# design 1

### Sizing map, design 1

Drawn at 4 px/µm.
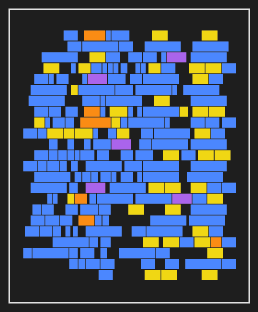

<file path="config.mk">
export PLATFORM = sky130hd
export DESIGN_NAME = pool_map_streamer_flat
export DESIGN_NICKNAME = d
export VERILOG_FILES = /design/src/rtl/pool_map_streamer_pkg.sv /design/src/rtl/pool_map_streamer_if.sv /design/src/rtl/pool_map_streamer_fifo2.sv /design/src/rtl/pool_map_streamer.sv /design/src/flat_wrapper.sv
export SDC_FILE = /design/constraint.sdc
export NUM_CORES = 1
export LEC_CHECK = 0
export ABC_AREA = 0
export CORE_ASPECT_RATIO = 1.25
export CORE_MARGIN = 3
export CORE_UTILIZATION = 55
export CTS_CLUSTER_DIAMETER = 120
export DETAILED_ROUTE_END_ITERATION = 6
export GPL_ROUTABILITY_DRIVEN = 1
export PLACE_DENSITY = 0.83
export REMOVE_ABC_BUFFERS = 1
export SYNTH_ARGS = -nofsm -noshare
export SYNTH_HDL_FRONTEND = slang
export SYNTH_SLANG_ARGS = --single-unit
</file>
<file path="constraint.sdc">
create_clock -name clk -period 4 [get_ports clk]
set_input_delay 0.6 -clock clk [delete_from_list [all_inputs] [get_ports clk]]
set_output_delay 0.6 -clock clk [all_outputs]
set_load 0.01 [all_outputs]
</file>
<file path="src/rtl/pool_map_streamer_pkg.sv">
// Shared definitions for the pooled-map streamer and the maxpool scheduler.
// Holds the FSM encoding and the two supported map geometries.
package pool_map_streamer_pkg;

    typedef enum logic [1:0] {
        S_IDLE   = 2'd0,
        S_STREAM = 2'd1,
        S_DRAIN  = 2'd2,
        S_DONE   = 2'd3
    } state_e;

    localparam int unsigned DIM_L0 = 12;
    localparam int unsigned DIM_L1 = 4;
    localparam int unsigned PIX_L0 = DIM_L0 * DIM_L0;
    localparam int unsigned PIX_L1 = DIM_L1 * DIM_L1;

    function automatic int unsigned map_pixels(input logic m);
        return m ? PIX_L1 : PIX_L0;
    endfunction

endpackage

</file>
<file path="src/rtl/pool_map_streamer_if.sv">
// Picture-memory read port and pixel output stream of the streamer.
// master = streamer side, slave = memory/consumer side.
interface pool_map_streamer_if #(
    parameter int ADDR_BIT = 10,
    parameter int DATA_BIT = 8
);
    logic [ADDR_BIT-1:0] mem_addr;
    logic                mem_re;
    logic [DATA_BIT-1:0] mem_rdata;
    logic                out_valid;
    logic                out_ready;
    logic [DATA_BIT-1:0] out_data;
    logic                out_last;

    modport master (
        output mem_addr, mem_re,
        input  mem_rdata,
        output out_valid, out_data, out_last,
        input  out_ready
    );

    modport slave (
        input  mem_addr, mem_re,
        output mem_rdata,
        input  out_valid, out_data, out_last,
        output out_ready
    );
endinterface

</file>
<file path="src/rtl/pool_map_streamer_fifo2.sv">
// Two-entry FIFO with occupancy count; head held until popped.
// Caller guarantees no push when full and no pop when empty.
module stream_fifo2 #(
    parameter int W = 9
) (
    input  logic         clk,
    input  logic         rst_n,
    input  logic         push_i,
    input  logic [W-1:0] din_i,
    input  logic         pop_i,
    output logic [W-1:0] dout_o,
    output logic         valid_o,
    output logic [1:0]   count_o
);
    logic [W-1:0] mem_q [2];
    logic         wp_q, rp_q;
    logic [1:0]   cnt_q;

    always_ff @(posedge clk or negedge rst_n) begin
        if (!rst_n) begin
            mem_q[0] <= '0;
            mem_q[1] <= '0;
            wp_q     <= 1'b0;
            rp_q     <= 1'b0;
            cnt_q    <= 2'd0;
        end else begin
            if (push_i) begin
                mem_q[wp_q] <= din_i;
                wp_q        <= ~wp_q;
            end
            if (pop_i) rp_q <= ~rp_q;
            unique case ({push_i, pop_i})
                2'b10:   cnt_q <= cnt_q + 2'd1;
                2'b01:   cnt_q <= cnt_q - 2'd1;
                default: cnt_q <= cnt_q;
            endcase
        end
    end

    assign dout_o  = mem_q[rp_q];
    assign valid_o = cnt_q != 2'd0;
    assign count_o = cnt_q;
endmodule

</file>
<file path="src/rtl/pool_map_streamer.sv">
// Streams one pooled feature map from picture memory in row-major order,
// with credit-limited reads so a 2-entry FIFO absorbs downstream stalls.
module pool_map_streamer
    import pool_map_streamer_pkg::*;
#(
    parameter int ADDR_BIT = 10,
    parameter int DATA_BIT = 8
) (
    input  logic                clk,
    input  logic                rst_n,
    input  logic                start,
    input  logic                mode,
    output logic                busy,
    output logic                done,
    pool_map_streamer_if.master bus
);
    state_e              state_q, state_d;
    logic                mode_q, mode_d;
    logic [ADDR_BIT-1:0] cnt_q, cnt_d, last_idx;
    logic                inflight_q, last_pend_q;
    logic                re, pop, is_last, fvalid;
    logic [1:0]          fcount;
    logic [DATA_BIT:0]   fhead;

    assign last_idx = ADDR_BIT'(map_pixels(mode_q) - 1);
    assign is_last  = cnt_q == last_idx;
    assign pop      = fvalid && bus.out_ready;

    always_comb begin
        state_d = state_q;
        mode_d  = mode_q;
        cnt_d   = cnt_q;
        re      = 1'b0;
        unique case (state_q)
            S_IDLE: if (start) begin
                state_d = S_STREAM;
                mode_d  = mode;
                cnt_d   = '0;
            end
            // Issue only while FIFO slots cover every outstanding read.
            S_STREAM: if ({1'b0, fcount} + {2'b0, inflight_q}
                          < 3'd2 + {2'b0, pop}) begin
                re    = 1'b1;
                cnt_d = cnt_q + ADDR_BIT'(1);
                if (is_last) state_d = S_DRAIN;
            end
            S_DRAIN: if (fcount == 2'd0 && !inflight_q) state_d = S_DONE;
            S_DONE:  state_d = S_IDLE;
            default: state_d = S_IDLE;
        endcase
    end

    always_ff @(posedge clk or negedge rst_n) begin
        if (!rst_n) begin
            state_q     <= S_IDLE;
            mode_q      <= 1'b0;
            cnt_q       <= '0;
            inflight_q  <= 1'b0;
            last_pend_q <= 1'b0;
        end else begin
            state_q     <= state_d;
            mode_q      <= mode_d;
            cnt_q       <= cnt_d;
            inflight_q  <= re;
            last_pend_q <= re && is_last;
        end
    end

    stream_fifo2 #(.W(DATA_BIT + 1)) u_fifo (
        .clk     (clk),
        .rst_n   (rst_n),
        .push_i  (inflight_q),
        .din_i   ({last_pend_q, bus.mem_rdata}),
        .pop_i   (pop),
        .dout_o  (fhead),
        .valid_o (fvalid),
        .count_o (fcount)
    );

    assign bus.mem_re    = re;
    assign bus.mem_addr  = re ? cnt_q : '0;
    assign bus.out_valid = fvalid;
    assign bus.out_data  = fhead[DATA_BIT-1:0];
    assign bus.out_last  = fvalid && fhead[DATA_BIT];
    assign busy          = state_q != S_IDLE;
    assign done          = state_q == S_DONE;
endmodule

</file>
<file path="src/flat_wrapper.sv">
// flat-port wrapper written by rule: the top's interface ports become plain ports
module pool_map_streamer_flat import pool_map_streamer_pkg::*;
#(
    parameter int ADDR_BIT = 10,
    parameter int DATA_BIT = 8
)
  (clk, rst_n, start, mode, busy, done, bus_mem_addr, bus_mem_re, bus_mem_rdata, bus_out_valid, bus_out_data, bus_out_last, bus_out_ready);
  pool_map_streamer_if #(.ADDR_BIT(ADDR_BIT), .DATA_BIT(DATA_BIT)) bus_i ();
  input  logic clk;
  input  logic rst_n;
  input  logic start;
  input  logic mode;
  output logic busy;
  output logic done;
  output wire logic [$bits(bus_i.mem_addr)-1:0] bus_mem_addr;
  output wire logic [$bits(bus_i.mem_re)-1:0] bus_mem_re;
  input wire logic [$bits(bus_i.mem_rdata)-1:0] bus_mem_rdata;
  output wire logic [$bits(bus_i.out_valid)-1:0] bus_out_valid;
  output wire logic [$bits(bus_i.out_data)-1:0] bus_out_data;
  output wire logic [$bits(bus_i.out_last)-1:0] bus_out_last;
  input wire logic [$bits(bus_i.out_ready)-1:0] bus_out_ready;
  assign bus_mem_addr = bus_i.mem_addr;
  assign bus_mem_re = bus_i.mem_re;
  assign bus_i.mem_rdata = bus_mem_rdata;
  assign bus_out_valid = bus_i.out_valid;
  assign bus_out_data = bus_i.out_data;
  assign bus_out_last = bus_i.out_last;
  assign bus_i.out_ready = bus_out_ready;
  pool_map_streamer #(.ADDR_BIT(ADDR_BIT), .DATA_BIT(DATA_BIT)) u_core (.clk(clk), .rst_n(rst_n), .start(start), .mode(mode), .busy(busy), .done(done), .bus(bus_i));
endmodule
</file>
# design 2

===== src/rtl/addsub_serial.sv =====
// addsub_serial: digit-serial add/subtract with valid/ready handshake and carry/ovf/zero flags
// Ports: clk, rst_n (async active-low); in_valid/in_ready with operands a, b and sub (1 = a - b);
//        out_valid/out_ready with result s, cout (no-borrow when subtracting), ovf (signed), zero.
module addsub_serial #(
  parameter int WIDTH = 8,
  parameter int DIGIT = 2
) (
  input  logic             clk,
  input  logic             rst_n,
  input  logic             in_valid,
  output logic             in_ready,
  input  logic [WIDTH-1:0] a,
  input  logic [WIDTH-1:0] b,
  input  logic             sub,
  output logic             out_valid,
  input  logic             out_ready,
  output logic [WIDTH-1:0] s,
  output logic             cout,
  output logic             ovf,
  output logic             zero
);
  localparam int NDIG = WIDTH / DIGIT;
  localparam int CW = NDIG > 1 ? $clog2(NDIG) : 1;
  typedef enum logic [1:0] {IDLE, CALC, DONE} state_t;
  state_t state, state_nx;
  logic [WIDTH-1:0] ra, rb, acc, acc_nx;
  logic [WIDTH+DIGIT-1:0] cat;
  logic [DIGIT:0] dsum;
  logic [CW-1:0] cnt;
  logic c, a_msb, b_msb, last;
  assign dsum = {1'b0, ra[DIGIT-1:0]} + {1'b0, rb[DIGIT-1:0]} + {{DIGIT{1'b0}}, c};
  // sum digits enter at the top so the LSB digit ends up at the bottom after NDIG shifts
  assign cat = {dsum[DIGIT-1:0], acc};
  assign acc_nx = cat[WIDTH+DIGIT-1:DIGIT];
  assign last = cnt == CW'(NDIG - 1);
  always_ff @(posedge clk or negedge rst_n)
    if (!rst_n) state <= IDLE;
    else state <= state_nx;
  always_comb begin
    in_ready = state == IDLE;
    out_valid = state == DONE;
    state_nx = state == IDLE ? (in_valid ? CALC : IDLE) :
               state == CALC ? (last ? DONE : CALC) :
               (out_ready ? IDLE : DONE);
  end
  always_ff @(posedge clk or negedge rst_n)
    if (!rst_n) begin
      ra <= '0;
      rb <= '0;
      acc <= '0;
      c <= 1'b0;
      cnt <= '0;
      a_msb <= 1'b0;
      b_msb <= 1'b0;
      s <= '0;
      cout <= 1'b0;
      ovf <= 1'b0;
      zero <= 1'b0;
    end else if (state == IDLE && in_valid) begin
      ra <= a;
      rb <= b ^ {WIDTH{sub}};
      c <= sub;
      cnt <= '0;
      // operand sign bits are shifted away during CALC, so keep them for the overflow flag
      a_msb <= a[WIDTH-1];
      b_msb <= b[WIDTH-1] ^ sub;
    end else if (state == CALC) begin
      ra <= ra >> DIGIT;
      rb <= rb >> DIGIT;
      c <= dsum[DIGIT];
      acc <= acc_nx;
      cnt <= cnt + 1'b1;
      if (last) begin
        s <= acc_nx;
        cout <= dsum[DIGIT];
        ovf <= (a_msb == b_msb) && (acc_nx[WIDTH-1] != a_msb);
        zero <= ~|acc_nx;
      end
    end
endmodule

===== config.mk =====
export PLATFORM = sky130hd
export DESIGN_NAME = addsub_serial
export DESIGN_NICKNAME = d
export VERILOG_FILES = /design/src/rtl/addsub_serial.sv
export SDC_FILE = /design/constraint.sdc
export NUM_CORES = 1
export LEC_CHECK = 0
export CAP_MARGIN = 20
export CORE_AREA = 2 2 48 83
export DETAILED_ROUTE_END_ITERATION = 8
export DIE_AREA = 0 0 50 85
export GPL_TIMING_DRIVEN = 0
export MAX_ROUTING_LAYER = met4
export PLACE_DENSITY = 0.76
export SYNTH_ARGS = -nofsm -noshare
export SYNTH_HDL_FRONTEND = slang
export SYNTH_SLANG_ARGS = --single-unit

===== constraint.sdc =====
create_clock -name clk -period 2.59 [get_ports clk]
set_clock_uncertainty 0.1 [all_clocks]
set_input_delay 0.259 -clock clk [delete_from_list [all_inputs] [get_ports clk]]
set_output_delay 0.259 -clock clk [all_outputs]
set_load 0.05 [all_outputs]

### Placed cells, one colour a class, design 1

Drawn at 4 px/µm.
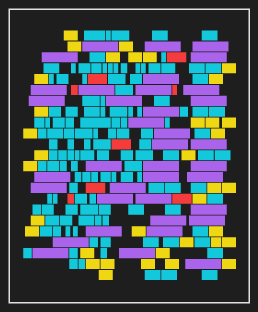
class	colour	cells	share of their area
sequential cells	purple	37	39%
combinational and other logic	cyan	126	43%
clock drivers and dummy loads	red	8	3.5%
remaining buffers and delay cells	yellow	36	15%

### A small window of the routed layout, design 1

Region (2, 42) to (27, 67) µm. Cells in grey, sequential cells in the stronger grey; small squares are vias.
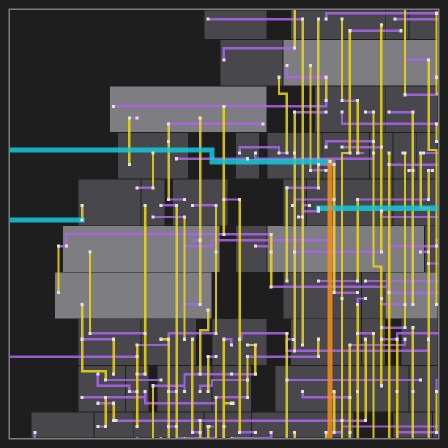
layer	colour
metal 3	cyan
metal 2	yellow
metal 4	orange
metal 1	purple
cells with their middle in the window	45
most frequent	clkdlybuf4s50_1 (6), dfrtp_1 (5)
sequential cells in the window	5
netlist names of flops here include	`u_core.cnt_q` (2), `u_core.state_q` (2)

Notes on 'Sizing map' of design 1 above:
size	colour	cells	share
_6 and larger	purple	5	2.4%
_2 cells	yellow	40	19%
_0 and _1 cells	blue	156	75%
_3 and _4 cells	orange	6	2.9%

==> results.toml, design 1 <==
# implementation run metrics
[job]
maxCapViolCount = 0

[finish]
regMostFlops = "u_core.u_fifo.mem_q"
signal_buffers = 36
sh_comb_area = 0.4084
nFlopsAndLatches = 37

[power]
intPower_mw = 1.172
maxPowerGroup = "combinational cells"
power.density_nw_per_um2 = 772.1
p_seq_mw = 0.694

[synthesis]
ys_sh_simple = 0.1924
ys_types = 43
synth_flops = 37
ys_cells = 169
async_flop_share = 1.000
ys_area_um2 = 1977
syn_area_um2 = 1977

[clock_tree]
clock_path_buffers = 2

[global_routing]
grt_pass1_vias = 1508

[detailed_routing]
finalWirelength_um = 4052

[outcome]
status = "finished, final reports clean"

[final_timing]
period_used_share = 0.8348
max_slew_margin = 0.4846
min_period_ns = 3.339
tns_ns = 0

[worst_setup_path]
max_stage_delay_ns = 0.54

[floorplanning]
chipHeight_um = 73.03
design 1: per-layer routing:
metal / wire length, µm / part of all wire / global-route usage / up-vias
met5: 0 / 0 / 0 / -
met4: 66 / 0.016 / 0.07389 / 0
met3: 212 / 0.052 / 0.05664 / 8
met2: 2157 / 0.53 / 0.3791 / 39
met1: 1615 / 0.40 / 0.2397 / 723
li1: - / - / - / 679
### Placed cells, one colour a class, design 2

Drawn at 6 px/µm.
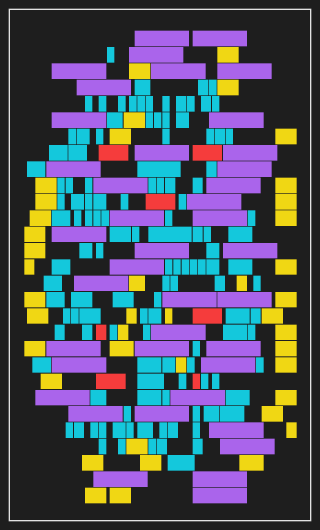
class	colour	cells	share of their area
sequential cells	purple	40	46%
remaining buffers and delay cells	yellow	41	17%
combinational and other logic	cyan	125	33%
clock drivers and dummy loads	red	7	3.6%

==> results.toml, design 2 <==
# implementation run metrics
[finish]
finalNonFillerCells = 259
comb_area_um2 = 685.7
drive_above_1_share = 0.1127
layout.cells.most_common = "nand2_1"
sh_comb_area = 0.3091
flop_area_um2 = 1001
nNetsFinal = 237

[worst_setup_path]
reg2reg_setup_slack_ns = 0.63
crit_required_ns = 2.23

[synthesis]
ys_types = 28
ys_sh_simple = 0.1854
common_cells = "nand2_1 (51), dfrtp_1 (40), nor2_1 (13)"

[global_routing]
grt_start_max_net_pins = 41

[final_timing]
rsz0062_at_grt = "no"
layout_setup_ws_ns = 0.4642
whs_ns = -0.02180
hold_violations = 40

[floorplanning]
fp_util = 0.4922
coreArea_um2 = 3592

[outcome]
status = "complete, but fails checks"
violations = "hold timing"

[detailed_routing]
route.met3.wl_um = 131
drc = 0
-- design 2: final timing paths --
kind	depth (start not counted)	end
worst max-delay path	3	out_valid
worst min register to register	2	s[6]
min in group clk	2	c
worst max register to register	6	ovf
max in group asynchronous	1	b_msb
worst min-delay path	1	s[0]
-- design 2: report_power, final --
part | leakage (nW) | switching, mW | internal [mW]
sequential | 0.507 | 0.178 | 0.914
combinational | 0.489 | 0.898 | 0.564
clock | 0.0410 | 0.206 | 0.183

# design 3

### Congestion heat map, design 3

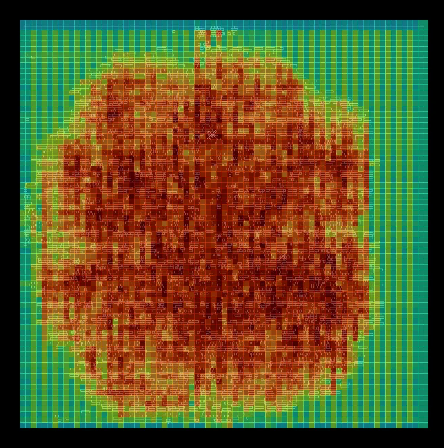

**config.mk**
```make
export PLATFORM = sky130hd
export DESIGN_NAME = im_fetch_port
export DESIGN_NICKNAME = d
export VERILOG_FILES = /design/src/rtl/im_fetch_port.sv
export SDC_FILE = /design/constraint.sdc
export NUM_CORES = 2
export LEC_CHECK = 0
export CAP_MARGIN = 0
export CORE_MARGIN = 5
export CORE_UTILIZATION = 26
export CTS_CLUSTER_SIZE = 40
export DETAILED_ROUTE_END_ITERATION = 7
export GPL_TIMING_DRIVEN = 0
export PLACE_DENSITY = 0.45
export SLEW_MARGIN = 20
export SYNTH_ARGS = -nofsm -noshare
export SYNTH_HDL_FRONTEND = slang
export SYNTH_SLANG_ARGS = --single-unit
```
**constraint.sdc**
```tcl
create_clock -name clk -period 3.2 [get_ports clk]
set_input_delay 0.64 -clock clk [delete_from_list [all_inputs] [get_ports clk]]
set_output_delay 0.64 -clock clk [all_outputs]
set_load 0.01 [all_outputs]
```
**src/rtl/im_fetch_port.sv**
```systemverilog
// im_fetch_port: handshaked big-endian instruction memory with fixed read latency and byte load port.
// Define IM_MISALIGN_CHECK_EN to also fault fetches whose address is not word aligned.
module im_fetch_port #(
  parameter int MEM_BYTES = 128,
  parameter int LATENCY   = 1
) (
  input  logic        clk,
  input  logic        rst_n,
  input  logic        req_valid_i,
  output logic        req_ready_o,
  input  logic [31:0] req_addr_i,
  output logic        rsp_valid_o,
  input  logic        rsp_ready_i,
  output logic [31:0] rsp_instr_o,
  output logic        rsp_err_o,
  input  logic        load_en_i,
  input  logic [31:0] load_addr_i,
  input  logic [7:0]  load_data_i,
  output logic        busy_o
);
  localparam int AW = (MEM_BYTES > 1) ? $clog2(MEM_BYTES) : 1;
  typedef enum logic [1:0] {IDLE, WAIT, RESP} state_t;
  state_t      state_q;
  logic [3:0]  cnt_q;
  logic [31:0] instr_q;
  logic        err_q;
  logic        valid_q;
  logic        busy_q;
  logic [7:0]  mem_q [MEM_BYTES];
  logic [AW-1:0] idx;
  logic        accept;
  logic        range_err;
  logic        err_d;
  logic [31:0] instr_d;
  assign idx       = req_addr_i[AW-1:0];
  assign range_err = req_addr_i > 32'(MEM_BYTES - 4);
`ifdef IM_MISALIGN_CHECK_EN
  assign err_d = range_err || (req_addr_i[1:0] != 2'b00);
`else
  assign err_d = range_err;
`endif
  // Index wrap on faulting addresses is harmless: the word is forced to zero.
  assign instr_d = err_d ? 32'h0 : {mem_q[idx], mem_q[idx + AW'(1)], mem_q[idx + AW'(2)], mem_q[idx + AW'(3)]};
  assign req_ready_o = (state_q == IDLE) && !load_en_i;
  assign accept      = req_valid_i && req_ready_o;
  assign rsp_valid_o = valid_q;
  assign rsp_instr_o = instr_q;
  assign rsp_err_o   = err_q;
  assign busy_o      = busy_q;
  always_ff @(posedge clk or negedge rst_n) begin
    if (!rst_n) begin
      state_q <= IDLE;
      cnt_q   <= 4'd0;
      instr_q <= 32'h0;
      err_q   <= 1'b0;
      valid_q <= 1'b0;
      busy_q  <= 1'b0;
    end else begin
      case (state_q)
        IDLE: if (accept) begin
          instr_q <= instr_d;
          err_q   <= err_d;
          busy_q  <= 1'b1;
          if (LATENCY > 1) begin
            state_q <= WAIT;
            cnt_q   <= 4'(LATENCY - 1);
          end else begin
            state_q <= RESP;
            valid_q <= 1'b1;
          end
        end
        WAIT: if (cnt_q == 4'd1) begin
          state_q <= RESP;
          valid_q <= 1'b1;
          cnt_q   <= 4'd0;
        end else begin
          cnt_q <= cnt_q - 4'd1;
        end
        RESP: if (rsp_ready_i) begin
          state_q <= IDLE;
          valid_q <= 1'b0;
          busy_q  <= 1'b0;
        end
        default: begin
          state_q <= IDLE;
          valid_q <= 1'b0;
          busy_q  <= 1'b0;
        end
      endcase
    end
  end
  // Storage deliberately has no reset so a program survives rst_n.
  always_ff @(posedge clk) begin
    if (load_en_i && (load_addr_i < 32'(MEM_BYTES))) mem_q[load_addr_i[AW-1:0]] <= load_data_i;
  end
endmodule
```
# design 4

### src/rtl/secuenciador.sv
// secuenciador: two-phase (FETCH/EXEC) instruction sequencer with a 16x8
// program memory. It drives opc/dir/x to an external program-counter block
// and counts retired non-halt instructions.
module secuenciador (
    input  logic       ck,
    input  logic       rst_n,
    input  logic [3:0] pc,
    input  logic       run,
    input  logic       cond,
    input  logic       ld_we,
    input  logic [3:0] ld_addr,
    input  logic [7:0] ld_data,
    output logic [2:0] opc,
    output logic [3:0] dir,
    output logic       x,
    output logic [1:0] fase,
    output logic [7:0] retired
);

    typedef enum logic [1:0] {
        IDLE  = 2'b00,
        FETCH = 2'b01,
        EXEC  = 2'b10,
        HALT  = 2'b11
    } state_t;

    // The hold word decodes to opc=111, dir=0000, so the program counter
    // keeps its value whatever x says.
    localparam logic [7:0] HOLD_WORD = 8'h70;
    localparam logic [2:0] HOLD_OPC  = 3'b111;
    localparam logic [3:0] HOLD_DIR  = 4'b0000;

    state_t     r_state;
    logic [7:0] r_ir;
    logic       r_xr;
    logic [7:0] r_retired;
    logic [7:0] r_mem [16];

    logic       w_loadOk;
    logic       w_execActive;

    // Loading is only safe while no instruction is in flight.
    assign w_loadOk     = (r_state == IDLE) || (r_state == HALT);

    // Only a non-halt instruction in EXEC may present its own opc/dir.
    assign w_execActive = (r_state == EXEC) && !r_ir[7];

    // Program memory write port; it has no reset so a program survives rst_n.
    always_ff @(posedge ck) begin
        if (ld_we && w_loadOk) begin
            r_mem[ld_addr] <= ld_data;
        end
    end

    // Sequencer state, instruction register, sampled condition and retire count.
    always_ff @(posedge ck or negedge rst_n) begin
        if (!rst_n) begin
            r_state   <= IDLE;
            r_ir      <= HOLD_WORD;
            r_xr      <= 1'b0;
            r_retired <= 8'd0;
        end else begin
            case (r_state)
                IDLE: begin
                    if (run) begin
                        r_state <= FETCH;
                    end
                end
                FETCH: begin
                    r_ir    <= r_mem[pc];
                    r_xr    <= cond;
                    r_state <= EXEC;
                end
                EXEC: begin
                    if (r_ir[7]) begin
                        r_state <= HALT;
                    end else begin
                        r_retired <= r_retired + 8'd1;
                        r_state   <= run ? FETCH : IDLE;
                    end
                end
                HALT: begin
                    if (!run) begin
                        r_state <= IDLE;
                    end
                end
                default: begin
                    r_state <= IDLE;
                end
            endcase
        end
    end

    // opc/dir are decoded from registered state only, so an asynchronous
    // reset during EXEC falls back to the hold code in that same cycle.
    assign opc     = w_execActive ? r_ir[6:4] : HOLD_OPC;
    assign dir     = w_execActive ? r_ir[3:0] : HOLD_DIR;

    // x comes straight from the FETCH sample so it cannot move while the
    // program counter consumes it at the end of EXEC.
    assign x       = r_xr;
    assign fase    = r_state;
    assign retired = r_retired;

endmodule
### config.mk
export PLATFORM = sky130hd
export DESIGN_NAME = secuenciador
export DESIGN_NICKNAME = d
export VERILOG_FILES = /design/src/rtl/secuenciador.sv
export SDC_FILE = /design/constraint.sdc
export NUM_CORES = 1
export LEC_CHECK = 0
export ABC_AREA = 1
export CAP_MARGIN = 20
export CORE_ASPECT_RATIO = 0.9
export CORE_MARGIN = 2
export CORE_UTILIZATION = 55
export DETAILED_ROUTE_END_ITERATION = 16
export PLACE_DENSITY_LB_ADDON = 0.3
export SETUP_SLACK_MARGIN = 0.1
export SLEW_MARGIN = 20
export SYNTH_ARGS = -nofsm -noshare
export SYNTH_HDL_FRONTEND = slang
export SYNTH_SLANG_ARGS = --single-unit
### constraint.sdc
create_clock -name ck -period 2.4 [get_ports ck]
set_clock_uncertainty 0.1 [all_clocks]
set_input_delay 0.24 -clock ck [delete_from_list [all_inputs] [get_ports ck]]
set_output_delay 0.24 -clock ck [all_outputs]
set_load 0.05 [all_outputs]
# design 5

File: config.mk
export PLATFORM = sky130hd
export DESIGN_NAME = dog_pyramid
export DESIGN_NICKNAME = d
export VERILOG_FILES = /design/src/rtl/sift_pkg.sv /design/src/rtl/dog_diff_lane.sv /design/src/rtl/dog_pyramid.sv
export SDC_FILE = /design/constraint.sdc
export NUM_CORES = 1
export LEC_CHECK = 0
export ABC_AREA = 1
export CORE_ASPECT_RATIO = 1.4
export CORE_MARGIN = 2
export CORE_UTILIZATION = 45
export CTS_BUF_LIST = sky130_fd_sc_hd__clkbuf_4
export CTS_CLUSTER_DIAMETER = 40
export CTS_CLUSTER_SIZE = 20
export DETAILED_ROUTE_END_ITERATION = 12
export GPL_TIMING_DRIVEN = 0
export PLACE_DENSITY = 0.86
export SETUP_SLACK_MARGIN = 0.1
export SYNTH_ARGS = -nofsm -noshare
export SYNTH_HDL_FRONTEND = slang
export SYNTH_SLANG_ARGS = --single-unit
File: constraint.sdc
create_clock -name clk -period 1.38 [get_ports clk]
set_input_delay 0.138 -clock clk [delete_from_list [all_inputs] [get_ports clk]]
set_output_delay 0.138 -clock clk [all_outputs]
set_load 0.01 [all_outputs]
File: src/rtl/sift_pkg.sv
// Types and sizing helpers shared by the SIFT octave stages (blur, DoG, extrema).
package sift_pkg;

  typedef enum logic [1:0] {
    IDLE  = 2'd0,
    READ  = 2'd1,
    DRAIN = 2'd2,
    DONE  = 2'd3
  } dog_state_t;

  function automatic int dog_width(input int pix_width);
    return pix_width + 1;
  endfunction

  // A 1x1 image still needs a one-bit address bus.
  function automatic int addr_width(input int dimension);
    int n;
    n = dimension * dimension;
    if (n <= 1) begin
      return 1;
    end else begin
      return $clog2(n);
    end
  endfunction

endpackage

File: src/rtl/dog_diff_lane.sv
// One DoG level pair: registered signed difference of two blurred pixels.
// With DOG_THRESH_EN defined, results whose magnitude is below THRESH are zeroed.
module dog_diff_lane
  import sift_pkg::*;
#(
  parameter  int PIX_WIDTH = 8,
  parameter  int THRESH    = 0,
  localparam int DOG_W     = dog_width(PIX_WIDTH)
) (
  input  logic                 clk,
  input  logic                 rst_in,
  input  logic                 en_i,
  input  logic [PIX_WIDTH-1:0] a_i,
  input  logic [PIX_WIDTH-1:0] b_i,
  output logic [DOG_W-1:0]     d_o
);

  logic [DOG_W-1:0] diff_s;
  logic [DOG_W-1:0] d_d;
  logic [DOG_W-1:0] d_q;

`ifdef DOG_THRESH_EN
  logic [DOG_W-1:0] mag_s;

  // Sharper minus fuzzier, with small magnitudes suppressed.
  always_comb begin
    diff_s = {1'b0, a_i} - {1'b0, b_i};
    if (diff_s[DOG_W-1]) begin
      mag_s = ~diff_s + DOG_W'(1);
    end else begin
      mag_s = diff_s;
    end
    if (int'(mag_s) < THRESH) begin
      d_d = '0;
    end else begin
      d_d = diff_s;
    end
  end
`else
  logic unused_thresh_s;
  assign unused_thresh_s = (THRESH != 0);

  // Sharper minus fuzzier; the extra bit makes overflow impossible.
  always_comb begin
    diff_s = {1'b0, a_i} - {1'b0, b_i};
    d_d    = diff_s;
  end
`endif

  // Result register; holds while no pixel is at the tap.
  always_ff @(posedge clk) begin
    if (rst_in) begin
      d_q <= '0;
    end else if (en_i) begin
      d_q <= d_d;
    end
  end

  assign d_o = d_q;

endmodule

File: src/rtl/dog_pyramid.sv
// Difference-of-Gaussians engine for one octave: streams LEVELS blurred images from
// parallel BRAMs and writes LEVELS-1 signed DoG planes. Optional macro DOG_THRESH_EN.
module dog_pyramid
  import sift_pkg::*;
#(
  parameter  int DIMENSION    = 64,
  parameter  int PIX_WIDTH    = 8,
  parameter  int LEVELS       = 5,
  parameter  int READ_LATENCY = 2,
  parameter  int THRESH       = 0,
  localparam int ADDR_W       = addr_width(DIMENSION),
  localparam int DOG_W        = dog_width(PIX_WIDTH)
) (
  input  logic                          clk,
  input  logic                          rst_in,
  input  logic                          start,
  output logic [ADDR_W-1:0]             rd_addr,
  input  logic [LEVELS*PIX_WIDTH-1:0]   rd_pix,
  output logic                          busy,
  output logic                          wr_en,
  output logic [ADDR_W-1:0]             wr_addr,
  output logic [(LEVELS-1)*DOG_W-1:0]   wr_data,
  output logic                          done
);

  localparam int              N         = DIMENSION * DIMENSION;
  localparam logic [ADDR_W-1:0] LAST_ADDR = ADDR_W'(N - 1);

  dog_state_t        state_q;
  logic [ADDR_W-1:0] rd_addr_q;
  logic              busy_q;
  logic              done_q;
  logic              wr_en_q;
  logic [ADDR_W-1:0] wr_addr_q;

  logic [READ_LATENCY-1:0] vld_q;
  logic [ADDR_W-1:0]       addr_pipe_q [READ_LATENCY];

  logic              tap_vld_s;
  logic [ADDR_W-1:0] tap_addr_s;
  logic              last_wr_s;

  assign tap_vld_s  = vld_q[READ_LATENCY-1];
  assign tap_addr_s = addr_pipe_q[READ_LATENCY-1];
  assign last_wr_s  = wr_en_q && (wr_addr_q == LAST_ADDR);

  // Pass sequencer: issues addresses, then waits for the last write to emerge.
  always_ff @(posedge clk) begin
    if (rst_in) begin
      state_q   <= IDLE;
      rd_addr_q <= '0;
      busy_q    <= 1'b0;
      done_q    <= 1'b0;
    end else begin
      case (state_q)
        IDLE: begin
          done_q    <= 1'b0;
          rd_addr_q <= '0;
          if (start) begin
            state_q <= READ;
            busy_q  <= 1'b1;
          end
        end
        READ: begin
          if (rd_addr_q == LAST_ADDR) begin
            state_q <= DRAIN;
          end else begin
            rd_addr_q <= rd_addr_q + ADDR_W'(1);
          end
        end
        DRAIN: begin
          if (last_wr_s) begin
            state_q <= DONE;
            done_q  <= 1'b1;
          end
        end
        DONE: begin
          state_q   <= IDLE;
          done_q    <= 1'b0;
          busy_q    <= 1'b0;
          rd_addr_q <= '0;
        end
        default: begin
          state_q   <= IDLE;
          rd_addr_q <= '0;
          busy_q    <= 1'b0;
          done_q    <= 1'b0;
        end
      endcase
    end
  end

  // Valid/address shadow of the BRAM read pipeline, plus the write-side strobe.
  always_ff @(posedge clk) begin
    if (rst_in) begin
      vld_q     <= '0;
      wr_en_q   <= 1'b0;
      wr_addr_q <= '0;
      for (int i = 0; i < READ_LATENCY; i++) begin
        addr_pipe_q[i] <= '0;
      end
    end else begin
      vld_q[0]       <= (state_q == READ);
      addr_pipe_q[0] <= rd_addr_q;
      for (int i = 1; i < READ_LATENCY; i++) begin
        vld_q[i]       <= vld_q[i-1];
        addr_pipe_q[i] <= addr_pipe_q[i-1];
      end
      wr_en_q <= tap_vld_s;
      if (tap_vld_s) begin
        wr_addr_q <= tap_addr_s;
      end
    end
  end

  for (genvar k = 0; k < LEVELS - 1; k++) begin : g_lane
    dog_diff_lane #(
      .PIX_WIDTH (PIX_WIDTH),
      .THRESH    (THRESH)
    ) u_lane (
      .clk    (clk),
      .rst_in (rst_in),
      .en_i   (tap_vld_s),
      .a_i    (rd_pix[k*PIX_WIDTH +: PIX_WIDTH]),
      .b_i    (rd_pix[(k+1)*PIX_WIDTH +: PIX_WIDTH]),
      .d_o    (wr_data[k*DOG_W +: DOG_W])
    );
  end

  assign rd_addr = rd_addr_q;
  assign busy    = busy_q;
  assign done    = done_q;
  assign wr_en   = wr_en_q;
  assign wr_addr = wr_addr_q;

endmodule
# design 6

<file path="src/rtl/fifo_wr_arbiter.sv">
// Round-robin arbiter that shares one FIFO write port among NUM_REQ valid/ready
// producer streams. Define ARB_STATS_EN to add per-requester accepted-beat counters.
module fifo_wr_arbiter #(
  parameter int DATA_WIDTH = 32,
  parameter int NUM_REQ    = 4,
  parameter int BURST_LEN  = 8,
  localparam int ID_WIDTH   = (NUM_REQ > 1) ? $clog2(NUM_REQ) : 1,
  localparam int BCNT_WIDTH = $clog2(BURST_LEN + 1)
) (
  input  logic                          clkIn,
  input  logic                          rstNIn,
  input  logic [NUM_REQ*DATA_WIDTH-1:0] reqDataIn,
  input  logic [NUM_REQ-1:0]            reqValidIn,
  output logic [NUM_REQ-1:0]            reqReadyOut,
  output logic [DATA_WIDTH-1:0]         outDataOut,
  output logic                          outValidOut,
  input  logic                          outReadyIn,
  output logic [ID_WIDTH-1:0]           grantIdOut,
`ifdef ARB_STATS_EN
  input  logic [ID_WIDTH-1:0]           statsSelIn,
  output logic [31:0]                   statsCountOut,
`endif
  output logic                          busyOut
);

  // Handshake: a beat moves on a rising edge where valid and ready are both high;
  // ready never depends on valid, and a producer holds data stable while valid & !ready.

  typedef enum logic {
    ST_IDLE  = 1'b0,
    ST_GRANT = 1'b1
  } state_e;

  localparam int SCAN_WIDTH = ID_WIDTH + 1;

  state_e                  state_q, state_d;
  logic [ID_WIDTH-1:0]     rr_ptr_q, rr_ptr_d;
  logic [ID_WIDTH-1:0]     grant_id_q, grant_id_d;
  logic [BCNT_WIDTH-1:0]   beat_cnt_q, beat_cnt_d;
  logic                    out_valid_q, out_valid_d;
  logic [DATA_WIDTH-1:0]   out_data_q, out_data_d;

  logic                    slot_free;
  logic                    holder_valid;
  logic [DATA_WIDTH-1:0]   holder_data;
  logic                    accept;
  logic                    burst_done;
  logic                    release_grant;
  logic [ID_WIDTH-1:0]     next_ptr;
  logic                    pick_found;
  logic [ID_WIDTH-1:0]     pick_id;
  logic [SCAN_WIDTH-1:0]   scan_idx;

  assign slot_free = !out_valid_q || outReadyIn;

  always_comb begin : holder_mux
    holder_valid = 1'b0;
    holder_data  = '0;
    reqReadyOut  = '0;
    for (int i = 0; i < NUM_REQ; i++) begin
      if (grant_id_q == ID_WIDTH'(i)) begin
        holder_valid   = reqValidIn[i];
        holder_data    = reqDataIn[i*DATA_WIDTH +: DATA_WIDTH];
        reqReadyOut[i] = (state_q == ST_GRANT) && slot_free;
      end
    end
  end

  // First valid requester scanning rr_ptr, rr_ptr+1, ... modulo NUM_REQ.
  always_comb begin : rr_pick
    pick_found = 1'b0;
    pick_id    = '0;
    scan_idx   = '0;
    for (int k = 0; k < NUM_REQ; k++) begin
      scan_idx = {1'b0, rr_ptr_q} + SCAN_WIDTH'(k);
      if (scan_idx >= SCAN_WIDTH'(NUM_REQ)) begin
        scan_idx = scan_idx - SCAN_WIDTH'(NUM_REQ);
      end
      if (!pick_found && reqValidIn[scan_idx[ID_WIDTH-1:0]]) begin
        pick_found = 1'b1;
        pick_id    = scan_idx[ID_WIDTH-1:0];
      end
    end
  end

  assign accept        = (state_q == ST_GRANT) && slot_free && holder_valid;
  assign burst_done    = (beat_cnt_q == BCNT_WIDTH'(BURST_LEN - 1));
  // A backpressured holder keeps its grant even if its valid drops.
  assign release_grant = (state_q == ST_GRANT) &&
                         ((accept && burst_done) || (slot_free && !holder_valid));
  assign next_ptr      = (grant_id_q == ID_WIDTH'(NUM_REQ - 1)) ? '0
                                                                : grant_id_q + ID_WIDTH'(1);

  always_comb begin : fsm_next
    state_d    = state_q;
    rr_ptr_d   = rr_ptr_q;
    grant_id_d = grant_id_q;
    beat_cnt_d = beat_cnt_q;
    case (state_q)
      ST_IDLE: begin
        if (pick_found) begin
          state_d    = ST_GRANT;
          grant_id_d = pick_id;
          beat_cnt_d = '0;
        end
      end
      ST_GRANT: begin
        if (accept) begin
          beat_cnt_d = beat_cnt_q + BCNT_WIDTH'(1);
        end
        if (release_grant) begin
          state_d  = ST_IDLE;
          rr_ptr_d = next_ptr;
        end
      end
      default: state_d = ST_IDLE;
    endcase
  end

  always_comb begin : out_next
    out_valid_d = out_valid_q;
    out_data_d  = out_data_q;
    if (accept) begin
      out_valid_d = 1'b1;
      out_data_d  = holder_data;
    end else if (outReadyIn) begin
      out_valid_d = 1'b0;
    end
  end

  always_ff @(posedge clkIn) begin
    if (!rstNIn) begin
      state_q     <= ST_IDLE;
      rr_ptr_q    <= '0;
      grant_id_q  <= '0;
      beat_cnt_q  <= '0;
      out_valid_q <= 1'b0;
      out_data_q  <= '0;
    end else begin
      state_q     <= state_d;
      rr_ptr_q    <= rr_ptr_d;
      grant_id_q  <= grant_id_d;
      beat_cnt_q  <= beat_cnt_d;
      out_valid_q <= out_valid_d;
      out_data_q  <= out_data_d;
    end
  end

  assign outDataOut  = out_data_q;
  assign outValidOut = out_valid_q;
  assign grantIdOut  = grant_id_q;
  assign busyOut     = (state_q == ST_GRANT);

`ifdef ARB_STATS_EN
  logic [31:0] stat_cnt_q [NUM_REQ];
  logic [31:0] stat_cnt_d [NUM_REQ];
  logic [31:0] stats_count_q, stats_count_d;

  // Counters wrap naturally at 2^32; the read port adds one register stage.
  always_comb begin : stats_next
    stats_count_d = '0;
    for (int i = 0; i < NUM_REQ; i++) begin
      stat_cnt_d[i] = stat_cnt_q[i];
      if (accept && (grant_id_q == ID_WIDTH'(i))) begin
        stat_cnt_d[i] = stat_cnt_q[i] + 32'd1;
      end
      if (statsSelIn == ID_WIDTH'(i)) begin
        stats_count_d = stat_cnt_q[i];
      end
    end
  end

  always_ff @(posedge clkIn) begin
    if (!rstNIn) begin
      for (int i = 0; i < NUM_REQ; i++) begin
        stat_cnt_q[i] <= '0;
      end
      stats_count_q <= '0;
    end else begin
      for (int i = 0; i < NUM_REQ; i++) begin
        stat_cnt_q[i] <= stat_cnt_d[i];
      end
      stats_count_q <= stats_count_d;
    end
  end

  assign statsCountOut = stats_count_q;
`endif

endmodule

</file>
<file path="config.mk">
export PLATFORM = sky130hd
export DESIGN_NAME = fifo_wr_arbiter
export DESIGN_NICKNAME = d
export VERILOG_FILES = /design/src/rtl/fifo_wr_arbiter.sv
export SDC_FILE = /design/constraint.sdc
export NUM_CORES = 1
export LEC_CHECK = 0
export ABC_CLOCK_PERIOD_IN_PS = 3100
export CAP_MARGIN = 20
export CORE_ASPECT_RATIO = 0.9
export CORE_MARGIN = 5
export CORE_UTILIZATION = 41
export CTS_CLUSTER_SIZE = 12
export DETAILED_ROUTE_END_ITERATION = 6
export HOLD_SLACK_MARGIN = 0.15
export PLACE_DENSITY = 0.87
export SYNTH_ARGS = -nofsm -noshare
export SYNTH_HDL_FRONTEND = slang
export SYNTH_SLANG_ARGS = --single-unit
</file>
<file path="constraint.sdc">
create_clock -name clkIn -period 3.1 [get_ports clkIn]
set_input_delay 0.31 -clock clkIn [delete_from_list [all_inputs] [get_ports clkIn]]
set_output_delay 0.31 -clock clkIn [all_outputs]
set_load 0.01 [all_outputs]
</file>
### Placed cells, one colour a class, design 5

Drawn at 3 px/µm.
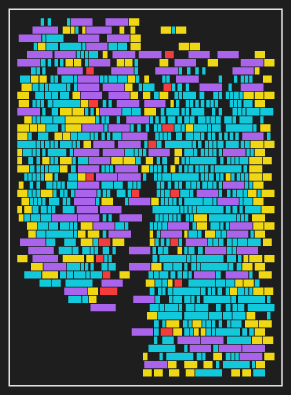
class	colour	cells	share of their area
sequential cells	purple	91	27%
remaining buffers and delay cells	yellow	162	21%
combinational and other logic	cyan	553	50%
clock drivers and dummy loads	red	16	2.1%
Core Box Area: 10,290 µm²
final instance area: 7142 µm²
post-route core utilization: 0.6937

### Congestion heat map, design 5

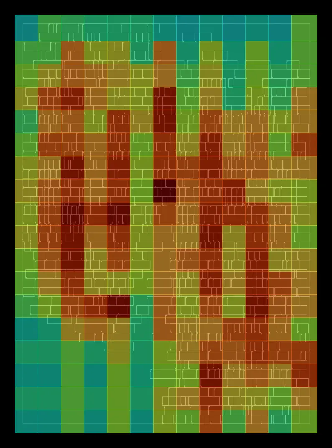
met3 Use GR: 0.05783
wire per inst: 16.43 µm
layer with the highest usage: met2
met1 Use GR: 0.2451
met2 Use GR: 0.4949

==> results.toml, design 5 <==
# implementation run metrics
[outcome]
violations = "setup timing"
status = "complete, but fails checks"

[final_timing]
setup_viol = 14
max_slew_margin = 0.5061
layout_setup_ws_ns = -0.1418

[finish]
fillers = 740
layout.cells.most_common = "nand2_1"
finalNonFillerCells = 960

[detailed_routing]
ant_nets = 0
drt_iter0_markers = 351
via_count = 5034

[global_routing]
grt_pass1_vias = 4963
antenna_found_initial = 0
grt_util_all_layers = 0.2516

[synthesis]
ys_seq_share = 0.3869
fa_ha_area_frac = 0.1180
synthCells = 661
edf_count = 0
postSynthNetCount = 746

[clock_tree]
cts_tree = "done"
cts_setup_buffers = 27

[placement]
dp_slack_ns = -0.7627

[power]
finalPower_mw = 8.278
powerClk_mw = 1.53
p_switching_mw = 3.272

[worst_setup_path]
cp-start-kind = "flop"

[job]
maxCapViolCount = 0
[design 5: routing by layer]
metal  wire [µm]  vias up
li1            -     2379
met3        1081       56
met2        8526      248
met1        5562     2351
met5           0        -
met4         598        0
[design 5: worst paths after layout]
check,start,to,slack [ns],cells past startpoint
worst max-delay path,rd_addr[1],state_q[1],-0.14,9
worst min-delay path,rd_pix[8],g_lane[0].u_lane.d_o[0],0.03,3
worst max register to register,rd_addr[1],state_q[1],-0.14,9
worst min register to register,addr_pipe_q[0][1],addr_pipe_q[1][1],0.42,2
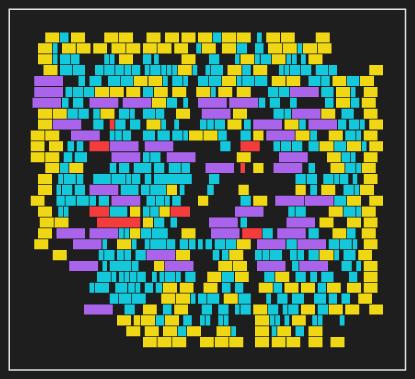
*Placed cells, one colour a class, design 6*
Drawn at 4 px/µm.
class	colour	cells	share of their area
sequential cells	purple	42	18%
remaining buffers and delay cells	yellow	185	39%
combinational and other logic	cyan	297	40%
clock drivers and dummy loads	red	8	2.3%
Core Box Area: 6967 µm²
flop share of the area: 0.1774
final instance area: 4740 µm²
row cnt: 29

==> results.toml, design 6 <==
# implementation run metrics
[clock_tree]
clock_path_buffers = 2
clock_latency_ns = 0.29
cts.repair.resized = 0

[synthesis]
common_cells = "nand2_1 (75), o211ai_1 (66), dfxtp_1 (42)"

[worst_setup_path]
worstPathCellList = "ha_1 > buf_4 > and3_1 > clkdlybuf4s50_1"
reg2reg_setup_slack_ns = 0.69

[final_timing]
whs_ns = 0.4885
finalMaxSlewViolations = 0
tns_ns = 0

[power]
powerComb_mw = 0.722

[global_routing]
grt_pass1_vias = 3592
grt_pass1_wl_um = 17090
use_met1 = 0.2746

[floorplanning]
chipHeight_um = 89.84
tap_cells = 93

[hold_path]
hold_depth = 2

[outcome]
status = "finished, final reports clean"

[placement]
dp_slack_ns = 0.7005

[finish]
flop_area_um2 = 840.8
largest_register_ffs = 32
layout_top_cells = "clkdlybuf4s50_1 (173), nand2_1 (75), o211ai_1 (66), dfxtp_1 (42), nand2b_1 (36)"

[detailed_routing]
via_count = 3520
==> design 6: kinds of logic after synthesis <==
group	share of synthesized area
muxes	0.01379
AOI/OAI and AO/OA	0.3748
and+or+nand+nor	0.2232
DFF	0.2895
buffers and inverters	0.07712
adders and majority gates	0.02154
==> design 6: worst max path at each step <==
stage	end	start
final	reqReadyOut[3]	grantIdOut[0]
after global routing	outDataOut[21]	grantIdOut[0]
after CTS	reqReadyOut[3]	grantIdOut[0]
after detailed placement	outDataOut[21]	grantIdOut[0]
after global placement	outDataOut[29]	grantIdOut[1]
after floorplan	beat_cnt_q[3]	grantIdOut[0]
### A small window of the routed layout, design 4

Region (17, 66) to (42, 91) µm. Cells in grey, sequential cells in the stronger grey; small squares are vias.
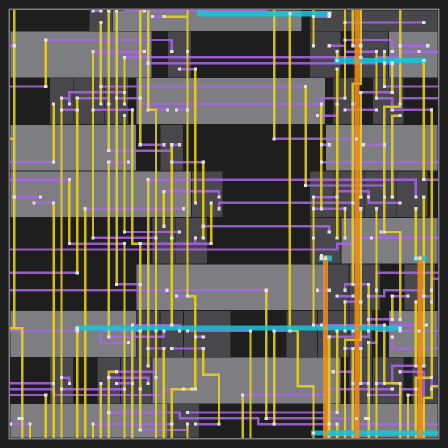
layer	colour
metal 2	yellow
metal 4	orange
metal 1	purple
metal 3	cyan
sequential cells in the window	11
cells with their middle in the window	44
most frequent	nand3_1 (17), nand2_1 (13), edfxtp_1 (11)
netlist names of flops here include	`r_mem` (11)

==> results.toml, design 4 <==
# implementation run metrics
[worst_setup_path]
cp.arrival_ns = 1.84

[placement]
place_hpwl_um = 8753
dp_cells = 737

[synthesis]
ys_types = 25
ys_seq_share = 0.6927
ys_sh_simple = 0.2257
yosys.area.top_type = "edfxtp_1"

[clock_tree]
clock_latency_ns = 0.42
clock-sinks = 147
cts_max_level = 4
clock_path_buffers = 2

[detailed_routing]
wl_per_cell_um = 17.83

[power]
intPower_mw = 5.007

[outcome]
status = "finished, final reports clean"

[floorplanning]
tap_cells = 152

[finish]
finalInstanceArea_um2 = 7321
## design 4: worst paths after layout
path,from,end,slack (ns),cells past startpoint
worst max-delay path,fase[0],opc[1],0.22,5
worst min-delay path,rst_n,x,0.03,1
worst max register to register,fase[1],r_mem[5][1],0.30,6
worst min register to register,r_ir[5],r_ir[5],0.36,2
max in group asynchronous,rst_n,r_ir[5],1.58,2
min in group ck,cond,x,0.27,3
### Placed cells, one colour a class, design 3

Drawn at 1 px/µm.
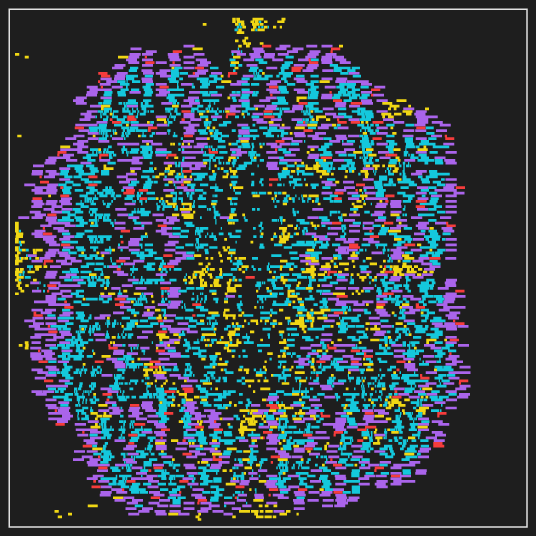
class	colour	cells	share of their area
remaining buffers and delay cells	yellow	862	12%
combinational and other logic	cyan	3,077	44%
clock drivers and dummy loads	red	240	5.4%
sequential cells	purple	1,058	39%

About 'Congestion heat map' of design 3:
met3 Use GR: 0.1902
met1 Use GR: 0.4138
post-route core utilization: 0.3385
layer with the highest usage: met2
wire per inst: 57.30 µm

==> results.toml, design 3 <==
# implementation run metrics
[detailed_routing]
drc = 6
drt_iter0_markers = 11930

[finish]
flop_area_um2 = 31600
final-nonclk-buf-share = 0.1168
drive_above_1_share = 0.4342
layout.cells.most_common = "edfxtp_1"
nNetsFinal = 5213

[floorplanning]
coreArea_um2 = 254600

[clock_tree]
cts_setup_buffers = 144
cts-root-buf = "clkbuf_16"

[placement]
place_hpwl_um = 357100
globalplace.congestion = 1.198

[power]
power.density_nw_per_um2 = 497.1
powerComb_mw = 11.7
p_seq_mw = 15.2

[worst_setup_path]
r2r-end = "rsp_instr_o[5]"

[job]
maxCapViolCount = 0

[final_timing]
layout_setup_ws_ns = -0.7174
setup_viol = 494

[outcome]
violations = "DRC, setup timing"
status = "complete, but fails checks"

[synthesis]
ys_cells = 4559
ys_area_um2 = 66650
ys_sh_aoi = 0.05455
synthCells = 4559
## design 3: flip-flops by register name (all words and copies together) (netlist names)
signal / cells
mem_q: 1024
rsp_instr_o: 32
rsp_err_o: 1
state_q: 1
## design 3: per-layer routing
layer  vias to the layer above  GRT usage  part of all wire
met3                      2095     0.1902              0.16
met4                        32     0.3242              0.11
met1                     31590     0.4138              0.34
li1                      20370          -                 -
met5                         -   0.004867            0.0012
met2                      7297     0.4818              0.39

==> notes/layouts.md <==
Pictures saved along the way, in no particular order.

Sizing map.
image #1
Drawn at 3 px/µm.
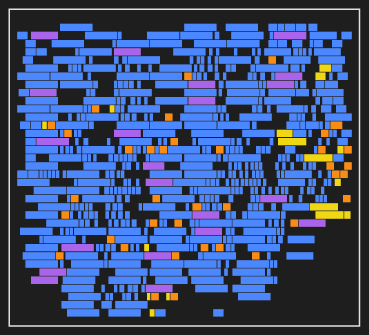
image #2
Drawn at 3 px/µm.
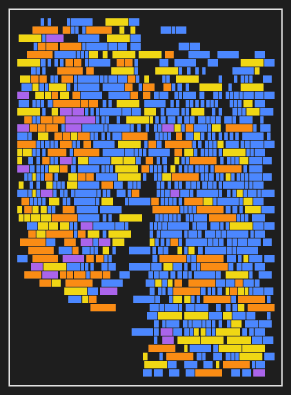
image #3
Drawn at 4 px/µm.
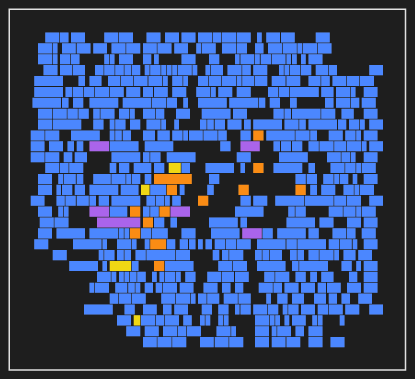
design 6: image #3
design 4: image #1
design 5: image #2
The one with the most cells is image #2.
The one with the smallest die is image #3.

Key to image #2:
size	colour	cells	share	most used
_2 cells	yellow	120	15%	dfxtp_2
_6 and larger	purple	22	2.7%	buf_6
_3 and _4 cells	orange	106	13%	buf_4
_0 and _1 cells	blue	574	70%	nand2_1


# design 7

### Sizing map, design 7

Drawn at 6 px/µm.
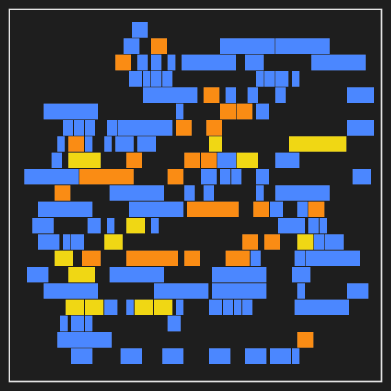

**src/rtl/uart_pkg.sv**
```systemverilog
// uart_pkg: shared UART state encoding, line levels and default sizing
package uart_pkg;
    typedef enum logic [2:0] {
        ST_IDLE,
        ST_START,
        ST_DATA,
        ST_PARITY,
        ST_STOP
    } uart_state_e;

    localparam logic UART_IDLE_LVL  = 1'b1;
    localparam logic UART_START_LVL = 1'b0;

    localparam int UART_DEF_CLKS_PER_BIT = 16;
    localparam int UART_DEF_DATA_WIDTH   = 8;
endpackage

```
**src/rtl/uart_baud_tick.sv**
```systemverilog
// uart_baud_tick: clocks-per-bit counter, one-cycle tick at count CLKS_PER_BIT-1
module uart_baud_tick
    import uart_pkg::*;
#(
    parameter int CLKS_PER_BIT = UART_DEF_CLKS_PER_BIT
) (
    input  logic clk,
    input  logic rst,
    input  logic clr_i,
    output logic tick_o
);
    localparam int W = $clog2(CLKS_PER_BIT);
    localparam logic [W-1:0] LAST = W'(CLKS_PER_BIT - 1);

    logic [W-1:0] cnt_q;
    logic [W-1:0] cnt_d;

    assign tick_o = cnt_q == LAST;
    assign cnt_d  = (clr_i || tick_o) ? '0 : cnt_q + 1'b1;

    // Count within the current bit window, wrapping at the bit boundary
    always_ff @(posedge clk or posedge rst) begin
        if (rst) cnt_q <= '0;
        else     cnt_q <= cnt_d;
    end
endmodule

```
**src/rtl/uart_tx.sv**
```systemverilog
// uart_tx: UART serial transmitter (start, data LSB first, optional parity via UART_TX_PARITY_EN, stop)
module uart_tx
    import uart_pkg::*;
#(
    parameter int DATA_WIDTH   = UART_DEF_DATA_WIDTH,
    parameter int CLKS_PER_BIT = UART_DEF_CLKS_PER_BIT,
    parameter int PARITY_ODD   = 0
) (
    input  logic                  clk,
    input  logic                  rst,
    input  logic                  tx_start,
    input  logic [DATA_WIDTH-1:0] tx_data,
    output logic                  tx_serial,
    output logic                  tx_busy,
    output logic                  tx_done
);
    localparam int BW = $clog2(DATA_WIDTH);
    localparam logic [BW-1:0] LAST_BIT = BW'(DATA_WIDTH - 1);

    uart_state_e           state_q;
    logic [DATA_WIDTH-1:0] shift_q;
    logic [BW-1:0]         bit_q;
    logic                  serial_q;
    logic                  busy_q;
    logic                  done_q;
    logic                  baud_tick;
`ifdef UART_TX_PARITY_EN
    logic                  parity_q;
`endif

    // The counter sits at zero in IDLE so the start bit gets a full window
    uart_baud_tick #(.CLKS_PER_BIT(CLKS_PER_BIT)) u_baud (
        .clk    (clk),
        .rst    (rst),
        .clr_i  (state_q == ST_IDLE),
        .tick_o (baud_tick)
    );

    assign tx_serial = serial_q;
    assign tx_busy   = busy_q;
    assign tx_done   = done_q;

    // Frame sequencer; line level is registered one bit ahead of each state change
    always_ff @(posedge clk or posedge rst) begin
        if (rst) begin
            state_q  <= ST_IDLE;
            shift_q  <= '0;
            bit_q    <= '0;
            serial_q <= UART_IDLE_LVL;
            busy_q   <= 1'b0;
            done_q   <= 1'b0;
`ifdef UART_TX_PARITY_EN
            parity_q <= 1'b0;
`endif
        end else begin
            done_q <= 1'b0;
            case (state_q)
                ST_IDLE: if (tx_start) begin
                    state_q  <= ST_START;
                    shift_q  <= tx_data;
                    serial_q <= UART_START_LVL;
                    busy_q   <= 1'b1;
`ifdef UART_TX_PARITY_EN
                    parity_q <= ^tx_data ^ (PARITY_ODD != 0);
`endif
                end
                ST_START: if (baud_tick) begin
                    state_q  <= ST_DATA;
                    serial_q <= shift_q[0];
                    bit_q    <= '0;
                end
                ST_DATA: if (baud_tick) begin
                    if (bit_q == LAST_BIT) begin
`ifdef UART_TX_PARITY_EN
                        state_q  <= ST_PARITY;
                        serial_q <= parity_q;
`else
                        state_q  <= ST_STOP;
                        serial_q <= UART_IDLE_LVL;
`endif
                    end else begin
                        shift_q  <= shift_q >> 1;
                        serial_q <= shift_q[1];
                        bit_q    <= bit_q + 1'b1;
                    end
                end
`ifdef UART_TX_PARITY_EN
                ST_PARITY: if (baud_tick) begin
                    state_q  <= ST_STOP;
                    serial_q <= UART_IDLE_LVL;
                end
`endif
                ST_STOP: if (baud_tick) begin
                    state_q  <= ST_IDLE;
                    serial_q <= UART_IDLE_LVL;
                    busy_q   <= 1'b0;
                    done_q   <= 1'b1;
                end
                default: begin
                    state_q  <= ST_IDLE;
                    serial_q <= UART_IDLE_LVL;
                    busy_q   <= 1'b0;
                end
            endcase
        end
    end
endmodule

```
**config.mk**
```make
export PLATFORM = sky130hd
export DESIGN_NAME = uart_tx
export DESIGN_NICKNAME = d
export VERILOG_FILES = /design/src/rtl/uart_pkg.sv /design/src/rtl/uart_baud_tick.sv /design/src/rtl/uart_tx.sv
export SDC_FILE = /design/constraint.sdc
export NUM_CORES = 1
export LEC_CHECK = 0
export ABC_AREA = 0
export CAP_MARGIN = 40
export CELL_PAD_IN_SITES_DETAIL_PLACEMENT = 0
export CELL_PAD_IN_SITES_GLOBAL_PLACEMENT = 2
export CORE_UTILIZATION = 30
export CTS_CLUSTER_DIAMETER = 30
export DETAILED_ROUTE_END_ITERATION = 16
export PLACE_DENSITY_LB_ADDON = 0.1
export SLEW_MARGIN = 10
export SYNTH_ARGS = -nofsm -noshare
export SYNTH_HDL_FRONTEND = slang
export SYNTH_SLANG_ARGS = --single-unit
```
**constraint.sdc**
```tcl
create_clock -name clk -period 1.55 [get_ports clk]
set_input_delay 0.2325 -clock clk [delete_from_list [all_inputs] [get_ports clk]]
set_output_delay 0.2325 -clock clk [all_outputs]
set_load 0.02 [all_outputs]
```
# design 8

**src/rtl/morse_pkg.sv**
```systemverilog
// Shared types for the Morse symbolizer: symbol codes on the output channel
// and the FSM state encoding.
package morse_pkg;

    typedef enum logic [1:0] {
        DOT      = 2'b00,
        DASH     = 2'b01,
        CHAR_END = 2'b10,
        WORD_END = 2'b11
    } sym_t;

    typedef enum logic [1:0] {
        IDLE,
        MARK,
        SPACE,
        CGAP
    } state_t;

endpackage

```
**src/rtl/morse_sync.sv**
```systemverilog
// Multi-flop synchronizer bringing the asynchronous keyed level into the clk domain.
module morse_sync #(
    parameter int STAGES = 2
) (
    input  logic clk,
    input  logic rst_n,
    input  logic d_i,
    output logic q_o
);

    logic [STAGES-1:0] chain_q;

    always_ff @(posedge clk or negedge rst_n) begin
        if (!rst_n) begin
            chain_q <= '0;
        end else begin
            chain_q <= {chain_q[STAGES-2:0], d_i};
        end
    end

    assign q_o = chain_q[STAGES-1];

endmodule

```
**src/rtl/morse_symbolizer.sv**
```systemverilog
// Classifies synchronized mark/space run lengths into DOT/DASH/CHAR_END/WORD_END
// symbols and offers them on a valid/ready channel with a sticky loss flag.
module morse_symbolizer
    import morse_pkg::*;
#(
    parameter int UNIT        = 1,
    parameter int SYNC_STAGES = 2,
    parameter int CNT_W       = 8
) (
    input  logic       clk,
    input  logic       rst_n,
    input  logic       in,
    output logic       sym_valid,
    input  logic       sym_ready,
    output logic [1:0] sym,
    output logic       overflow
);

    localparam logic [CNT_W-1:0] DASH_MIN  = CNT_W'(2 * UNIT);
    localparam logic [CNT_W-1:0] WORD_MIN  = CNT_W'(5 * UNIT);
    localparam logic [CNT_W-1:0] CNT_MAX   = '1;
    localparam logic [1:0]       FILL_DONE = 2'(SYNC_STAGES);

    logic             s;
    state_t           state_q, state_d;
    logic [CNT_W-1:0] cnt_q, cnt_d;
    logic [1:0]       fill_q;
    logic             armed_q;
    logic             emit;
    sym_t             emit_sym;
    sym_t             sym_q;
    logic             sym_valid_q;
    logic             overflow_q;

    morse_sync #(.STAGES(SYNC_STAGES)) u_sync (
        .clk   (clk),
        .rst_n (rst_n),
        .d_i   (in),
        .q_o   (s)
    );

    // NOTE: every combinational output gets a default first so no path infers a latch.
    always_comb begin
        state_d  = state_q;
        emit     = 1'b0;
        emit_sym = DOT;

        // The previous level of s is implied by the state: only MARK follows a 1.
        if (s != (state_q == MARK)) begin
            cnt_d = CNT_W'(1);
        end else if (cnt_q == CNT_MAX) begin
            cnt_d = cnt_q;
        end else begin
            cnt_d = cnt_q + CNT_W'(1);
        end

        case (state_q)
            IDLE: begin
                if (s && armed_q) state_d = MARK;
            end
            MARK: begin
                if (!s) begin
                    emit     = 1'b1;
                    emit_sym = (cnt_q < DASH_MIN) ? DOT : DASH;
                    state_d  = SPACE;
                end
            end
            SPACE: begin
                if (s) begin
                    state_d = MARK;
                end else if (cnt_d == DASH_MIN) begin
                    emit     = 1'b1;
                    emit_sym = CHAR_END;
                    state_d  = CGAP;
                end
            end
            CGAP: begin
                if (s) begin
                    state_d = MARK;
                end else if (cnt_d >= WORD_MIN) begin
                    emit     = 1'b1;
                    emit_sym = WORD_END;
                    state_d  = IDLE;
                end
            end
            default: state_d = IDLE;
        endcase
    end

    // A mark may only start once a genuine post-reset space has passed through the
    // synchronizer, so a mark cut by reset never yields a symbol.
    always_ff @(posedge clk or negedge rst_n) begin
        if (!rst_n) begin
            state_q     <= IDLE;
            cnt_q       <= '0;
            fill_q      <= '0;
            armed_q     <= 1'b0;
            sym_valid_q <= 1'b0;
            sym_q       <= DOT;
            overflow_q  <= 1'b0;
        end else begin
            state_q <= state_d;
            cnt_q   <= cnt_d;

            if (fill_q != FILL_DONE) begin
                fill_q <= fill_q + 2'd1;
            end else if (!s) begin
                armed_q <= 1'b1;
            end

            if (emit) begin
                if (!sym_valid_q || sym_ready) begin
                    sym_q       <= emit_sym;
                    sym_valid_q <= 1'b1;
                end else begin
                    overflow_q  <= 1'b1;
                end
            end else if (sym_ready) begin
                sym_valid_q <= 1'b0;
            end
        end
    end

    assign sym_valid = sym_valid_q;
    assign sym       = sym_q;
    assign overflow  = overflow_q;

endmodule
```
**config.mk**
```make
export PLATFORM = sky130hd
export DESIGN_NAME = morse_symbolizer
export DESIGN_NICKNAME = d
export VERILOG_FILES = /design/src/rtl/morse_pkg.sv /design/src/rtl/morse_sync.sv /design/src/rtl/morse_symbolizer.sv
export SDC_FILE = /design/constraint.sdc
export NUM_CORES = 1
export LEC_CHECK = 0
export CORE_MARGIN = 2
export CORE_UTILIZATION = 40
export DETAILED_ROUTE_END_ITERATION = 12
export PLACE_DENSITY = 0.68
export RECOVER_POWER = 100
export SETUP_SLACK_MARGIN = 0.2
export SLEW_MARGIN = 20
export SYNTH_ARGS = -nofsm -noshare
export SYNTH_HDL_FRONTEND = slang
export SYNTH_SLANG_ARGS = --single-unit
```
**constraint.sdc**
```tcl
create_clock -name clk -period 5.9 [get_ports clk]
set_clock_uncertainty 0.1 [all_clocks]
set_input_delay 1.18 -clock clk [delete_from_list [all_inputs] [get_ports clk]]
set_output_delay 1.18 -clock clk [all_outputs]
set_load 0.005 [all_outputs]
```
# design 9

### src/rtl/jk_drive_pkg.sv
// Shared opcodes, FSM state encoding and JK next-state helper
// for the jk_drive_seq sequencer and its shadow checker.
package jk_drive_pkg;

  localparam logic [1:0] OP_HOLD   = 2'b00;
  localparam logic [1:0] OP_RESET  = 2'b01;
  localparam logic [1:0] OP_SET    = 2'b10;
  localparam logic [1:0] OP_TOGGLE = 2'b11;

  typedef enum logic [1:0] {
    ST_IDLE  = 2'd0,
    ST_DRIVE = 2'd1,
    ST_DONE  = 2'd2
  } state_e;

  // Characteristic equation of a JK flop: {j,k} -> next q.
  function automatic logic jk_next(
    input logic       q,
    input logic [1:0] jk
  );
    logic nq;
    nq = q;
    case (jk)
      OP_RESET:  nq = 1'b0;
      OP_SET:    nq = 1'b1;
      OP_TOGGLE: nq = ~q;
      default:   nq = q;
    endcase
    return nq;
  endfunction

endpackage

### src/rtl/jk_shadow_chk.sv
// Shadow model of the downstream JK flop plus sticky feedback compare.
// Ports: clk, reset (async high), jk (registered drive), q_fb/qbar_fb, mismatch.
module jk_shadow_chk
  import jk_drive_pkg::*;
(
  input  logic       clk,
  input  logic       reset,
  input  logic [1:0] jk,
  input  logic       q_fb,
  input  logic       qbar_fb,
  output logic       mismatch
);

  logic exp_q, exp_d;
  logic mis_q, mis_d;
  logic bad;

  always_comb begin
    bad   = (q_fb != exp_q) || (q_fb == qbar_fb);
    exp_d = jk_next(exp_q, jk);
    mis_d = mis_q | bad;
  end

  always_ff @(posedge clk or posedge reset) begin
    if (reset) begin
      exp_q <= 1'b0;
      mis_q <= 1'b0;
    end else begin
      exp_q <= exp_d;
      mis_q <= mis_d;
    end
  end

  assign mismatch = mis_q;

endmodule

### src/rtl/jk_drive_seq.sv
// Command sequencer driving {j,k} of one JK stage for cmd_len clocks,
// then pulsing done. Ports: clk, reset (async high), cmd_valid/ready,
// cmd_op, cmd_len, j, k, busy, done, q_fb, qbar_fb, mismatch.
// Macro JK_DRIVE_QCHECK_EN enables the q/qbar shadow checker.
module jk_drive_seq
  import jk_drive_pkg::*;
#(
  parameter int CNT_W = 8
) (
  input  logic             clk,
  input  logic             reset,
  input  logic             cmd_valid,
  output logic             cmd_ready,
  input  logic [1:0]       cmd_op,
  input  logic [CNT_W-1:0] cmd_len,
  output logic             j,
  output logic             k,
  output logic             busy,
  output logic             done,
  input  logic             q_fb,
  input  logic             qbar_fb,
  output logic             mismatch
);

  state_e           state_q, state_d;
  logic [CNT_W-1:0] cnt_q, cnt_d;
  logic [1:0]       op_q, op_d;
  logic [1:0]       jk_q, jk_d;
  logic             busy_q, busy_d;
  logic             done_q, done_d;
  logic             accept;
  logic [CNT_W-1:0] len_m1;

  assign cmd_ready = (state_q != ST_DRIVE);
  assign accept    = cmd_valid && cmd_ready;

  // A zero length runs for one cycle, same as length one.
  assign len_m1 = (cmd_len == '0) ? '0
                : cmd_len - CNT_W'(1);

  always_comb begin
    state_d = state_q;
    cnt_d   = cnt_q;
    op_d    = op_q;
    jk_d    = jk_q;
    busy_d  = busy_q;
    done_d  = 1'b0;
    case (state_q)
      ST_IDLE, ST_DONE: begin
        state_d = ST_IDLE;
        jk_d    = OP_HOLD;
        busy_d  = 1'b0;
        if (accept) begin
          state_d = ST_DRIVE;
          cnt_d   = len_m1;
          op_d    = cmd_op;
          jk_d    = cmd_op;
          busy_d  = 1'b1;
        end
      end
      ST_DRIVE: begin
        if (cnt_q != '0) begin
          cnt_d = cnt_q - CNT_W'(1);
          jk_d  = op_q;
        end else begin
          state_d = ST_DONE;
          jk_d    = OP_HOLD;
          busy_d  = 1'b0;
          done_d  = 1'b1;
        end
      end
      default: begin
        state_d = ST_IDLE;
        jk_d    = OP_HOLD;
        busy_d  = 1'b0;
      end
    endcase
  end

  always_ff @(posedge clk or posedge reset) begin
    if (reset) begin
      state_q <= ST_IDLE;
      cnt_q   <= '0;
      op_q    <= OP_HOLD;
      jk_q    <= OP_HOLD;
      busy_q  <= 1'b0;
      done_q  <= 1'b0;
    end else begin
      state_q <= state_d;
      cnt_q   <= cnt_d;
      op_q    <= op_d;
      jk_q    <= jk_d;
      busy_q  <= busy_d;
      done_q  <= done_d;
    end
  end

  assign j    = jk_q[1];
  assign k    = jk_q[0];
  assign busy = busy_q;
  assign done = done_q;

`ifdef JK_DRIVE_QCHECK_EN
  jk_shadow_chk u_chk (
    .clk      (clk),
    .reset    (reset),
    .jk       (jk_q),
    .q_fb     (q_fb),
    .qbar_fb  (qbar_fb),
    .mismatch (mismatch)
  );
`else
  logic unused_fb;
  assign unused_fb = q_fb ^ qbar_fb;
  assign mismatch  = 1'b0;
`endif

endmodule

### config.mk
export PLATFORM = sky130hd
export DESIGN_NAME = jk_drive_seq
export DESIGN_NICKNAME = d
export VERILOG_FILES = /design/src/rtl/jk_drive_pkg.sv /design/src/rtl/jk_shadow_chk.sv /design/src/rtl/jk_drive_seq.sv
export SDC_FILE = /design/constraint.sdc
export NUM_CORES = 1
export LEC_CHECK = 0
export ABC_AREA = 1
export ABC_CLOCK_PERIOD_IN_PS = 1900
export CORE_UTILIZATION = 32
export DETAILED_ROUTE_END_ITERATION = 16
export PLACE_DENSITY_LB_ADDON = 0.15
export SLEW_MARGIN = 10
export SYNTH_ARGS = -nofsm -noshare
export SYNTH_HDL_FRONTEND = slang
export SYNTH_SLANG_ARGS = --single-unit
### constraint.sdc
create_clock -name clk -period 1.9 [get_ports clk]
set_clock_uncertainty 0.15 [all_clocks]
set_input_delay 0.38 -clock clk [delete_from_list [all_inputs] [get_ports clk]]
set_output_delay 0.38 -clock clk [all_outputs]
set_load 0.01 [all_outputs]
### Congestion heat map, design 9

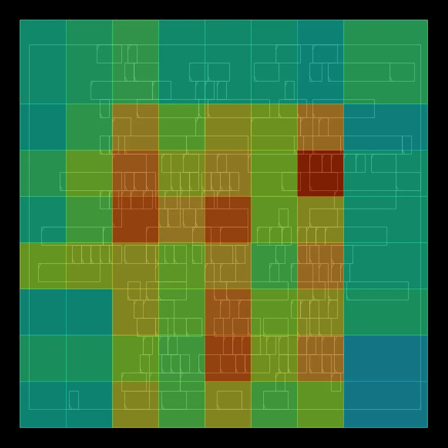
met2 Use GR: 0.2496
post-route core utilization: 0.4386

==> results.toml, design 9 <==
# implementation run metrics
[finish]
finalInstanceArea_um2 = 1394
n_antenna_cell = 0
drive_above_1_share = 0.1547
comb_cells = 113

[power]
finalPower_mw = 1.240
intPower_mw = 0.7424

[placement]
dpl_cell_area_um2 = 1351
port_buffers = 17

[synthesis]
synth_area_per_cell_um2 = 7.098
synthXorXnorAreaFrac = 0.01582

[outcome]
status = "finished, final reports clean"

[final_timing]
setup_viol = 0

[floorplanning]
tap_cells = 44

[worst_setup_path]
crit_required_ns = 1.98

[detailed_routing]
wl_per_cell_um = 10.18
design 9: layer usage:
metal | wire length, µm | vias up | track usage | part of all wire
met2 | 1048 | 14 | 0.2496 | 0.46
met5 | 0 | - | 0 | 0
met3 | 87 | 2 | 0.03838 | 0.038
li1 | - | 536 | - | -
met1 | 1133 | 456 | 0.1815 | 0.49
met4 | 21 | 0 | 0.05195 | 0.0092
design 9: power groups by stage:
stage	sequential (mW)	combinational (mW)	clock, mW
finish	0.501	0.510	0.230
CTS	0.502	0.517	0.242
global placement	0.503	0.510	0
detailed placement	0.508	0.514	0
global route	0.518	0.582	0.254
floorplan	0.490	0.413	0
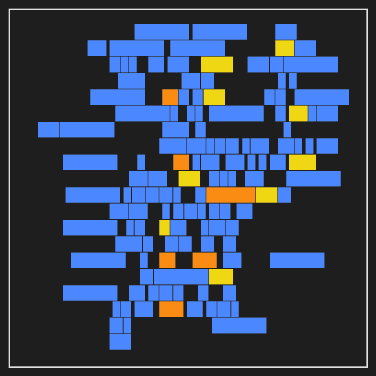
*Sizing map, design 8*
Drawn at 6 px/µm.
size	colour	cells	share
_0 and _1 cells	blue	119	89%
_3 and _4 cells	orange	6	4.5%
_2 cells	yellow	9	6.7%

### Placed cells, one colour a class, design 8

Drawn at 6 px/µm.
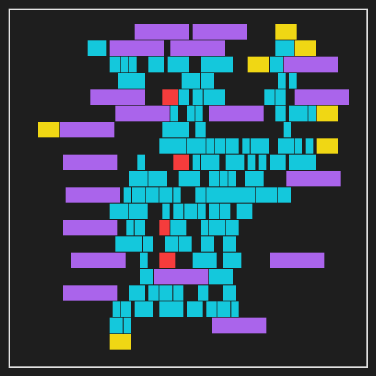
class	colour	cells	share of their area
clock drivers and dummy loads	red	4	2.2%
sequential cells	purple	19	38%
remaining buffers and delay cells	yellow	7	5.6%
combinational and other logic	cyan	104	55%

==> results.toml, design 8 <==
# implementation run metrics
[finish]
post-route-util = 0.4370
n_antenna_cell = 0

[clock_tree]
cts_max_level = 1
clk_pin_slew_ns = 0.11
clock_latency_ns = 0.30

[worst_setup_path]
cp-start-kind = "flop"
path_class = "flop to flop"
cpLargestDelayFamily = "simple AND/OR/NAND/NOR gates"
crit_path_max_fanout = 9

[global_routing]
grt_util_all_layers = 0.1627
busiest_layer = "met2"

[hold_path]
hold_class = "flop to flop"

[power]
p_leak_nw = 0.5417
maxPowerGroup = "combinational cells"
swShare = 0.4233

[synthesis]
ys_seq_share = 0.3874
syn_area_um2 = 1227

[final_timing]
worst_pin_slew_ns = 0.8905

[outcome]
status = "finished, final reports clean"

[detailed_routing]
wl_met2_um = 1187
design 8: flip-flops by register name, summed over array words and instances, names as in the netlist:
signal          cells
overflow            1
fill_q              2
sym_valid           1
state_q             2
armed_q             1
u_sync.chain_q      2
sym                 2
cnt_q               8
design 8: cell type report:
class | instances | share of cell area
Sequential cell | 19 | 0.3654
Tap cell | 33 | 0.03173
Inverter | 4 | 0.01154
Timing Repair Buffer | 7 | 0.05385
Multi-Input combinational cell | 100 | 0.5163
Clock inverter | 1 | 0.003846
Clock buffer | 3 | 0.01731
### Placed cells, one colour a class, design 7

Drawn at 6 px/µm.
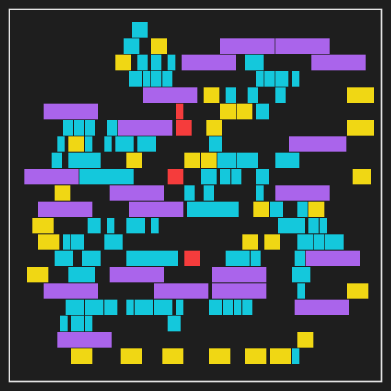
class	colour	cells	share of their area
combinational and other logic	cyan	82	41%
sequential cells	purple	21	38%
clock drivers and dummy loads	red	4	1.9%
remaining buffers and delay cells	yellow	29	19%

### A small window of the routed layout, design 7

Region (3, 34) to (28, 59) µm. Cells in grey, sequential cells in the stronger grey; small squares are vias.
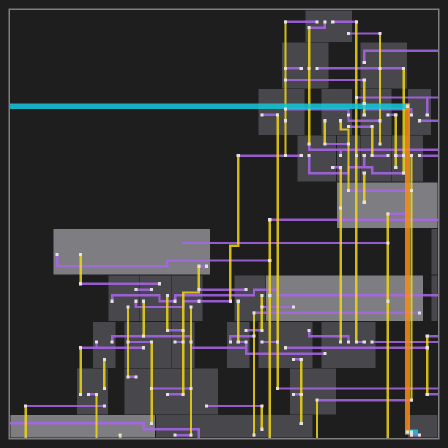
layer	colour
metal 2	yellow
metal 3	cyan
metal 1	purple
metal 4	orange
netlist names of flops here include	`bit_q` (3), `state_q` (1)
sequential cells in the window	4
cells with their middle in the window	30
most frequent	dfrtp_1 (4), buf_4 (4)

Notes on 'Sizing map' of design 7 above:
size	colour	cells	share	most used
_2 cells	yellow	13	9.6%	a21oi_2
_0 and _1 cells	blue	99	73%	dfrtp_1
_3 and _4 cells	orange	24	18%	buf_4
Non-CTS buffers: 29
final setup margin: -0.08365 ns
layout overhead on the synthesized area: 33.26%

==> results.toml, design 7 <==
# implementation run metrics
[global_routing]
antenna_found_initial = 0
grt_pass1_vias = 843
grt_util_met3 = 0.02484

[finish]
drive_above_1_share = 0.2721
n_antenna_cell = 0
flop_area_um2 = 526.8
largestClassByArea = "registers"

[power]
p_switching_mw = 0.7452
combPwrFrac = 0.417

[outcome]
status = "complete, but fails checks"
violations = "setup timing"

[worst_setup_path]
critPathBufInv = 0
r2r-end = "bit_q[1]"
crit_path_max_fanout = 5

[synthesis]
ys_sh_simple = 0.1902
ys_area_um2 = 1072

[clock_tree]
clock_latency_ns = 0.30
cts_tree = "done"

[detailed_routing]
wl_per_cell_um = 12.85

[final_timing]
setup_viol = 3
layout_setup_ws_ns = -0.08365

[floorplanning]
coreArea_um2 = 3390
die_x_um = 61.79
==> design 7: flip-flops by register name (all words and copies together) (netlist names) <==
name / cells
tx_done: 1
tx_serial: 1
shift_q: 8
bit_q: 3
tx_busy: 1
u_baud.cnt_q: 4
state_q: 3
==> design 7: power by group through the flow <==
stage               combinational [mW]  clock, mW  sequential [mW]
finish                           0.848      0.273            0.912
global route                     0.969      0.323            0.944
CTS                              0.854      0.288            0.917
detailed placement               0.831          0            0.924
global placement                 0.824          0            0.913
floorplan                        0.541          0            0.908

==> gallery <==
The metal 1 layer.
Drawn at 8 px/µm.
panel A
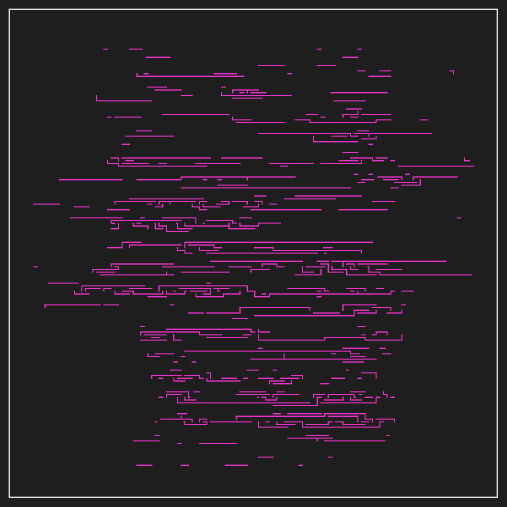
panel B
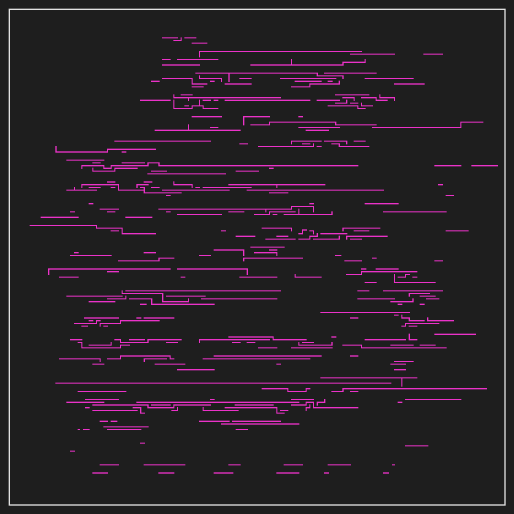
panel C
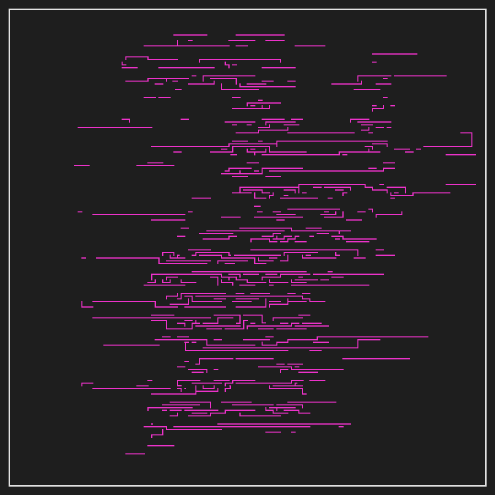
Design 9 is panel A.
Design 8 is panel C.
Design 7 is panel B.


# design 10

### Placed cells, one colour a class, design 10

Drawn at 3 px/µm.
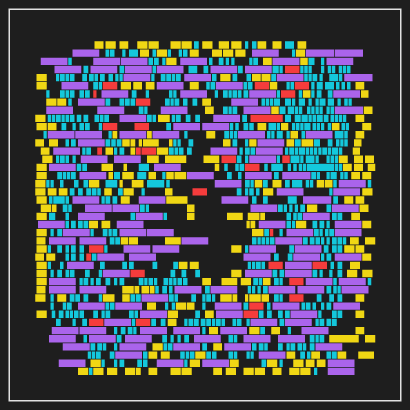

**src/rtl/pipe_stage_reg.sv**
```systemverilog
// Pipeline stage register with valid/ready handshake, hazard freeze, synchronous
// flush, an optional one-entry skid buffer and a saturating stall counter.
module pipe_stage_reg #(
    parameter int unsigned       DATA_W    = 64,
    parameter logic [DATA_W-1:0] NOP_VALUE = {DATA_W{1'b0}},
    parameter bit                SKID      = 1'b1,
    parameter int unsigned       CNT_W     = 16
) (
    input  logic              CLK,
    input  logic              reset_n,
    input  logic              in_valid,
    input  logic [DATA_W-1:0] in_data,
    output logic              in_ready,
    input  logic              FREEZE,
    input  logic              FLUSH,
    output logic              out_valid,
    output logic [DATA_W-1:0] out_data,
    input  logic              out_ready,
    output logic [CNT_W-1:0]  stall_cnt
);

    localparam logic [CNT_W-1:0] CNT_ONE = {{(CNT_W-1){1'b0}}, 1'b1};
    localparam logic [CNT_W-1:0] CNT_MAX = {CNT_W{1'b1}};

    logic              v_main_q, v_main_d;
    logic [DATA_W-1:0] main_data_q, main_data_d;
    logic              v_skid_q, v_skid_d;
    logic [DATA_W-1:0] skid_data_q, skid_data_d;
    logic [CNT_W-1:0]  stall_cnt_q, stall_cnt_d;

    logic adv;
    logic in_fire;
    logic out_fire;

    assign out_valid = v_main_q & ~FREEZE;
    assign out_data  = main_data_q;
    assign stall_cnt = stall_cnt_q;
    assign out_fire  = out_valid & out_ready;

    // A frozen stage never advances, even while its main entry is empty.
    assign adv     = ~FREEZE & (~v_main_q | out_fire);
    assign in_fire = in_valid & in_ready;

    generate
        if (SKID) begin : g_skid_ready
            assign in_ready = ~v_skid_q;
        end else begin : g_comb_ready
            assign in_ready = adv;
        end
    endgenerate

    always_comb begin
        // NOTE: every signal gets its hold value first so no path leaves it unassigned (no latch).
        v_main_d    = v_main_q;
        main_data_d = main_data_q;
        v_skid_d    = v_skid_q;
        skid_data_d = skid_data_q;

        if (FLUSH) begin
            v_main_d    = 1'b0;
            v_skid_d    = 1'b0;
            main_data_d = NOP_VALUE;
        end else if (adv) begin
            if (v_skid_q) begin
                // Parked payload is older than anything upstream, so it goes first.
                main_data_d = skid_data_q;
                v_main_d    = 1'b1;
                v_skid_d    = 1'b0;
            end else if (in_fire) begin
                main_data_d = in_data;
                v_main_d    = 1'b1;
            end else begin
                v_main_d = 1'b0;
            end
        end else if (in_fire && SKID) begin
            skid_data_d = in_data;
            v_skid_d    = 1'b1;
        end
    end

    always_comb begin
        stall_cnt_d = stall_cnt_q;
        if (in_valid && !in_ready && (stall_cnt_q != CNT_MAX)) begin
            stall_cnt_d = stall_cnt_q + CNT_ONE;
        end
    end

    // NOTE: state registers use non-blocking assignments so all flops update from pre-edge values.
    always_ff @(posedge CLK or negedge reset_n) begin
        if (!reset_n) begin
            v_main_q    <= 1'b0;
            main_data_q <= NOP_VALUE;
            v_skid_q    <= 1'b0;
            skid_data_q <= NOP_VALUE;
            stall_cnt_q <= '0;
        end else begin
            v_main_q    <= v_main_d;
            main_data_q <= main_data_d;
            v_skid_q    <= v_skid_d;
            skid_data_q <= skid_data_d;
            stall_cnt_q <= stall_cnt_d;
        end
    end

endmodule

```
**config.mk**
```make
export PLATFORM = sky130hd
export DESIGN_NAME = pipe_stage_reg
export DESIGN_NICKNAME = d
export VERILOG_FILES = /design/src/rtl/pipe_stage_reg.sv
export SDC_FILE = /design/constraint.sdc
export NUM_CORES = 1
export LEC_CHECK = 0
export ABC_AREA = 1
export CORE_MARGIN = 8
export CORE_UTILIZATION = 52
export CTS_BUF_LIST = sky130_fd_sc_hd__clkbuf_8
export DETAILED_ROUTE_END_ITERATION = 7
export GPL_ROUTABILITY_DRIVEN = 0
export GPL_TIMING_DRIVEN = 0
export PLACE_DENSITY = 0.82
export SLEW_MARGIN = 20
export SYNTH_ARGS = -nofsm -noshare
export SYNTH_HDL_FRONTEND = slang
export SYNTH_SLANG_ARGS = --single-unit
export TNS_END_PERCENT = 30
```
**constraint.sdc**
```tcl
create_clock -name CLK -period 1.5 [get_ports CLK]
set_input_delay 0.225 -clock CLK [delete_from_list [all_inputs] [get_ports CLK]]
set_output_delay 0.225 -clock CLK [all_outputs]
set_load 0.01 [all_outputs]
```
# design 11

`config.mk`:
```
export PLATFORM = sky130hd
export DESIGN_NAME = rr_arb_8
export DESIGN_NICKNAME = d
export VERILOG_FILES = /design/src/rtl/rr_arb_8_pkg.sv /design/src/rtl/rr_arb_8_onehot_dec3.sv /design/src/rtl/rr_arb_8.sv
export SDC_FILE = /design/constraint.sdc
export NUM_CORES = 1
export LEC_CHECK = 0
export CORE_MARGIN = 4
export CORE_UTILIZATION = 50
export DETAILED_ROUTE_END_ITERATION = 16
export PLACE_DENSITY_LB_ADDON = 0.05
export SLEW_MARGIN = 20
export SYNTH_ARGS = -nofsm -noshare
export SYNTH_HDL_FRONTEND = slang
export SYNTH_SLANG_ARGS = --single-unit
```
`constraint.sdc`:
```
create_clock -name clk -period 3.2 [get_ports clk]
set_input_delay 0.8 -clock clk [delete_from_list [all_inputs] [get_ports clk]]
set_output_delay 0.8 -clock clk [all_outputs]
set_load 0.02 [all_outputs]
```
`src/rtl/rr_arb_8_pkg.sv`:
```
// Shared definitions for the 8-requester round-robin arbiter: FSM encoding,
// requester count and index width.
package rr_arb_8_pkg;

  localparam int N_REQ = 8;
  localparam int IDX_W = 3;

  typedef enum logic {
    IDLE  = 1'b0,
    GRANT = 1'b1
  } state_t;

endpackage

```
`src/rtl/rr_arb_8_onehot_dec3.sv`:
```
// 3-to-8 one-hot decode of the owner index, forced to zero when no grant is held.
module onehot_dec3
  import rr_arb_8_pkg::*;
(
  input  logic [IDX_W-1:0] idx,
  input  logic             en,
  output logic [N_REQ-1:0] onehot
);

  always_comb begin
    onehot = '0;
    if (en) onehot[idx] = 1'b1;
  end

endmodule

```
`src/rtl/rr_arb_8.sv`:
```
// Round-robin arbiter for 8 requesters with a mandatory dead cycle between grants.
// Optional forced revocation after HOLD_MAX cycles when ARB_TIMEOUT_EN is defined.
//
//   state | meaning
//   IDLE  | no owner; search upward from ptr for the next requester
//   GRANT | owner gnt_id holds the resource until done, req drop or timeout
module rr_arb_8
  import rr_arb_8_pkg::*;
#(
  parameter int HOLD_MAX = 16
) (
  input  logic             clk,
  input  logic             rst,
  input  logic [N_REQ-1:0] req,
  input  logic             done,
  output logic [N_REQ-1:0] gnt,
  output logic [IDX_W-1:0] gnt_id,
  output logic             gnt_valid,
  output logic             timeout
);

  if (HOLD_MAX < 2 || HOLD_MAX > 255) begin : g_hold_range_chk
    $error("rr_arb_8: HOLD_MAX must be within 2..255");
  end

  state_t           state, state_nxt;
  logic [IDX_W-1:0] ptr, ptr_nxt;
  logic [IDX_W-1:0] gnt_id_nxt;
  logic             valid_nxt;
  logic [IDX_W-1:0] sel_id;
  logic [IDX_W-1:0] cand;
  logic             sel_found;
  logic             release_own;
  logic             expire;

  // First requester at or above ptr, wrapping modulo 8.
  always_comb begin
    sel_id    = '0;
    sel_found = 1'b0;
    cand      = '0;
    for (int k = 0; k < N_REQ; k++) begin
      cand = ptr + IDX_W'(k);
      if (!sel_found && req[cand]) begin
        sel_found = 1'b1;
        sel_id    = cand;
      end
    end
  end

  assign release_own = done || !req[gnt_id];

  always_comb begin
    state_nxt  = state;
    ptr_nxt    = ptr;
    gnt_id_nxt = gnt_id;
    valid_nxt  = gnt_valid;
    case (state)
      IDLE: begin
        if (sel_found) begin
          state_nxt  = GRANT;
          gnt_id_nxt = sel_id;
          valid_nxt  = 1'b1;
        end
      end
      GRANT: begin
        if (release_own || expire) begin
          state_nxt  = IDLE;
          gnt_id_nxt = '0;
          valid_nxt  = 1'b0;
          ptr_nxt    = gnt_id + IDX_W'(1);
        end
      end
      default: begin
        state_nxt  = IDLE;
        gnt_id_nxt = '0;
        valid_nxt  = 1'b0;
      end
    endcase
  end

  always_ff @(posedge clk) begin
    if (rst) begin
      state     <= IDLE;
      ptr       <= '0;
      gnt_id    <= '0;
      gnt_valid <= 1'b0;
    end else begin
      state     <= state_nxt;
      ptr       <= ptr_nxt;
      gnt_id    <= gnt_id_nxt;
      gnt_valid <= valid_nxt;
    end
  end

`ifdef ARB_TIMEOUT_EN
  logic [7:0] tenure;

  assign expire = (state == GRANT) && (tenure == 8'(HOLD_MAX - 1));

  // A release in the expiry cycle wins: no timeout pulse in that case.
  always_ff @(posedge clk) begin
    if (rst) begin
      tenure  <= '0;
      timeout <= 1'b0;
    end else begin
      timeout <= expire && !release_own;
      if (state == GRANT && !release_own && !expire)
        tenure <= tenure + 8'd1;
      else
        tenure <= '0;
    end
  end
`else
  assign expire  = 1'b0;
  assign timeout = 1'b0;
`endif

  onehot_dec3 u_dec (
    .idx    (gnt_id),
    .en     (gnt_valid),
    .onehot (gnt)
  );

endmodule
```
# design 12

===== src/rtl/mul_div_unit.sv =====
// rtl/mul_div_unit.sv - iterative MULT/MULTU/DIV/DIVU unit holding the HI/LO registers
module mul_div_unit #(
  parameter int WIDTH = 32
) (
  input  logic             clk,
  input  logic             rst_n,
  input  logic             start,
  input  logic [1:0]       op,
  input  logic [WIDTH-1:0] rs_data,
  input  logic [WIDTH-1:0] rt_data,
  input  logic             flush,
  input  logic             hi_we,
  input  logic             lo_we,
  input  logic [WIDTH-1:0] wdata,
  output logic             busy,
  output logic             done,
  output logic             div_by_zero,
  output logic [WIDTH-1:0] hi,
  output logic [WIDTH-1:0] lo
);

  localparam int CW = $clog2(WIDTH);

  typedef enum logic [1:0] {IDLE, CALC, FIX} state_t;
  state_t state, state_nxt;

  logic [CW-1:0]    cnt;
  logic             is_div, neg_q, neg_r, dz;
  logic [WIDTH-1:0] opb, acc_hi, acc_lo;

  // Signed ops work on magnitudes; the sign is reapplied in FIX.
  logic             is_signed, a_neg, b_neg;
  logic [WIDTH-1:0] a_abs, b_abs;
  assign is_signed = ~op[0];
  assign a_neg     = is_signed & rs_data[WIDTH-1];
  assign b_neg     = is_signed & rt_data[WIDTH-1];
  assign a_abs     = a_neg ? (~rs_data + 1'b1) : rs_data;
  assign b_abs     = b_neg ? (~rt_data + 1'b1) : rt_data;

  logic [WIDTH:0]     mul_sum, div_shift, div_diff;
  logic [2*WIDTH-1:0] prod_fix;
  logic [WIDTH-1:0]   quo_fix, rem_fix;
  assign mul_sum   = {1'b0, acc_hi} + (acc_lo[0] ? {1'b0, opb} : {(WIDTH+1){1'b0}});
  assign div_shift = {acc_hi, acc_lo[WIDTH-1]};
  assign div_diff  = div_shift - {1'b0, opb};
  assign prod_fix  = neg_q ? (~{acc_hi, acc_lo} + 1'b1) : {acc_hi, acc_lo};
  assign quo_fix   = neg_q ? (~acc_lo + 1'b1) : acc_lo;
  assign rem_fix   = neg_r ? (~acc_hi + 1'b1) : acc_hi;

  assign busy = (state != IDLE);

  always_ff @(posedge clk or negedge rst_n) begin
    if (!rst_n) state <= IDLE;
    else        state <= state_nxt;
  end

  always_comb begin
    state_nxt = state;
    case (state)
      IDLE:    if (start && !flush) state_nxt = CALC;
      CALC:    if (flush) state_nxt = IDLE;
               else if (cnt == CW'(WIDTH-1)) state_nxt = FIX;
      FIX:     state_nxt = IDLE;
      default: state_nxt = IDLE;
    endcase
  end

  always_ff @(posedge clk or negedge rst_n) begin
    if (!rst_n) begin
      hi          <= '0;
      lo          <= '0;
      done        <= 1'b0;
      div_by_zero <= 1'b0;
      cnt         <= '0;
      is_div      <= 1'b0;
      neg_q       <= 1'b0;
      neg_r       <= 1'b0;
      dz          <= 1'b0;
      opb         <= '0;
      acc_hi      <= '0;
      acc_lo      <= '0;
    end else begin
      done        <= 1'b0;
      div_by_zero <= 1'b0;
      case (state)
        IDLE: begin
          if (hi_we) hi <= wdata;
          if (lo_we) lo <= wdata;
          if (start && !flush) begin
            is_div <= op[1];
            neg_q  <= a_neg ^ b_neg;
            neg_r  <= a_neg;
            dz     <= op[1] & (rt_data == '0);
            cnt    <= '0;
            acc_hi <= '0;
            acc_lo <= op[1] ? a_abs : b_abs;
            opb    <= op[1] ? b_abs : a_abs;
          end
        end
        CALC: if (!flush) begin
          cnt <= cnt + 1'b1;
          if (is_div) begin
            // Restoring step; a zero divisor always "fits", giving all-ones quotient.
            if (!div_diff[WIDTH]) begin
              acc_hi <= div_diff[WIDTH-1:0];
              acc_lo <= {acc_lo[WIDTH-2:0], 1'b1};
            end else begin
              acc_hi <= div_shift[WIDTH-1:0];
              acc_lo <= {acc_lo[WIDTH-2:0], 1'b0};
            end
          end else begin
            acc_hi <= mul_sum[WIDTH:1];
            acc_lo <= {mul_sum[0], acc_lo[WIDTH-1:1]};
          end
        end
        FIX: if (!flush) begin
          done        <= 1'b1;
          div_by_zero <= dz;
          if (is_div) begin
            hi <= rem_fix;
            lo <= dz ? {WIDTH{1'b1}} : quo_fix;
          end else begin
            hi <= prod_fix[2*WIDTH-1:WIDTH];
            lo <= prod_fix[WIDTH-1:0];
          end
        end
        default: ;
      endcase
    end
  end

endmodule

===== config.mk =====
export PLATFORM = sky130hd
export DESIGN_NAME = mul_div_unit
export DESIGN_NICKNAME = d
export VERILOG_FILES = /design/src/rtl/mul_div_unit.sv
export SDC_FILE = /design/constraint.sdc
export NUM_CORES = 1
export LEC_CHECK = 0
export CORE_MARGIN = 4
export CORE_UTILIZATION = 58
export DETAILED_ROUTE_END_ITERATION = 8
export PLACE_DENSITY = 0.82
export SYNTH_ARGS = -nofsm -noshare
export SYNTH_HDL_FRONTEND = slang
export SYNTH_SLANG_ARGS = --single-unit

===== constraint.sdc =====
create_clock -name clk -period 3.8 [get_ports clk]
set_clock_uncertainty 0.1 [all_clocks]
set_input_delay 0.38 -clock clk [delete_from_list [all_inputs] [get_ports clk]]
set_output_delay 0.38 -clock clk [all_outputs]
set_load 0.02 [all_outputs]

# design 13

## src/rtl/freqmeter_pkg.sv

```systemverilog
// ----------------------------------------------------------------------------
// freqmeter_pkg
// Shared definitions for the frequency meter:
//   - gate window state encoding
//   - one-hot bit positions of the range select clk_wait[6:0]
//   - default gate lengths / period counts / hold and timeout limits
//   - counter widths and small select-decoding helpers
// ----------------------------------------------------------------------------
package freqmeter_pkg;

  // Gate window generator states
  typedef enum logic [2:0] {
    ST_IDLE  = 3'd0,
    ST_CLEAR = 3'd1,
    ST_ARM   = 3'd2,
    ST_GATE  = 3'd3,
    ST_LATCH = 3'd4,
    ST_HOLD  = 3'd5
  } gw_state_e;

  // Range select width and one-hot bit positions (shared with select generator)
  localparam int SEL_W      = 7;
  localparam int SEL_F1MS   = 0;  // frequency mode, 1 ms gate
  localparam int SEL_F10MS  = 1;  // frequency mode, 10 ms gate
  localparam int SEL_F100MS = 2;  // frequency mode, 100 ms gate
  localparam int SEL_F1S    = 3;  // frequency mode, 1 s gate
  localparam int SEL_P1     = 4;  // period mode, 1 period
  localparam int SEL_P10    = 5;  // period mode, 10 periods
  localparam int SEL_P100   = 6;  // period mode, 100 periods

  // Default timing constants (CLK_50 cycles / signal periods)
  localparam int GATE0_DEF    = 50_000;
  localparam int GATE1_DEF    = 500_000;
  localparam int GATE2_DEF    = 5_000_000;
  localparam int GATE3_DEF    = 50_000_000;
  localparam int PER4_DEF     = 1;
  localparam int PER5_DEF     = 10;
  localparam int PER6_DEF     = 100;
  localparam int HOLD_CYC_DEF = 25_000_000;
  localparam int TIMEOUT_DEF  = 100_000_000;

  // Counter widths: cycle counter covers GATE3 and HOLD_CYC, edge counter
  // covers 100 periods, timeout counter covers TIMEOUT.
  localparam int CYC_CNT_W  = 26;
  localparam int EDGE_CNT_W = 7;
  localparam int TO_CNT_W   = 27;

  // True when exactly one select bit is set
  function automatic logic sel_is_onehot(input logic [SEL_W-1:0] sel);
    return (sel != 7'd0) && ((sel & (sel - 7'd1)) == 7'd0);
  endfunction

  // True when the select addresses a period-mode range
  function automatic logic sel_is_period(input logic [SEL_W-1:0] sel);
    return sel[SEL_P1] | sel[SEL_P10] | sel[SEL_P100];
  endfunction

endpackage

```

## src/rtl/sig_sync_edge.sv

```systemverilog
// ----------------------------------------------------------------------------
// sig_sync_edge
// Two-flop synchronizer for an asynchronous input followed by a registered
// copy of the synchronized level; edge_o pulses for one cycle on each
// synchronized rising edge (sync=1, prev=0).
// Ports:
//   clk_i  : clock
//   rst_ni : synchronous active-low reset, clears all three flops
//   d_i    : asynchronous input
//   edge_o : one-cycle rising-edge pulse, two cycles after d_i rises
// ----------------------------------------------------------------------------
module sig_sync_edge (
  input  logic clk_i,
  input  logic rst_ni,
  input  logic d_i,
  output logic edge_o
);

  logic meta_q;
  logic sync_q;
  logic prev_q;

  // Synchronizer chain plus previous-level register for edge detection
  always_ff @(posedge clk_i) begin
    if (!rst_ni) begin
      meta_q <= 1'b0;
      sync_q <= 1'b0;
      prev_q <= 1'b0;
    end else begin
      meta_q <= d_i;
      sync_q <= meta_q;
      prev_q <= sync_q;
    end
  end

  assign edge_o = sync_q & ~prev_q;

endmodule

```

## src/rtl/gate_window_gen.sv

```systemverilog
// ----------------------------------------------------------------------------
// gate_window_gen
// Measurement-window generator for the frequency meter. Turns the one-hot
// range select into a counter gate window plus clear / latch strobes, a hold
// interval and fault flags.
//   Frequency mode (clk_wait[3:0]): gate open for GATEn CLK_50 cycles.
//   Period mode    (clk_wait[6:4]): gate aligned to sig_in rising edges,
//                                   spanning PERn signal periods.
// Ports:
//   CLK_50   : system clock, rising edge
//   nRST     : synchronous active-low reset
//   clk_wait : one-hot range select
//   sig_in   : asynchronous measured signal
//   gate     : counter enable window
//   clr      : one-cycle counter clear strobe
//   latch    : one-cycle result capture strobe
//   timeout  : period window timed out (set with latch, cleared with clr)
//   busy     : high outside IDLE
//   sel_err  : clk_wait is not exactly one-hot
//   gate_sel : clk_wait captured at CLEAR, used for display scaling
// ----------------------------------------------------------------------------
module gate_window_gen
  import freqmeter_pkg::*;
#(
  parameter int GATE0    = GATE0_DEF,
  parameter int GATE1    = GATE1_DEF,
  parameter int GATE2    = GATE2_DEF,
  parameter int GATE3    = GATE3_DEF,
  parameter int PER4     = PER4_DEF,
  parameter int PER5     = PER5_DEF,
  parameter int PER6     = PER6_DEF,
  parameter int HOLD_CYC = HOLD_CYC_DEF,
  parameter int TIMEOUT  = TIMEOUT_DEF
) (
  input  logic             CLK_50,
  input  logic             nRST,
  input  logic [SEL_W-1:0] clk_wait,
  input  logic             sig_in,
  output logic             gate,
  output logic             clr,
  output logic             latch,
  output logic             timeout,
  output logic             busy,
  output logic             sel_err,
  output logic [SEL_W-1:0] gate_sel
);

  // Terminal counts: every counter stops on an equality with (limit - 1)
  localparam logic [CYC_CNT_W-1:0] HOLD_LAST = CYC_CNT_W'(HOLD_CYC - 1);
  localparam logic [TO_CNT_W-1:0]  TO_LAST   = TO_CNT_W'(TIMEOUT - 1);

  gw_state_e              state_q;
  logic [CYC_CNT_W-1:0]   cyc_cnt_q;
  logic [CYC_CNT_W-1:0]   len_q;
  logic [EDGE_CNT_W-1:0]  edge_cnt_q;
  logic [EDGE_CNT_W-1:0]  per_q;
  logic [TO_CNT_W-1:0]    to_cnt_q;
  logic                   gate_q;
  logic                   clr_q;
  logic                   latch_q;
  logic                   timeout_q;
  logic                   busy_q;
  logic                   sel_err_q;
  logic [SEL_W-1:0]       gate_sel_q;

  logic                   sig_edge_s;
  logic                   sel_onehot_d;
  logic [CYC_CNT_W-1:0]   sel_len_d;
  logic [EDGE_CNT_W-1:0]  sel_per_d;
  logic                   cyc_done_d;
  logic                   hold_done_d;
  logic                   edge_done_d;
  logic                   to_done_d;
  logic                   abort_d;

  sig_sync_edge u_sig_sync (
    .clk_i  (CLK_50),
    .rst_ni (nRST),
    .d_i    (sig_in),
    .edge_o (sig_edge_s)
  );

  // Decode the live select into a gate length or a period count
  always_comb begin
    sel_onehot_d = sel_is_onehot(clk_wait);
    sel_len_d    = 26'd0;
    sel_per_d    = 7'd0;
    case (1'b1)
      clk_wait[SEL_F1MS]:   sel_len_d = CYC_CNT_W'(GATE0);
      clk_wait[SEL_F10MS]:  sel_len_d = CYC_CNT_W'(GATE1);
      clk_wait[SEL_F100MS]: sel_len_d = CYC_CNT_W'(GATE2);
      clk_wait[SEL_F1S]:    sel_len_d = CYC_CNT_W'(GATE3);
      clk_wait[SEL_P1]:     sel_per_d = EDGE_CNT_W'(PER4);
      clk_wait[SEL_P10]:    sel_per_d = EDGE_CNT_W'(PER5);
      clk_wait[SEL_P100]:   sel_per_d = EDGE_CNT_W'(PER6);
      default: begin
        sel_len_d = 26'd0;
        sel_per_d = 7'd0;
      end
    endcase
  end

  // Terminal-count compares and the abort condition
  always_comb begin
    cyc_done_d  = (cyc_cnt_q == (len_q - 26'd1));
    hold_done_d = (cyc_cnt_q == HOLD_LAST);
    edge_done_d = (edge_cnt_q == (per_q - 7'd1));
    to_done_d   = (to_cnt_q == TO_LAST);
    abort_d     = (clk_wait != gate_sel_q);
  end

  // Window state machine with registered strobes and flags
  always_ff @(posedge CLK_50) begin
    if (!nRST) begin
      state_q    <= ST_IDLE;
      cyc_cnt_q  <= 26'd0;
      len_q      <= 26'd0;
      edge_cnt_q <= 7'd0;
      per_q      <= 7'd0;
      to_cnt_q   <= 27'd0;
      gate_q     <= 1'b0;
      clr_q      <= 1'b0;
      latch_q    <= 1'b0;
      timeout_q  <= 1'b0;
      busy_q     <= 1'b0;
      sel_err_q  <= 1'b0;
      gate_sel_q <= 7'd0;
    end else begin
      // Strobes default low; the select fault flag tracks clk_wait continuously
      clr_q     <= 1'b0;
      latch_q   <= 1'b0;
      sel_err_q <= ~sel_onehot_d;
      case (state_q)
        ST_IDLE: begin
          if (sel_onehot_d) begin
            // Capture the range on entry so gate_sel is stable from clr onward
            state_q    <= ST_CLEAR;
            clr_q      <= 1'b1;
            timeout_q  <= 1'b0;
            busy_q     <= 1'b1;
            gate_sel_q <= clk_wait;
            len_q      <= sel_len_d;
            per_q      <= sel_per_d;
          end else begin
            busy_q <= 1'b0;
          end
        end

        ST_CLEAR: begin
          cyc_cnt_q  <= 26'd0;
          edge_cnt_q <= 7'd0;
          to_cnt_q   <= 27'd0;
          if (sel_is_period(gate_sel_q)) begin
            state_q <= ST_ARM;
          end else begin
            state_q <= ST_GATE;
            gate_q  <= 1'b1;
          end
        end

        ST_ARM: begin
          if (abort_d) begin
            state_q <= ST_IDLE;
            busy_q  <= 1'b0;
          end else if (to_done_d) begin
            state_q   <= ST_LATCH;
            latch_q   <= 1'b1;
            timeout_q <= 1'b1;
          end else if (sig_edge_s) begin
            state_q  <= ST_GATE;
            gate_q   <= 1'b1;
            to_cnt_q <= to_cnt_q + 27'd1;
          end else begin
            to_cnt_q <= to_cnt_q + 27'd1;
          end
        end

        ST_GATE: begin
          if (abort_d) begin
            state_q <= ST_IDLE;
            gate_q  <= 1'b0;
            busy_q  <= 1'b0;
          end else if (sel_is_period(gate_sel_q)) begin
            // The closing edge takes priority over a coincident timeout
            if (sig_edge_s && edge_done_d) begin
              state_q <= ST_LATCH;
              gate_q  <= 1'b0;
              latch_q <= 1'b1;
            end else if (to_done_d) begin
              state_q   <= ST_LATCH;
              gate_q    <= 1'b0;
              latch_q   <= 1'b1;
              timeout_q <= 1'b1;
            end else begin
              to_cnt_q <= to_cnt_q + 27'd1;
              if (sig_edge_s) begin
                edge_cnt_q <= edge_cnt_q + 7'd1;
              end else begin
                edge_cnt_q <= edge_cnt_q;
              end
            end
          end else begin
            if (cyc_done_d) begin
              state_q <= ST_LATCH;
              gate_q  <= 1'b0;
              latch_q <= 1'b1;
            end else begin
              cyc_cnt_q <= cyc_cnt_q + 26'd1;
            end
          end
        end

        ST_LATCH: begin
          state_q   <= ST_HOLD;
          cyc_cnt_q <= 26'd0;
        end

        ST_HOLD: begin
          if (hold_done_d) begin
            state_q <= ST_IDLE;
            busy_q  <= 1'b0;
          end else begin
            cyc_cnt_q <= cyc_cnt_q + 26'd1;
          end
        end

        default: begin
          state_q <= ST_IDLE;
          gate_q  <= 1'b0;
          busy_q  <= 1'b0;
        end
      endcase
    end
  end

  assign gate     = gate_q;
  assign clr      = clr_q;
  assign latch    = latch_q;
  assign timeout  = timeout_q;
  assign busy     = busy_q;
  assign sel_err  = sel_err_q;
  assign gate_sel = gate_sel_q;

endmodule
```

## config.mk

```make
export PLATFORM = sky130hd
export DESIGN_NAME = gate_window_gen
export DESIGN_NICKNAME = d
export VERILOG_FILES = /design/src/rtl/freqmeter_pkg.sv /design/src/rtl/sig_sync_edge.sv /design/src/rtl/gate_window_gen.sv
export SDC_FILE = /design/constraint.sdc
export NUM_CORES = 1
export LEC_CHECK = 0
export CORE_MARGIN = 3
export CORE_UTILIZATION = 50
export DETAILED_ROUTE_END_ITERATION = 10
export DONT_BUFFER_PORTS = 1
export PLACE_DENSITY = 0.77
export SLEW_MARGIN = 20
export SYNTH_ARGS = -nofsm -noshare
export SYNTH_HDL_FRONTEND = slang
export SYNTH_SLANG_ARGS = --single-unit
export TNS_END_PERCENT = 1
```

## constraint.sdc

```tcl
create_clock -name CLK_50 -period 2.8 [get_ports CLK_50]
set_clock_uncertainty 0.1 [all_clocks]
set_input_delay 0.56 -clock CLK_50 [delete_from_list [all_inputs] [get_ports CLK_50]]
set_output_delay 0.56 -clock CLK_50 [all_outputs]
set_load 0.02 [all_outputs]
```

### Sizing map, design 11

Drawn at 6 px/µm.
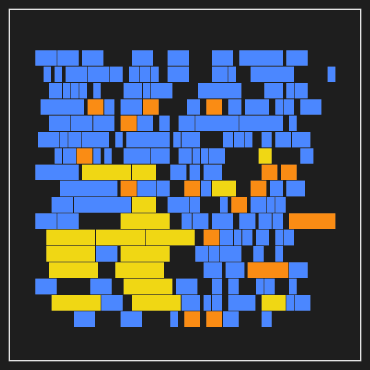
size	colour	cells	share	most used
_3 and _4 cells	orange	16	9.4%	buf_4
_2 cells	yellow	17	10%	mux4_2
_0 and _1 cells	blue	137	81%	clkdlybuf4s50_1
Non-CTS buffers: 33
layout overhead on the synthesized area: 24.80%

### A small window of the routed layout, design 11

Region (2, 31) to (27, 56) µm. Cells in grey, sequential cells in the stronger grey; small squares are vias.
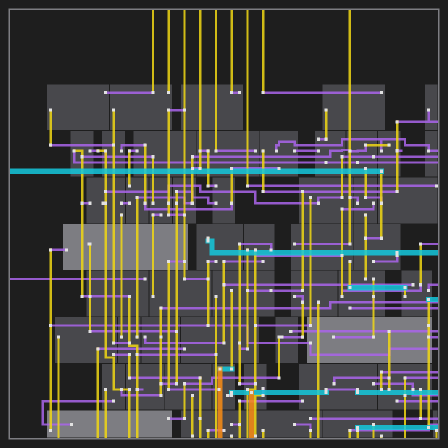
layer	colour
metal 3	cyan
metal 4	orange
metal 1	purple
metal 2	yellow
netlist names of flops here include	`ptr` (3)
sequential cells in the window	3
most frequent	clkdlybuf4s50_1 (11), nor2_1 (8)
cells with their middle in the window	47

==> results.toml, design 11 <==
# implementation run metrics
[outcome]
status = "finished, final reports clean"

[finish]
n_clock_buffer = 3
sh_comb_area = 0.6540
flop_area_um2 = 160.2
largestClassByArea = "logic gates"
n_all_inverters = 7
comb_area_um2 = 1033

[worst_setup_path]
startpoint = "req[5]"
cp-start-kind = "primary input"
max_stage_delay_ns = 0.62
cp.depth = 9

[clock_tree]
cts_max_level = 1
cts_hold_buf = 0

[synthesis]
edf_count = 0

[global_routing]
grt-ovfl-total = 0

[hold_path]
min-delay-start = "gnt_valid"
hold_class = "flop to flop"

[final_timing]
layout_setup_ws_ns = 0.2034

[detailed_routing]
wl_per_cell_um = 17.70
==> design 11: power breakdown <==
| group | switching [mW] | total [mW] | internal (mW) |
|---|---|---|---|
| registers | 0.0459 | 0.167 | 0.121 |
| logic | 0.369 | 0.718 | 0.350 |
| clock network | 0.0352 | 0.0782 | 0.0430 |
| total | 0.450 | 0.964 | 0.514 |
==> design 11: sequential cells by signal, indices dropped and copies added, names as in the netlist <==
name / cells
ptr: 3
gnt_id: 3
gnt_valid: 1
state: 1
### The metal 1 layer, design 10

Drawn at 4 px/µm.
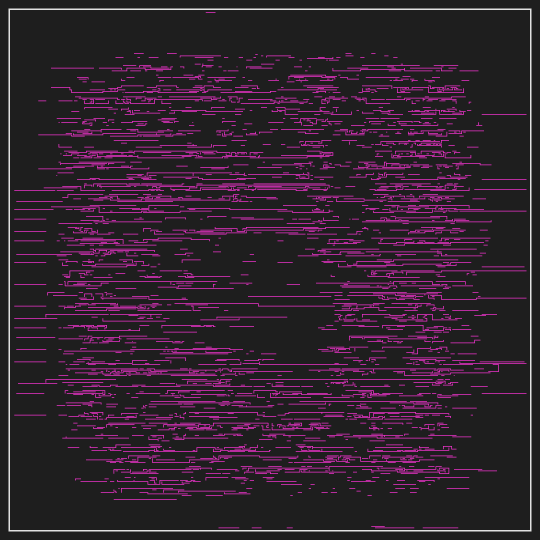
wire length on this layer	7,950 µm
nets with wire on the layer	971
share of all routed wire	43%
longest straight run	37.3 µm
main direction	horizontal

## Picture notes: 'Placed cells, one colour a class' of design 10
class	colour	cells	share of their area
remaining buffers and delay cells	yellow	221	23%
clock drivers and dummy loads	red	29	4.1%
sequential cells	purple	146	42%
combinational and other logic	cyan	600	31%
row cnt: 41
final instance area: 9024 µm²
Core Box Area: 12,670 µm²

==> results.toml, design 10 <==
# implementation run metrics
[detailed_routing]
drt_iter0_markers = 511
via_count = 6138

[worst_setup_path]
worstPathCellList = "buf_4 > clkdlybuf4s15_1"
critPathBufInv = 2
reg2reg_setup_slack_ns = 0.06
startpoint = "stall_cnt[0]"
crit_path_max_fanout = 3
slowest_stage = "dfrtp_1"
cp-start-kind = "flop"
rr_startpoint = "stall_cnt[4]"

[final_timing]
rsz0062_at_grt = "yes"

[synthesis]
edf_count = 0
synth_warnings = 0
ys_sh_aoi = 0.1954
ys_area_um2 = 6756

[global_routing]
grt_util_met3 = 0.06936
grt_pass1_vias = 5999
grt_pass1_wl_um = 29790

[clock_tree]
clock-sinks = 146
cts_buffers = 17
cts.repair.resized = 102

[power]
peakVddDrop_mv = 0.5106
pwr-share-seq = 0.502
p_leak_nw = 4.703

[floorplanning]
io_pins = 152

[outcome]
status = "finished, final reports clean"
## design 10: final cells by class
type / count / area [µm²] / area share
clock buffer: 22 / 302.8 / 0.03356
clock inverter: 7 / 60.06 / 0.006656
buffer: 48 / 412.9 / 0.04576
inverter: 85 / 319.1 / 0.03536
timing repair buffer: 173 / 1607 / 0.1780
multi-input combinational: 515 / 2446 / 0.2711
tap: 172 / 215.2 / 0.02385
sequential: 146 / 3661 / 0.4057
## design 10: registers in the layout, indices dropped and copies added (netlist names)
name and count:
skid_data_q 64, out_data 64, stall_cnt 16, v_skid_q 1, v_main_q 1
### Placed cells, one colour a class, design 12

Drawn at 2 px/µm.
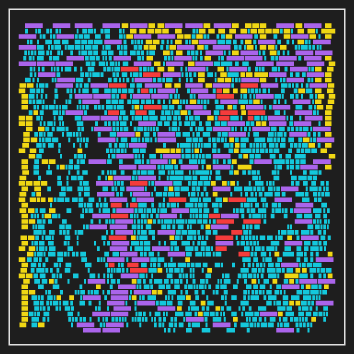
class	colour	cells	share of their area
clock drivers and dummy loads	red	32	3.7%
remaining buffers and delay cells	yellow	246	14%
combinational and other logic	cyan	1,601	58%
sequential cells	purple	173	25%

==> results.toml, design 12 <==
# implementation run metrics
[synthesis]
syn_area_um2 = 14650
synth_warnings = 0
ys_sh_mux = 0.05329

[clock_tree]
clock-sinks = 173
cts_hold_buf = 1

[finish]
n_all_inverters = 62
nFlopsAndLatches = 173
largestClassByArea = "logic gates"

[worst_setup_path]
reg2reg_setup_slack_ns = 0.15
critPathBufInv = 2
crit_path_max_fanout = 30
rr_startpoint = "acc_lo[0]"
max_stage_delay_ns = 0.47

[global_routing]
grt_pass1_wl_um = 81140

[final_timing]
layout_setup_ws_ns = 0.1531
hold_violations = 0
finalMaxSlewViolations = 0

[outcome]
status = "finished, final reports clean"

[floorplanning]
fp_util = 0.5955

[hold_path]
worstHoldEndpoint = "lo[24]"
[design 12: power breakdown]
part / switching [mW] / leakage [nW] / internal (mW)
Combinational: 4.50 / 4.88 / 3.16
Clock: 0.954 / 0.303 / 0.914
Sequential: 0.548 / 2.14 / 2.30
[design 12: layer usage]
layer | part of all wire | wire (µm) | track usage | vias up
met5 | 0 | 0 | 0 | -
met4 | 0.059 | 3116 | 0.1843 | 0
met3 | 0.088 | 4628 | 0.07087 | 150
met2 | 0.46 | 24090 | 0.5854 | 792
met1 | 0.40 | 20970 | 0.4758 | 7066
li1 | - | - | - | 7070
### Placed cells, one colour a class, design 13

Drawn at 3 px/µm.
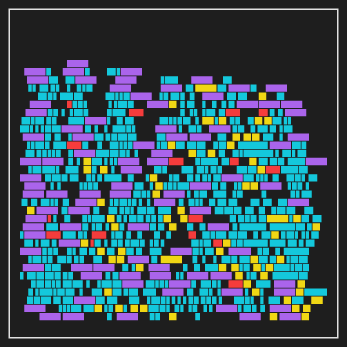
class	colour	cells	share of their area
clock drivers and dummy loads	red	16	2.8%
sequential cells	purple	92	30%
combinational and other logic	cyan	537	58%
remaining buffers and delay cells	yellow	69	9.2%

### Congestion heat map, design 13

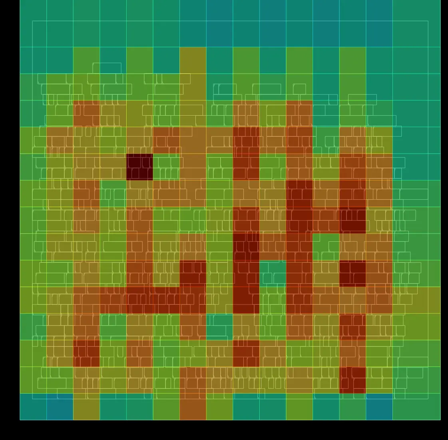
met3 Use GR: 0.05565
Total Routing Usage GR: 0.2345

==> results.toml, design 13 <==
# implementation run metrics
[synthesis]
yosys.area.top_type = "dfxtp_1"
postSynthNetCount = 688

[floorplanning]
fp_util = 0.5280

[global_routing]
grt_pass1_vias = 4684

[finish]
clk_share = 0.02721
n_antenna_cell = 0
n_all_inverters = 24

[final_timing]
rsz0062_at_grt = "yes"
layout_setup_ws_ns = -0.003545
setup_viol = 1

[detailed_routing]
route.met3.wl_um = 713
wl_met2_um = 6604

[outcome]
status = "complete, but fails checks"
violations = "setup timing"

[hold_path]
hold_depth = 1
hold_class = "primary input to flop"

[clock_tree]
clock-sinks = 92
## design 13: metrics by stage
| stage | setup WS, ns | cell area [µm²] | total power, mW | instances | TNS [ns] |
|---|---|---|---|---|---|
| CTS | 0.001086 | 6091 | 2.610 | 845 | 0 |
| detailed placement | -0.1185 | 5822 | 1.794 | 824 | -0.9876 |
| floorplan | -0.1374 | 5320 | 1.678 | 673 | -2.103 |
| global route | -0.09911 | 6254 | 2.748 | 847 | -1.132 |
| finish | -0.003545 | 6254 | 2.617 | 847 | -0.003545 |
| global placement | -0.03180 | 5822 | 1.783 | 824 | -0.2272 |


==> gallery <==
Sizing map.
shot_01.png
Drawn at 2 px/µm.
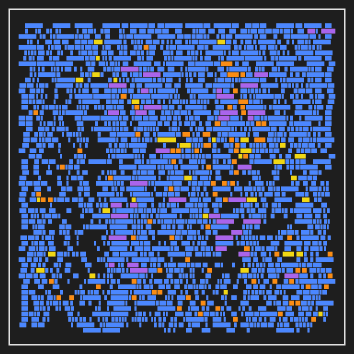
shot_02.png
Drawn at 3 px/µm.
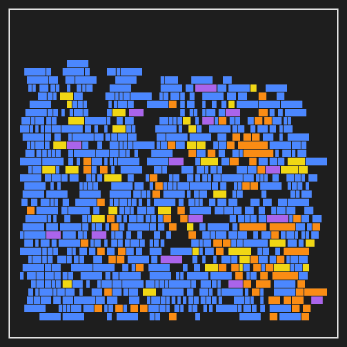
shot_03.png
Drawn at 6 px/µm.
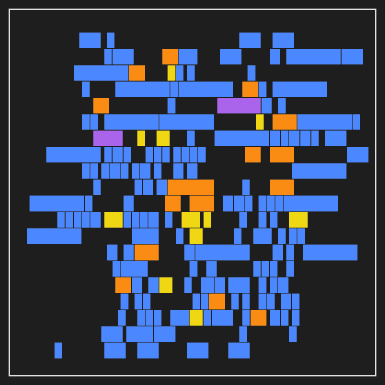
shot_04.png
Drawn at 6 px/µm.
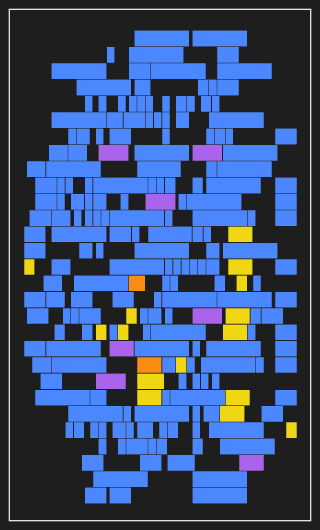
shot_05.png
Drawn at 3 px/µm.
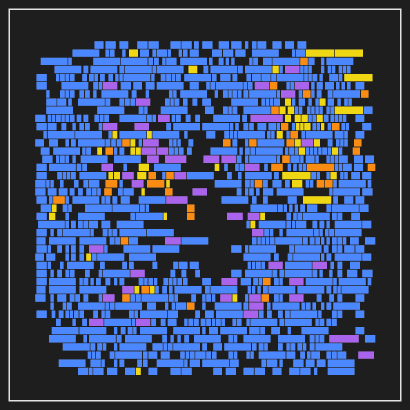
Design 12 is shot_01.png.
Design 9 is shot_03.png.
Design 10 is shot_05.png.
Design 13 is shot_02.png.
Design 2 is shot_04.png.
The one with the largest die is shot_01.png.
The one with the fewest cells is shot_03.png.


## Gallery

A small window of the routed layout.
(a)
Region (20, 85) to (45, 110) µm. Cells in grey, sequential cells in the stronger grey; small squares are vias.
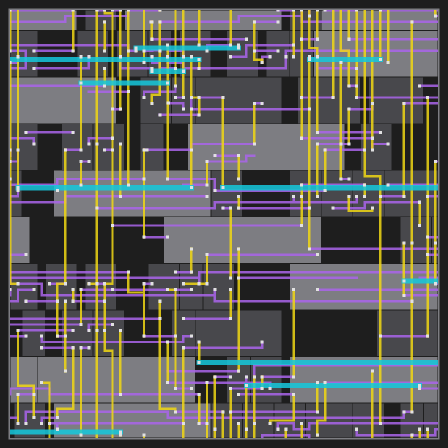
(b)
Region (10, 81) to (35, 106) µm. Cells in grey, sequential cells in the stronger grey; small squares are vias.
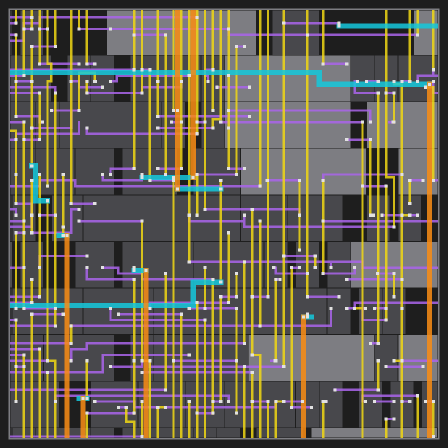
(c)
Region (0, 51) to (25, 76) µm. Cells in grey, sequential cells in the stronger grey; small squares are vias.
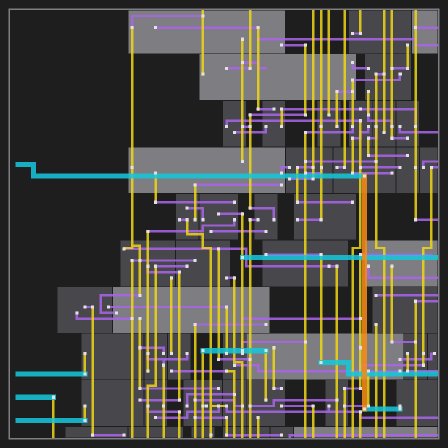
(d)
Region (12, 55) to (37, 80) µm. Cells in grey, sequential cells in the stronger grey; small squares are vias.
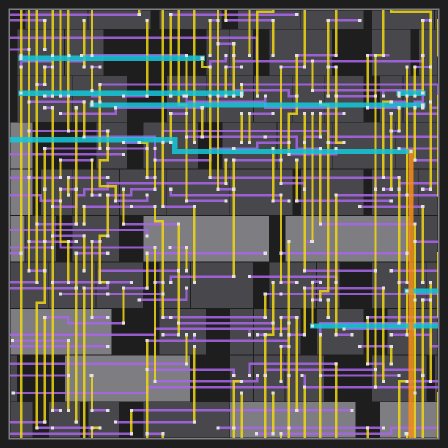
(e)
Region (2, 32) to (27, 57) µm. Cells in grey, sequential cells in the stronger grey; small squares are vias.
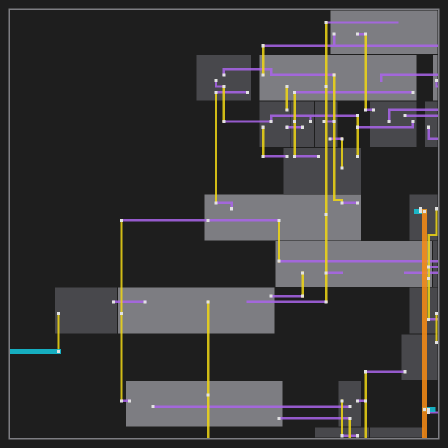
(f)
Region (3, 33) to (28, 58) µm. Cells in grey, sequential cells in the stronger grey; small squares are vias.
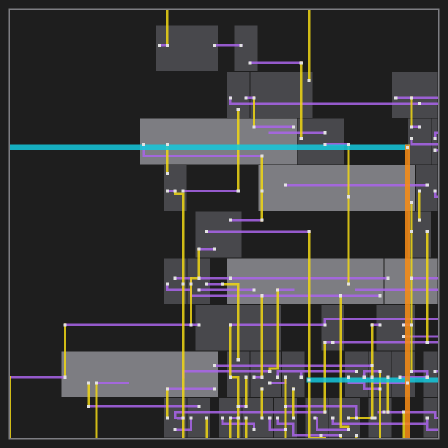
- (e) = design 8
- (d) = design 6
- (f) = design 9
- (a) = design 10
- (b) = design 5
- (c) = design 2

No activity file was given, so power comes from the tool's default toggle rates.
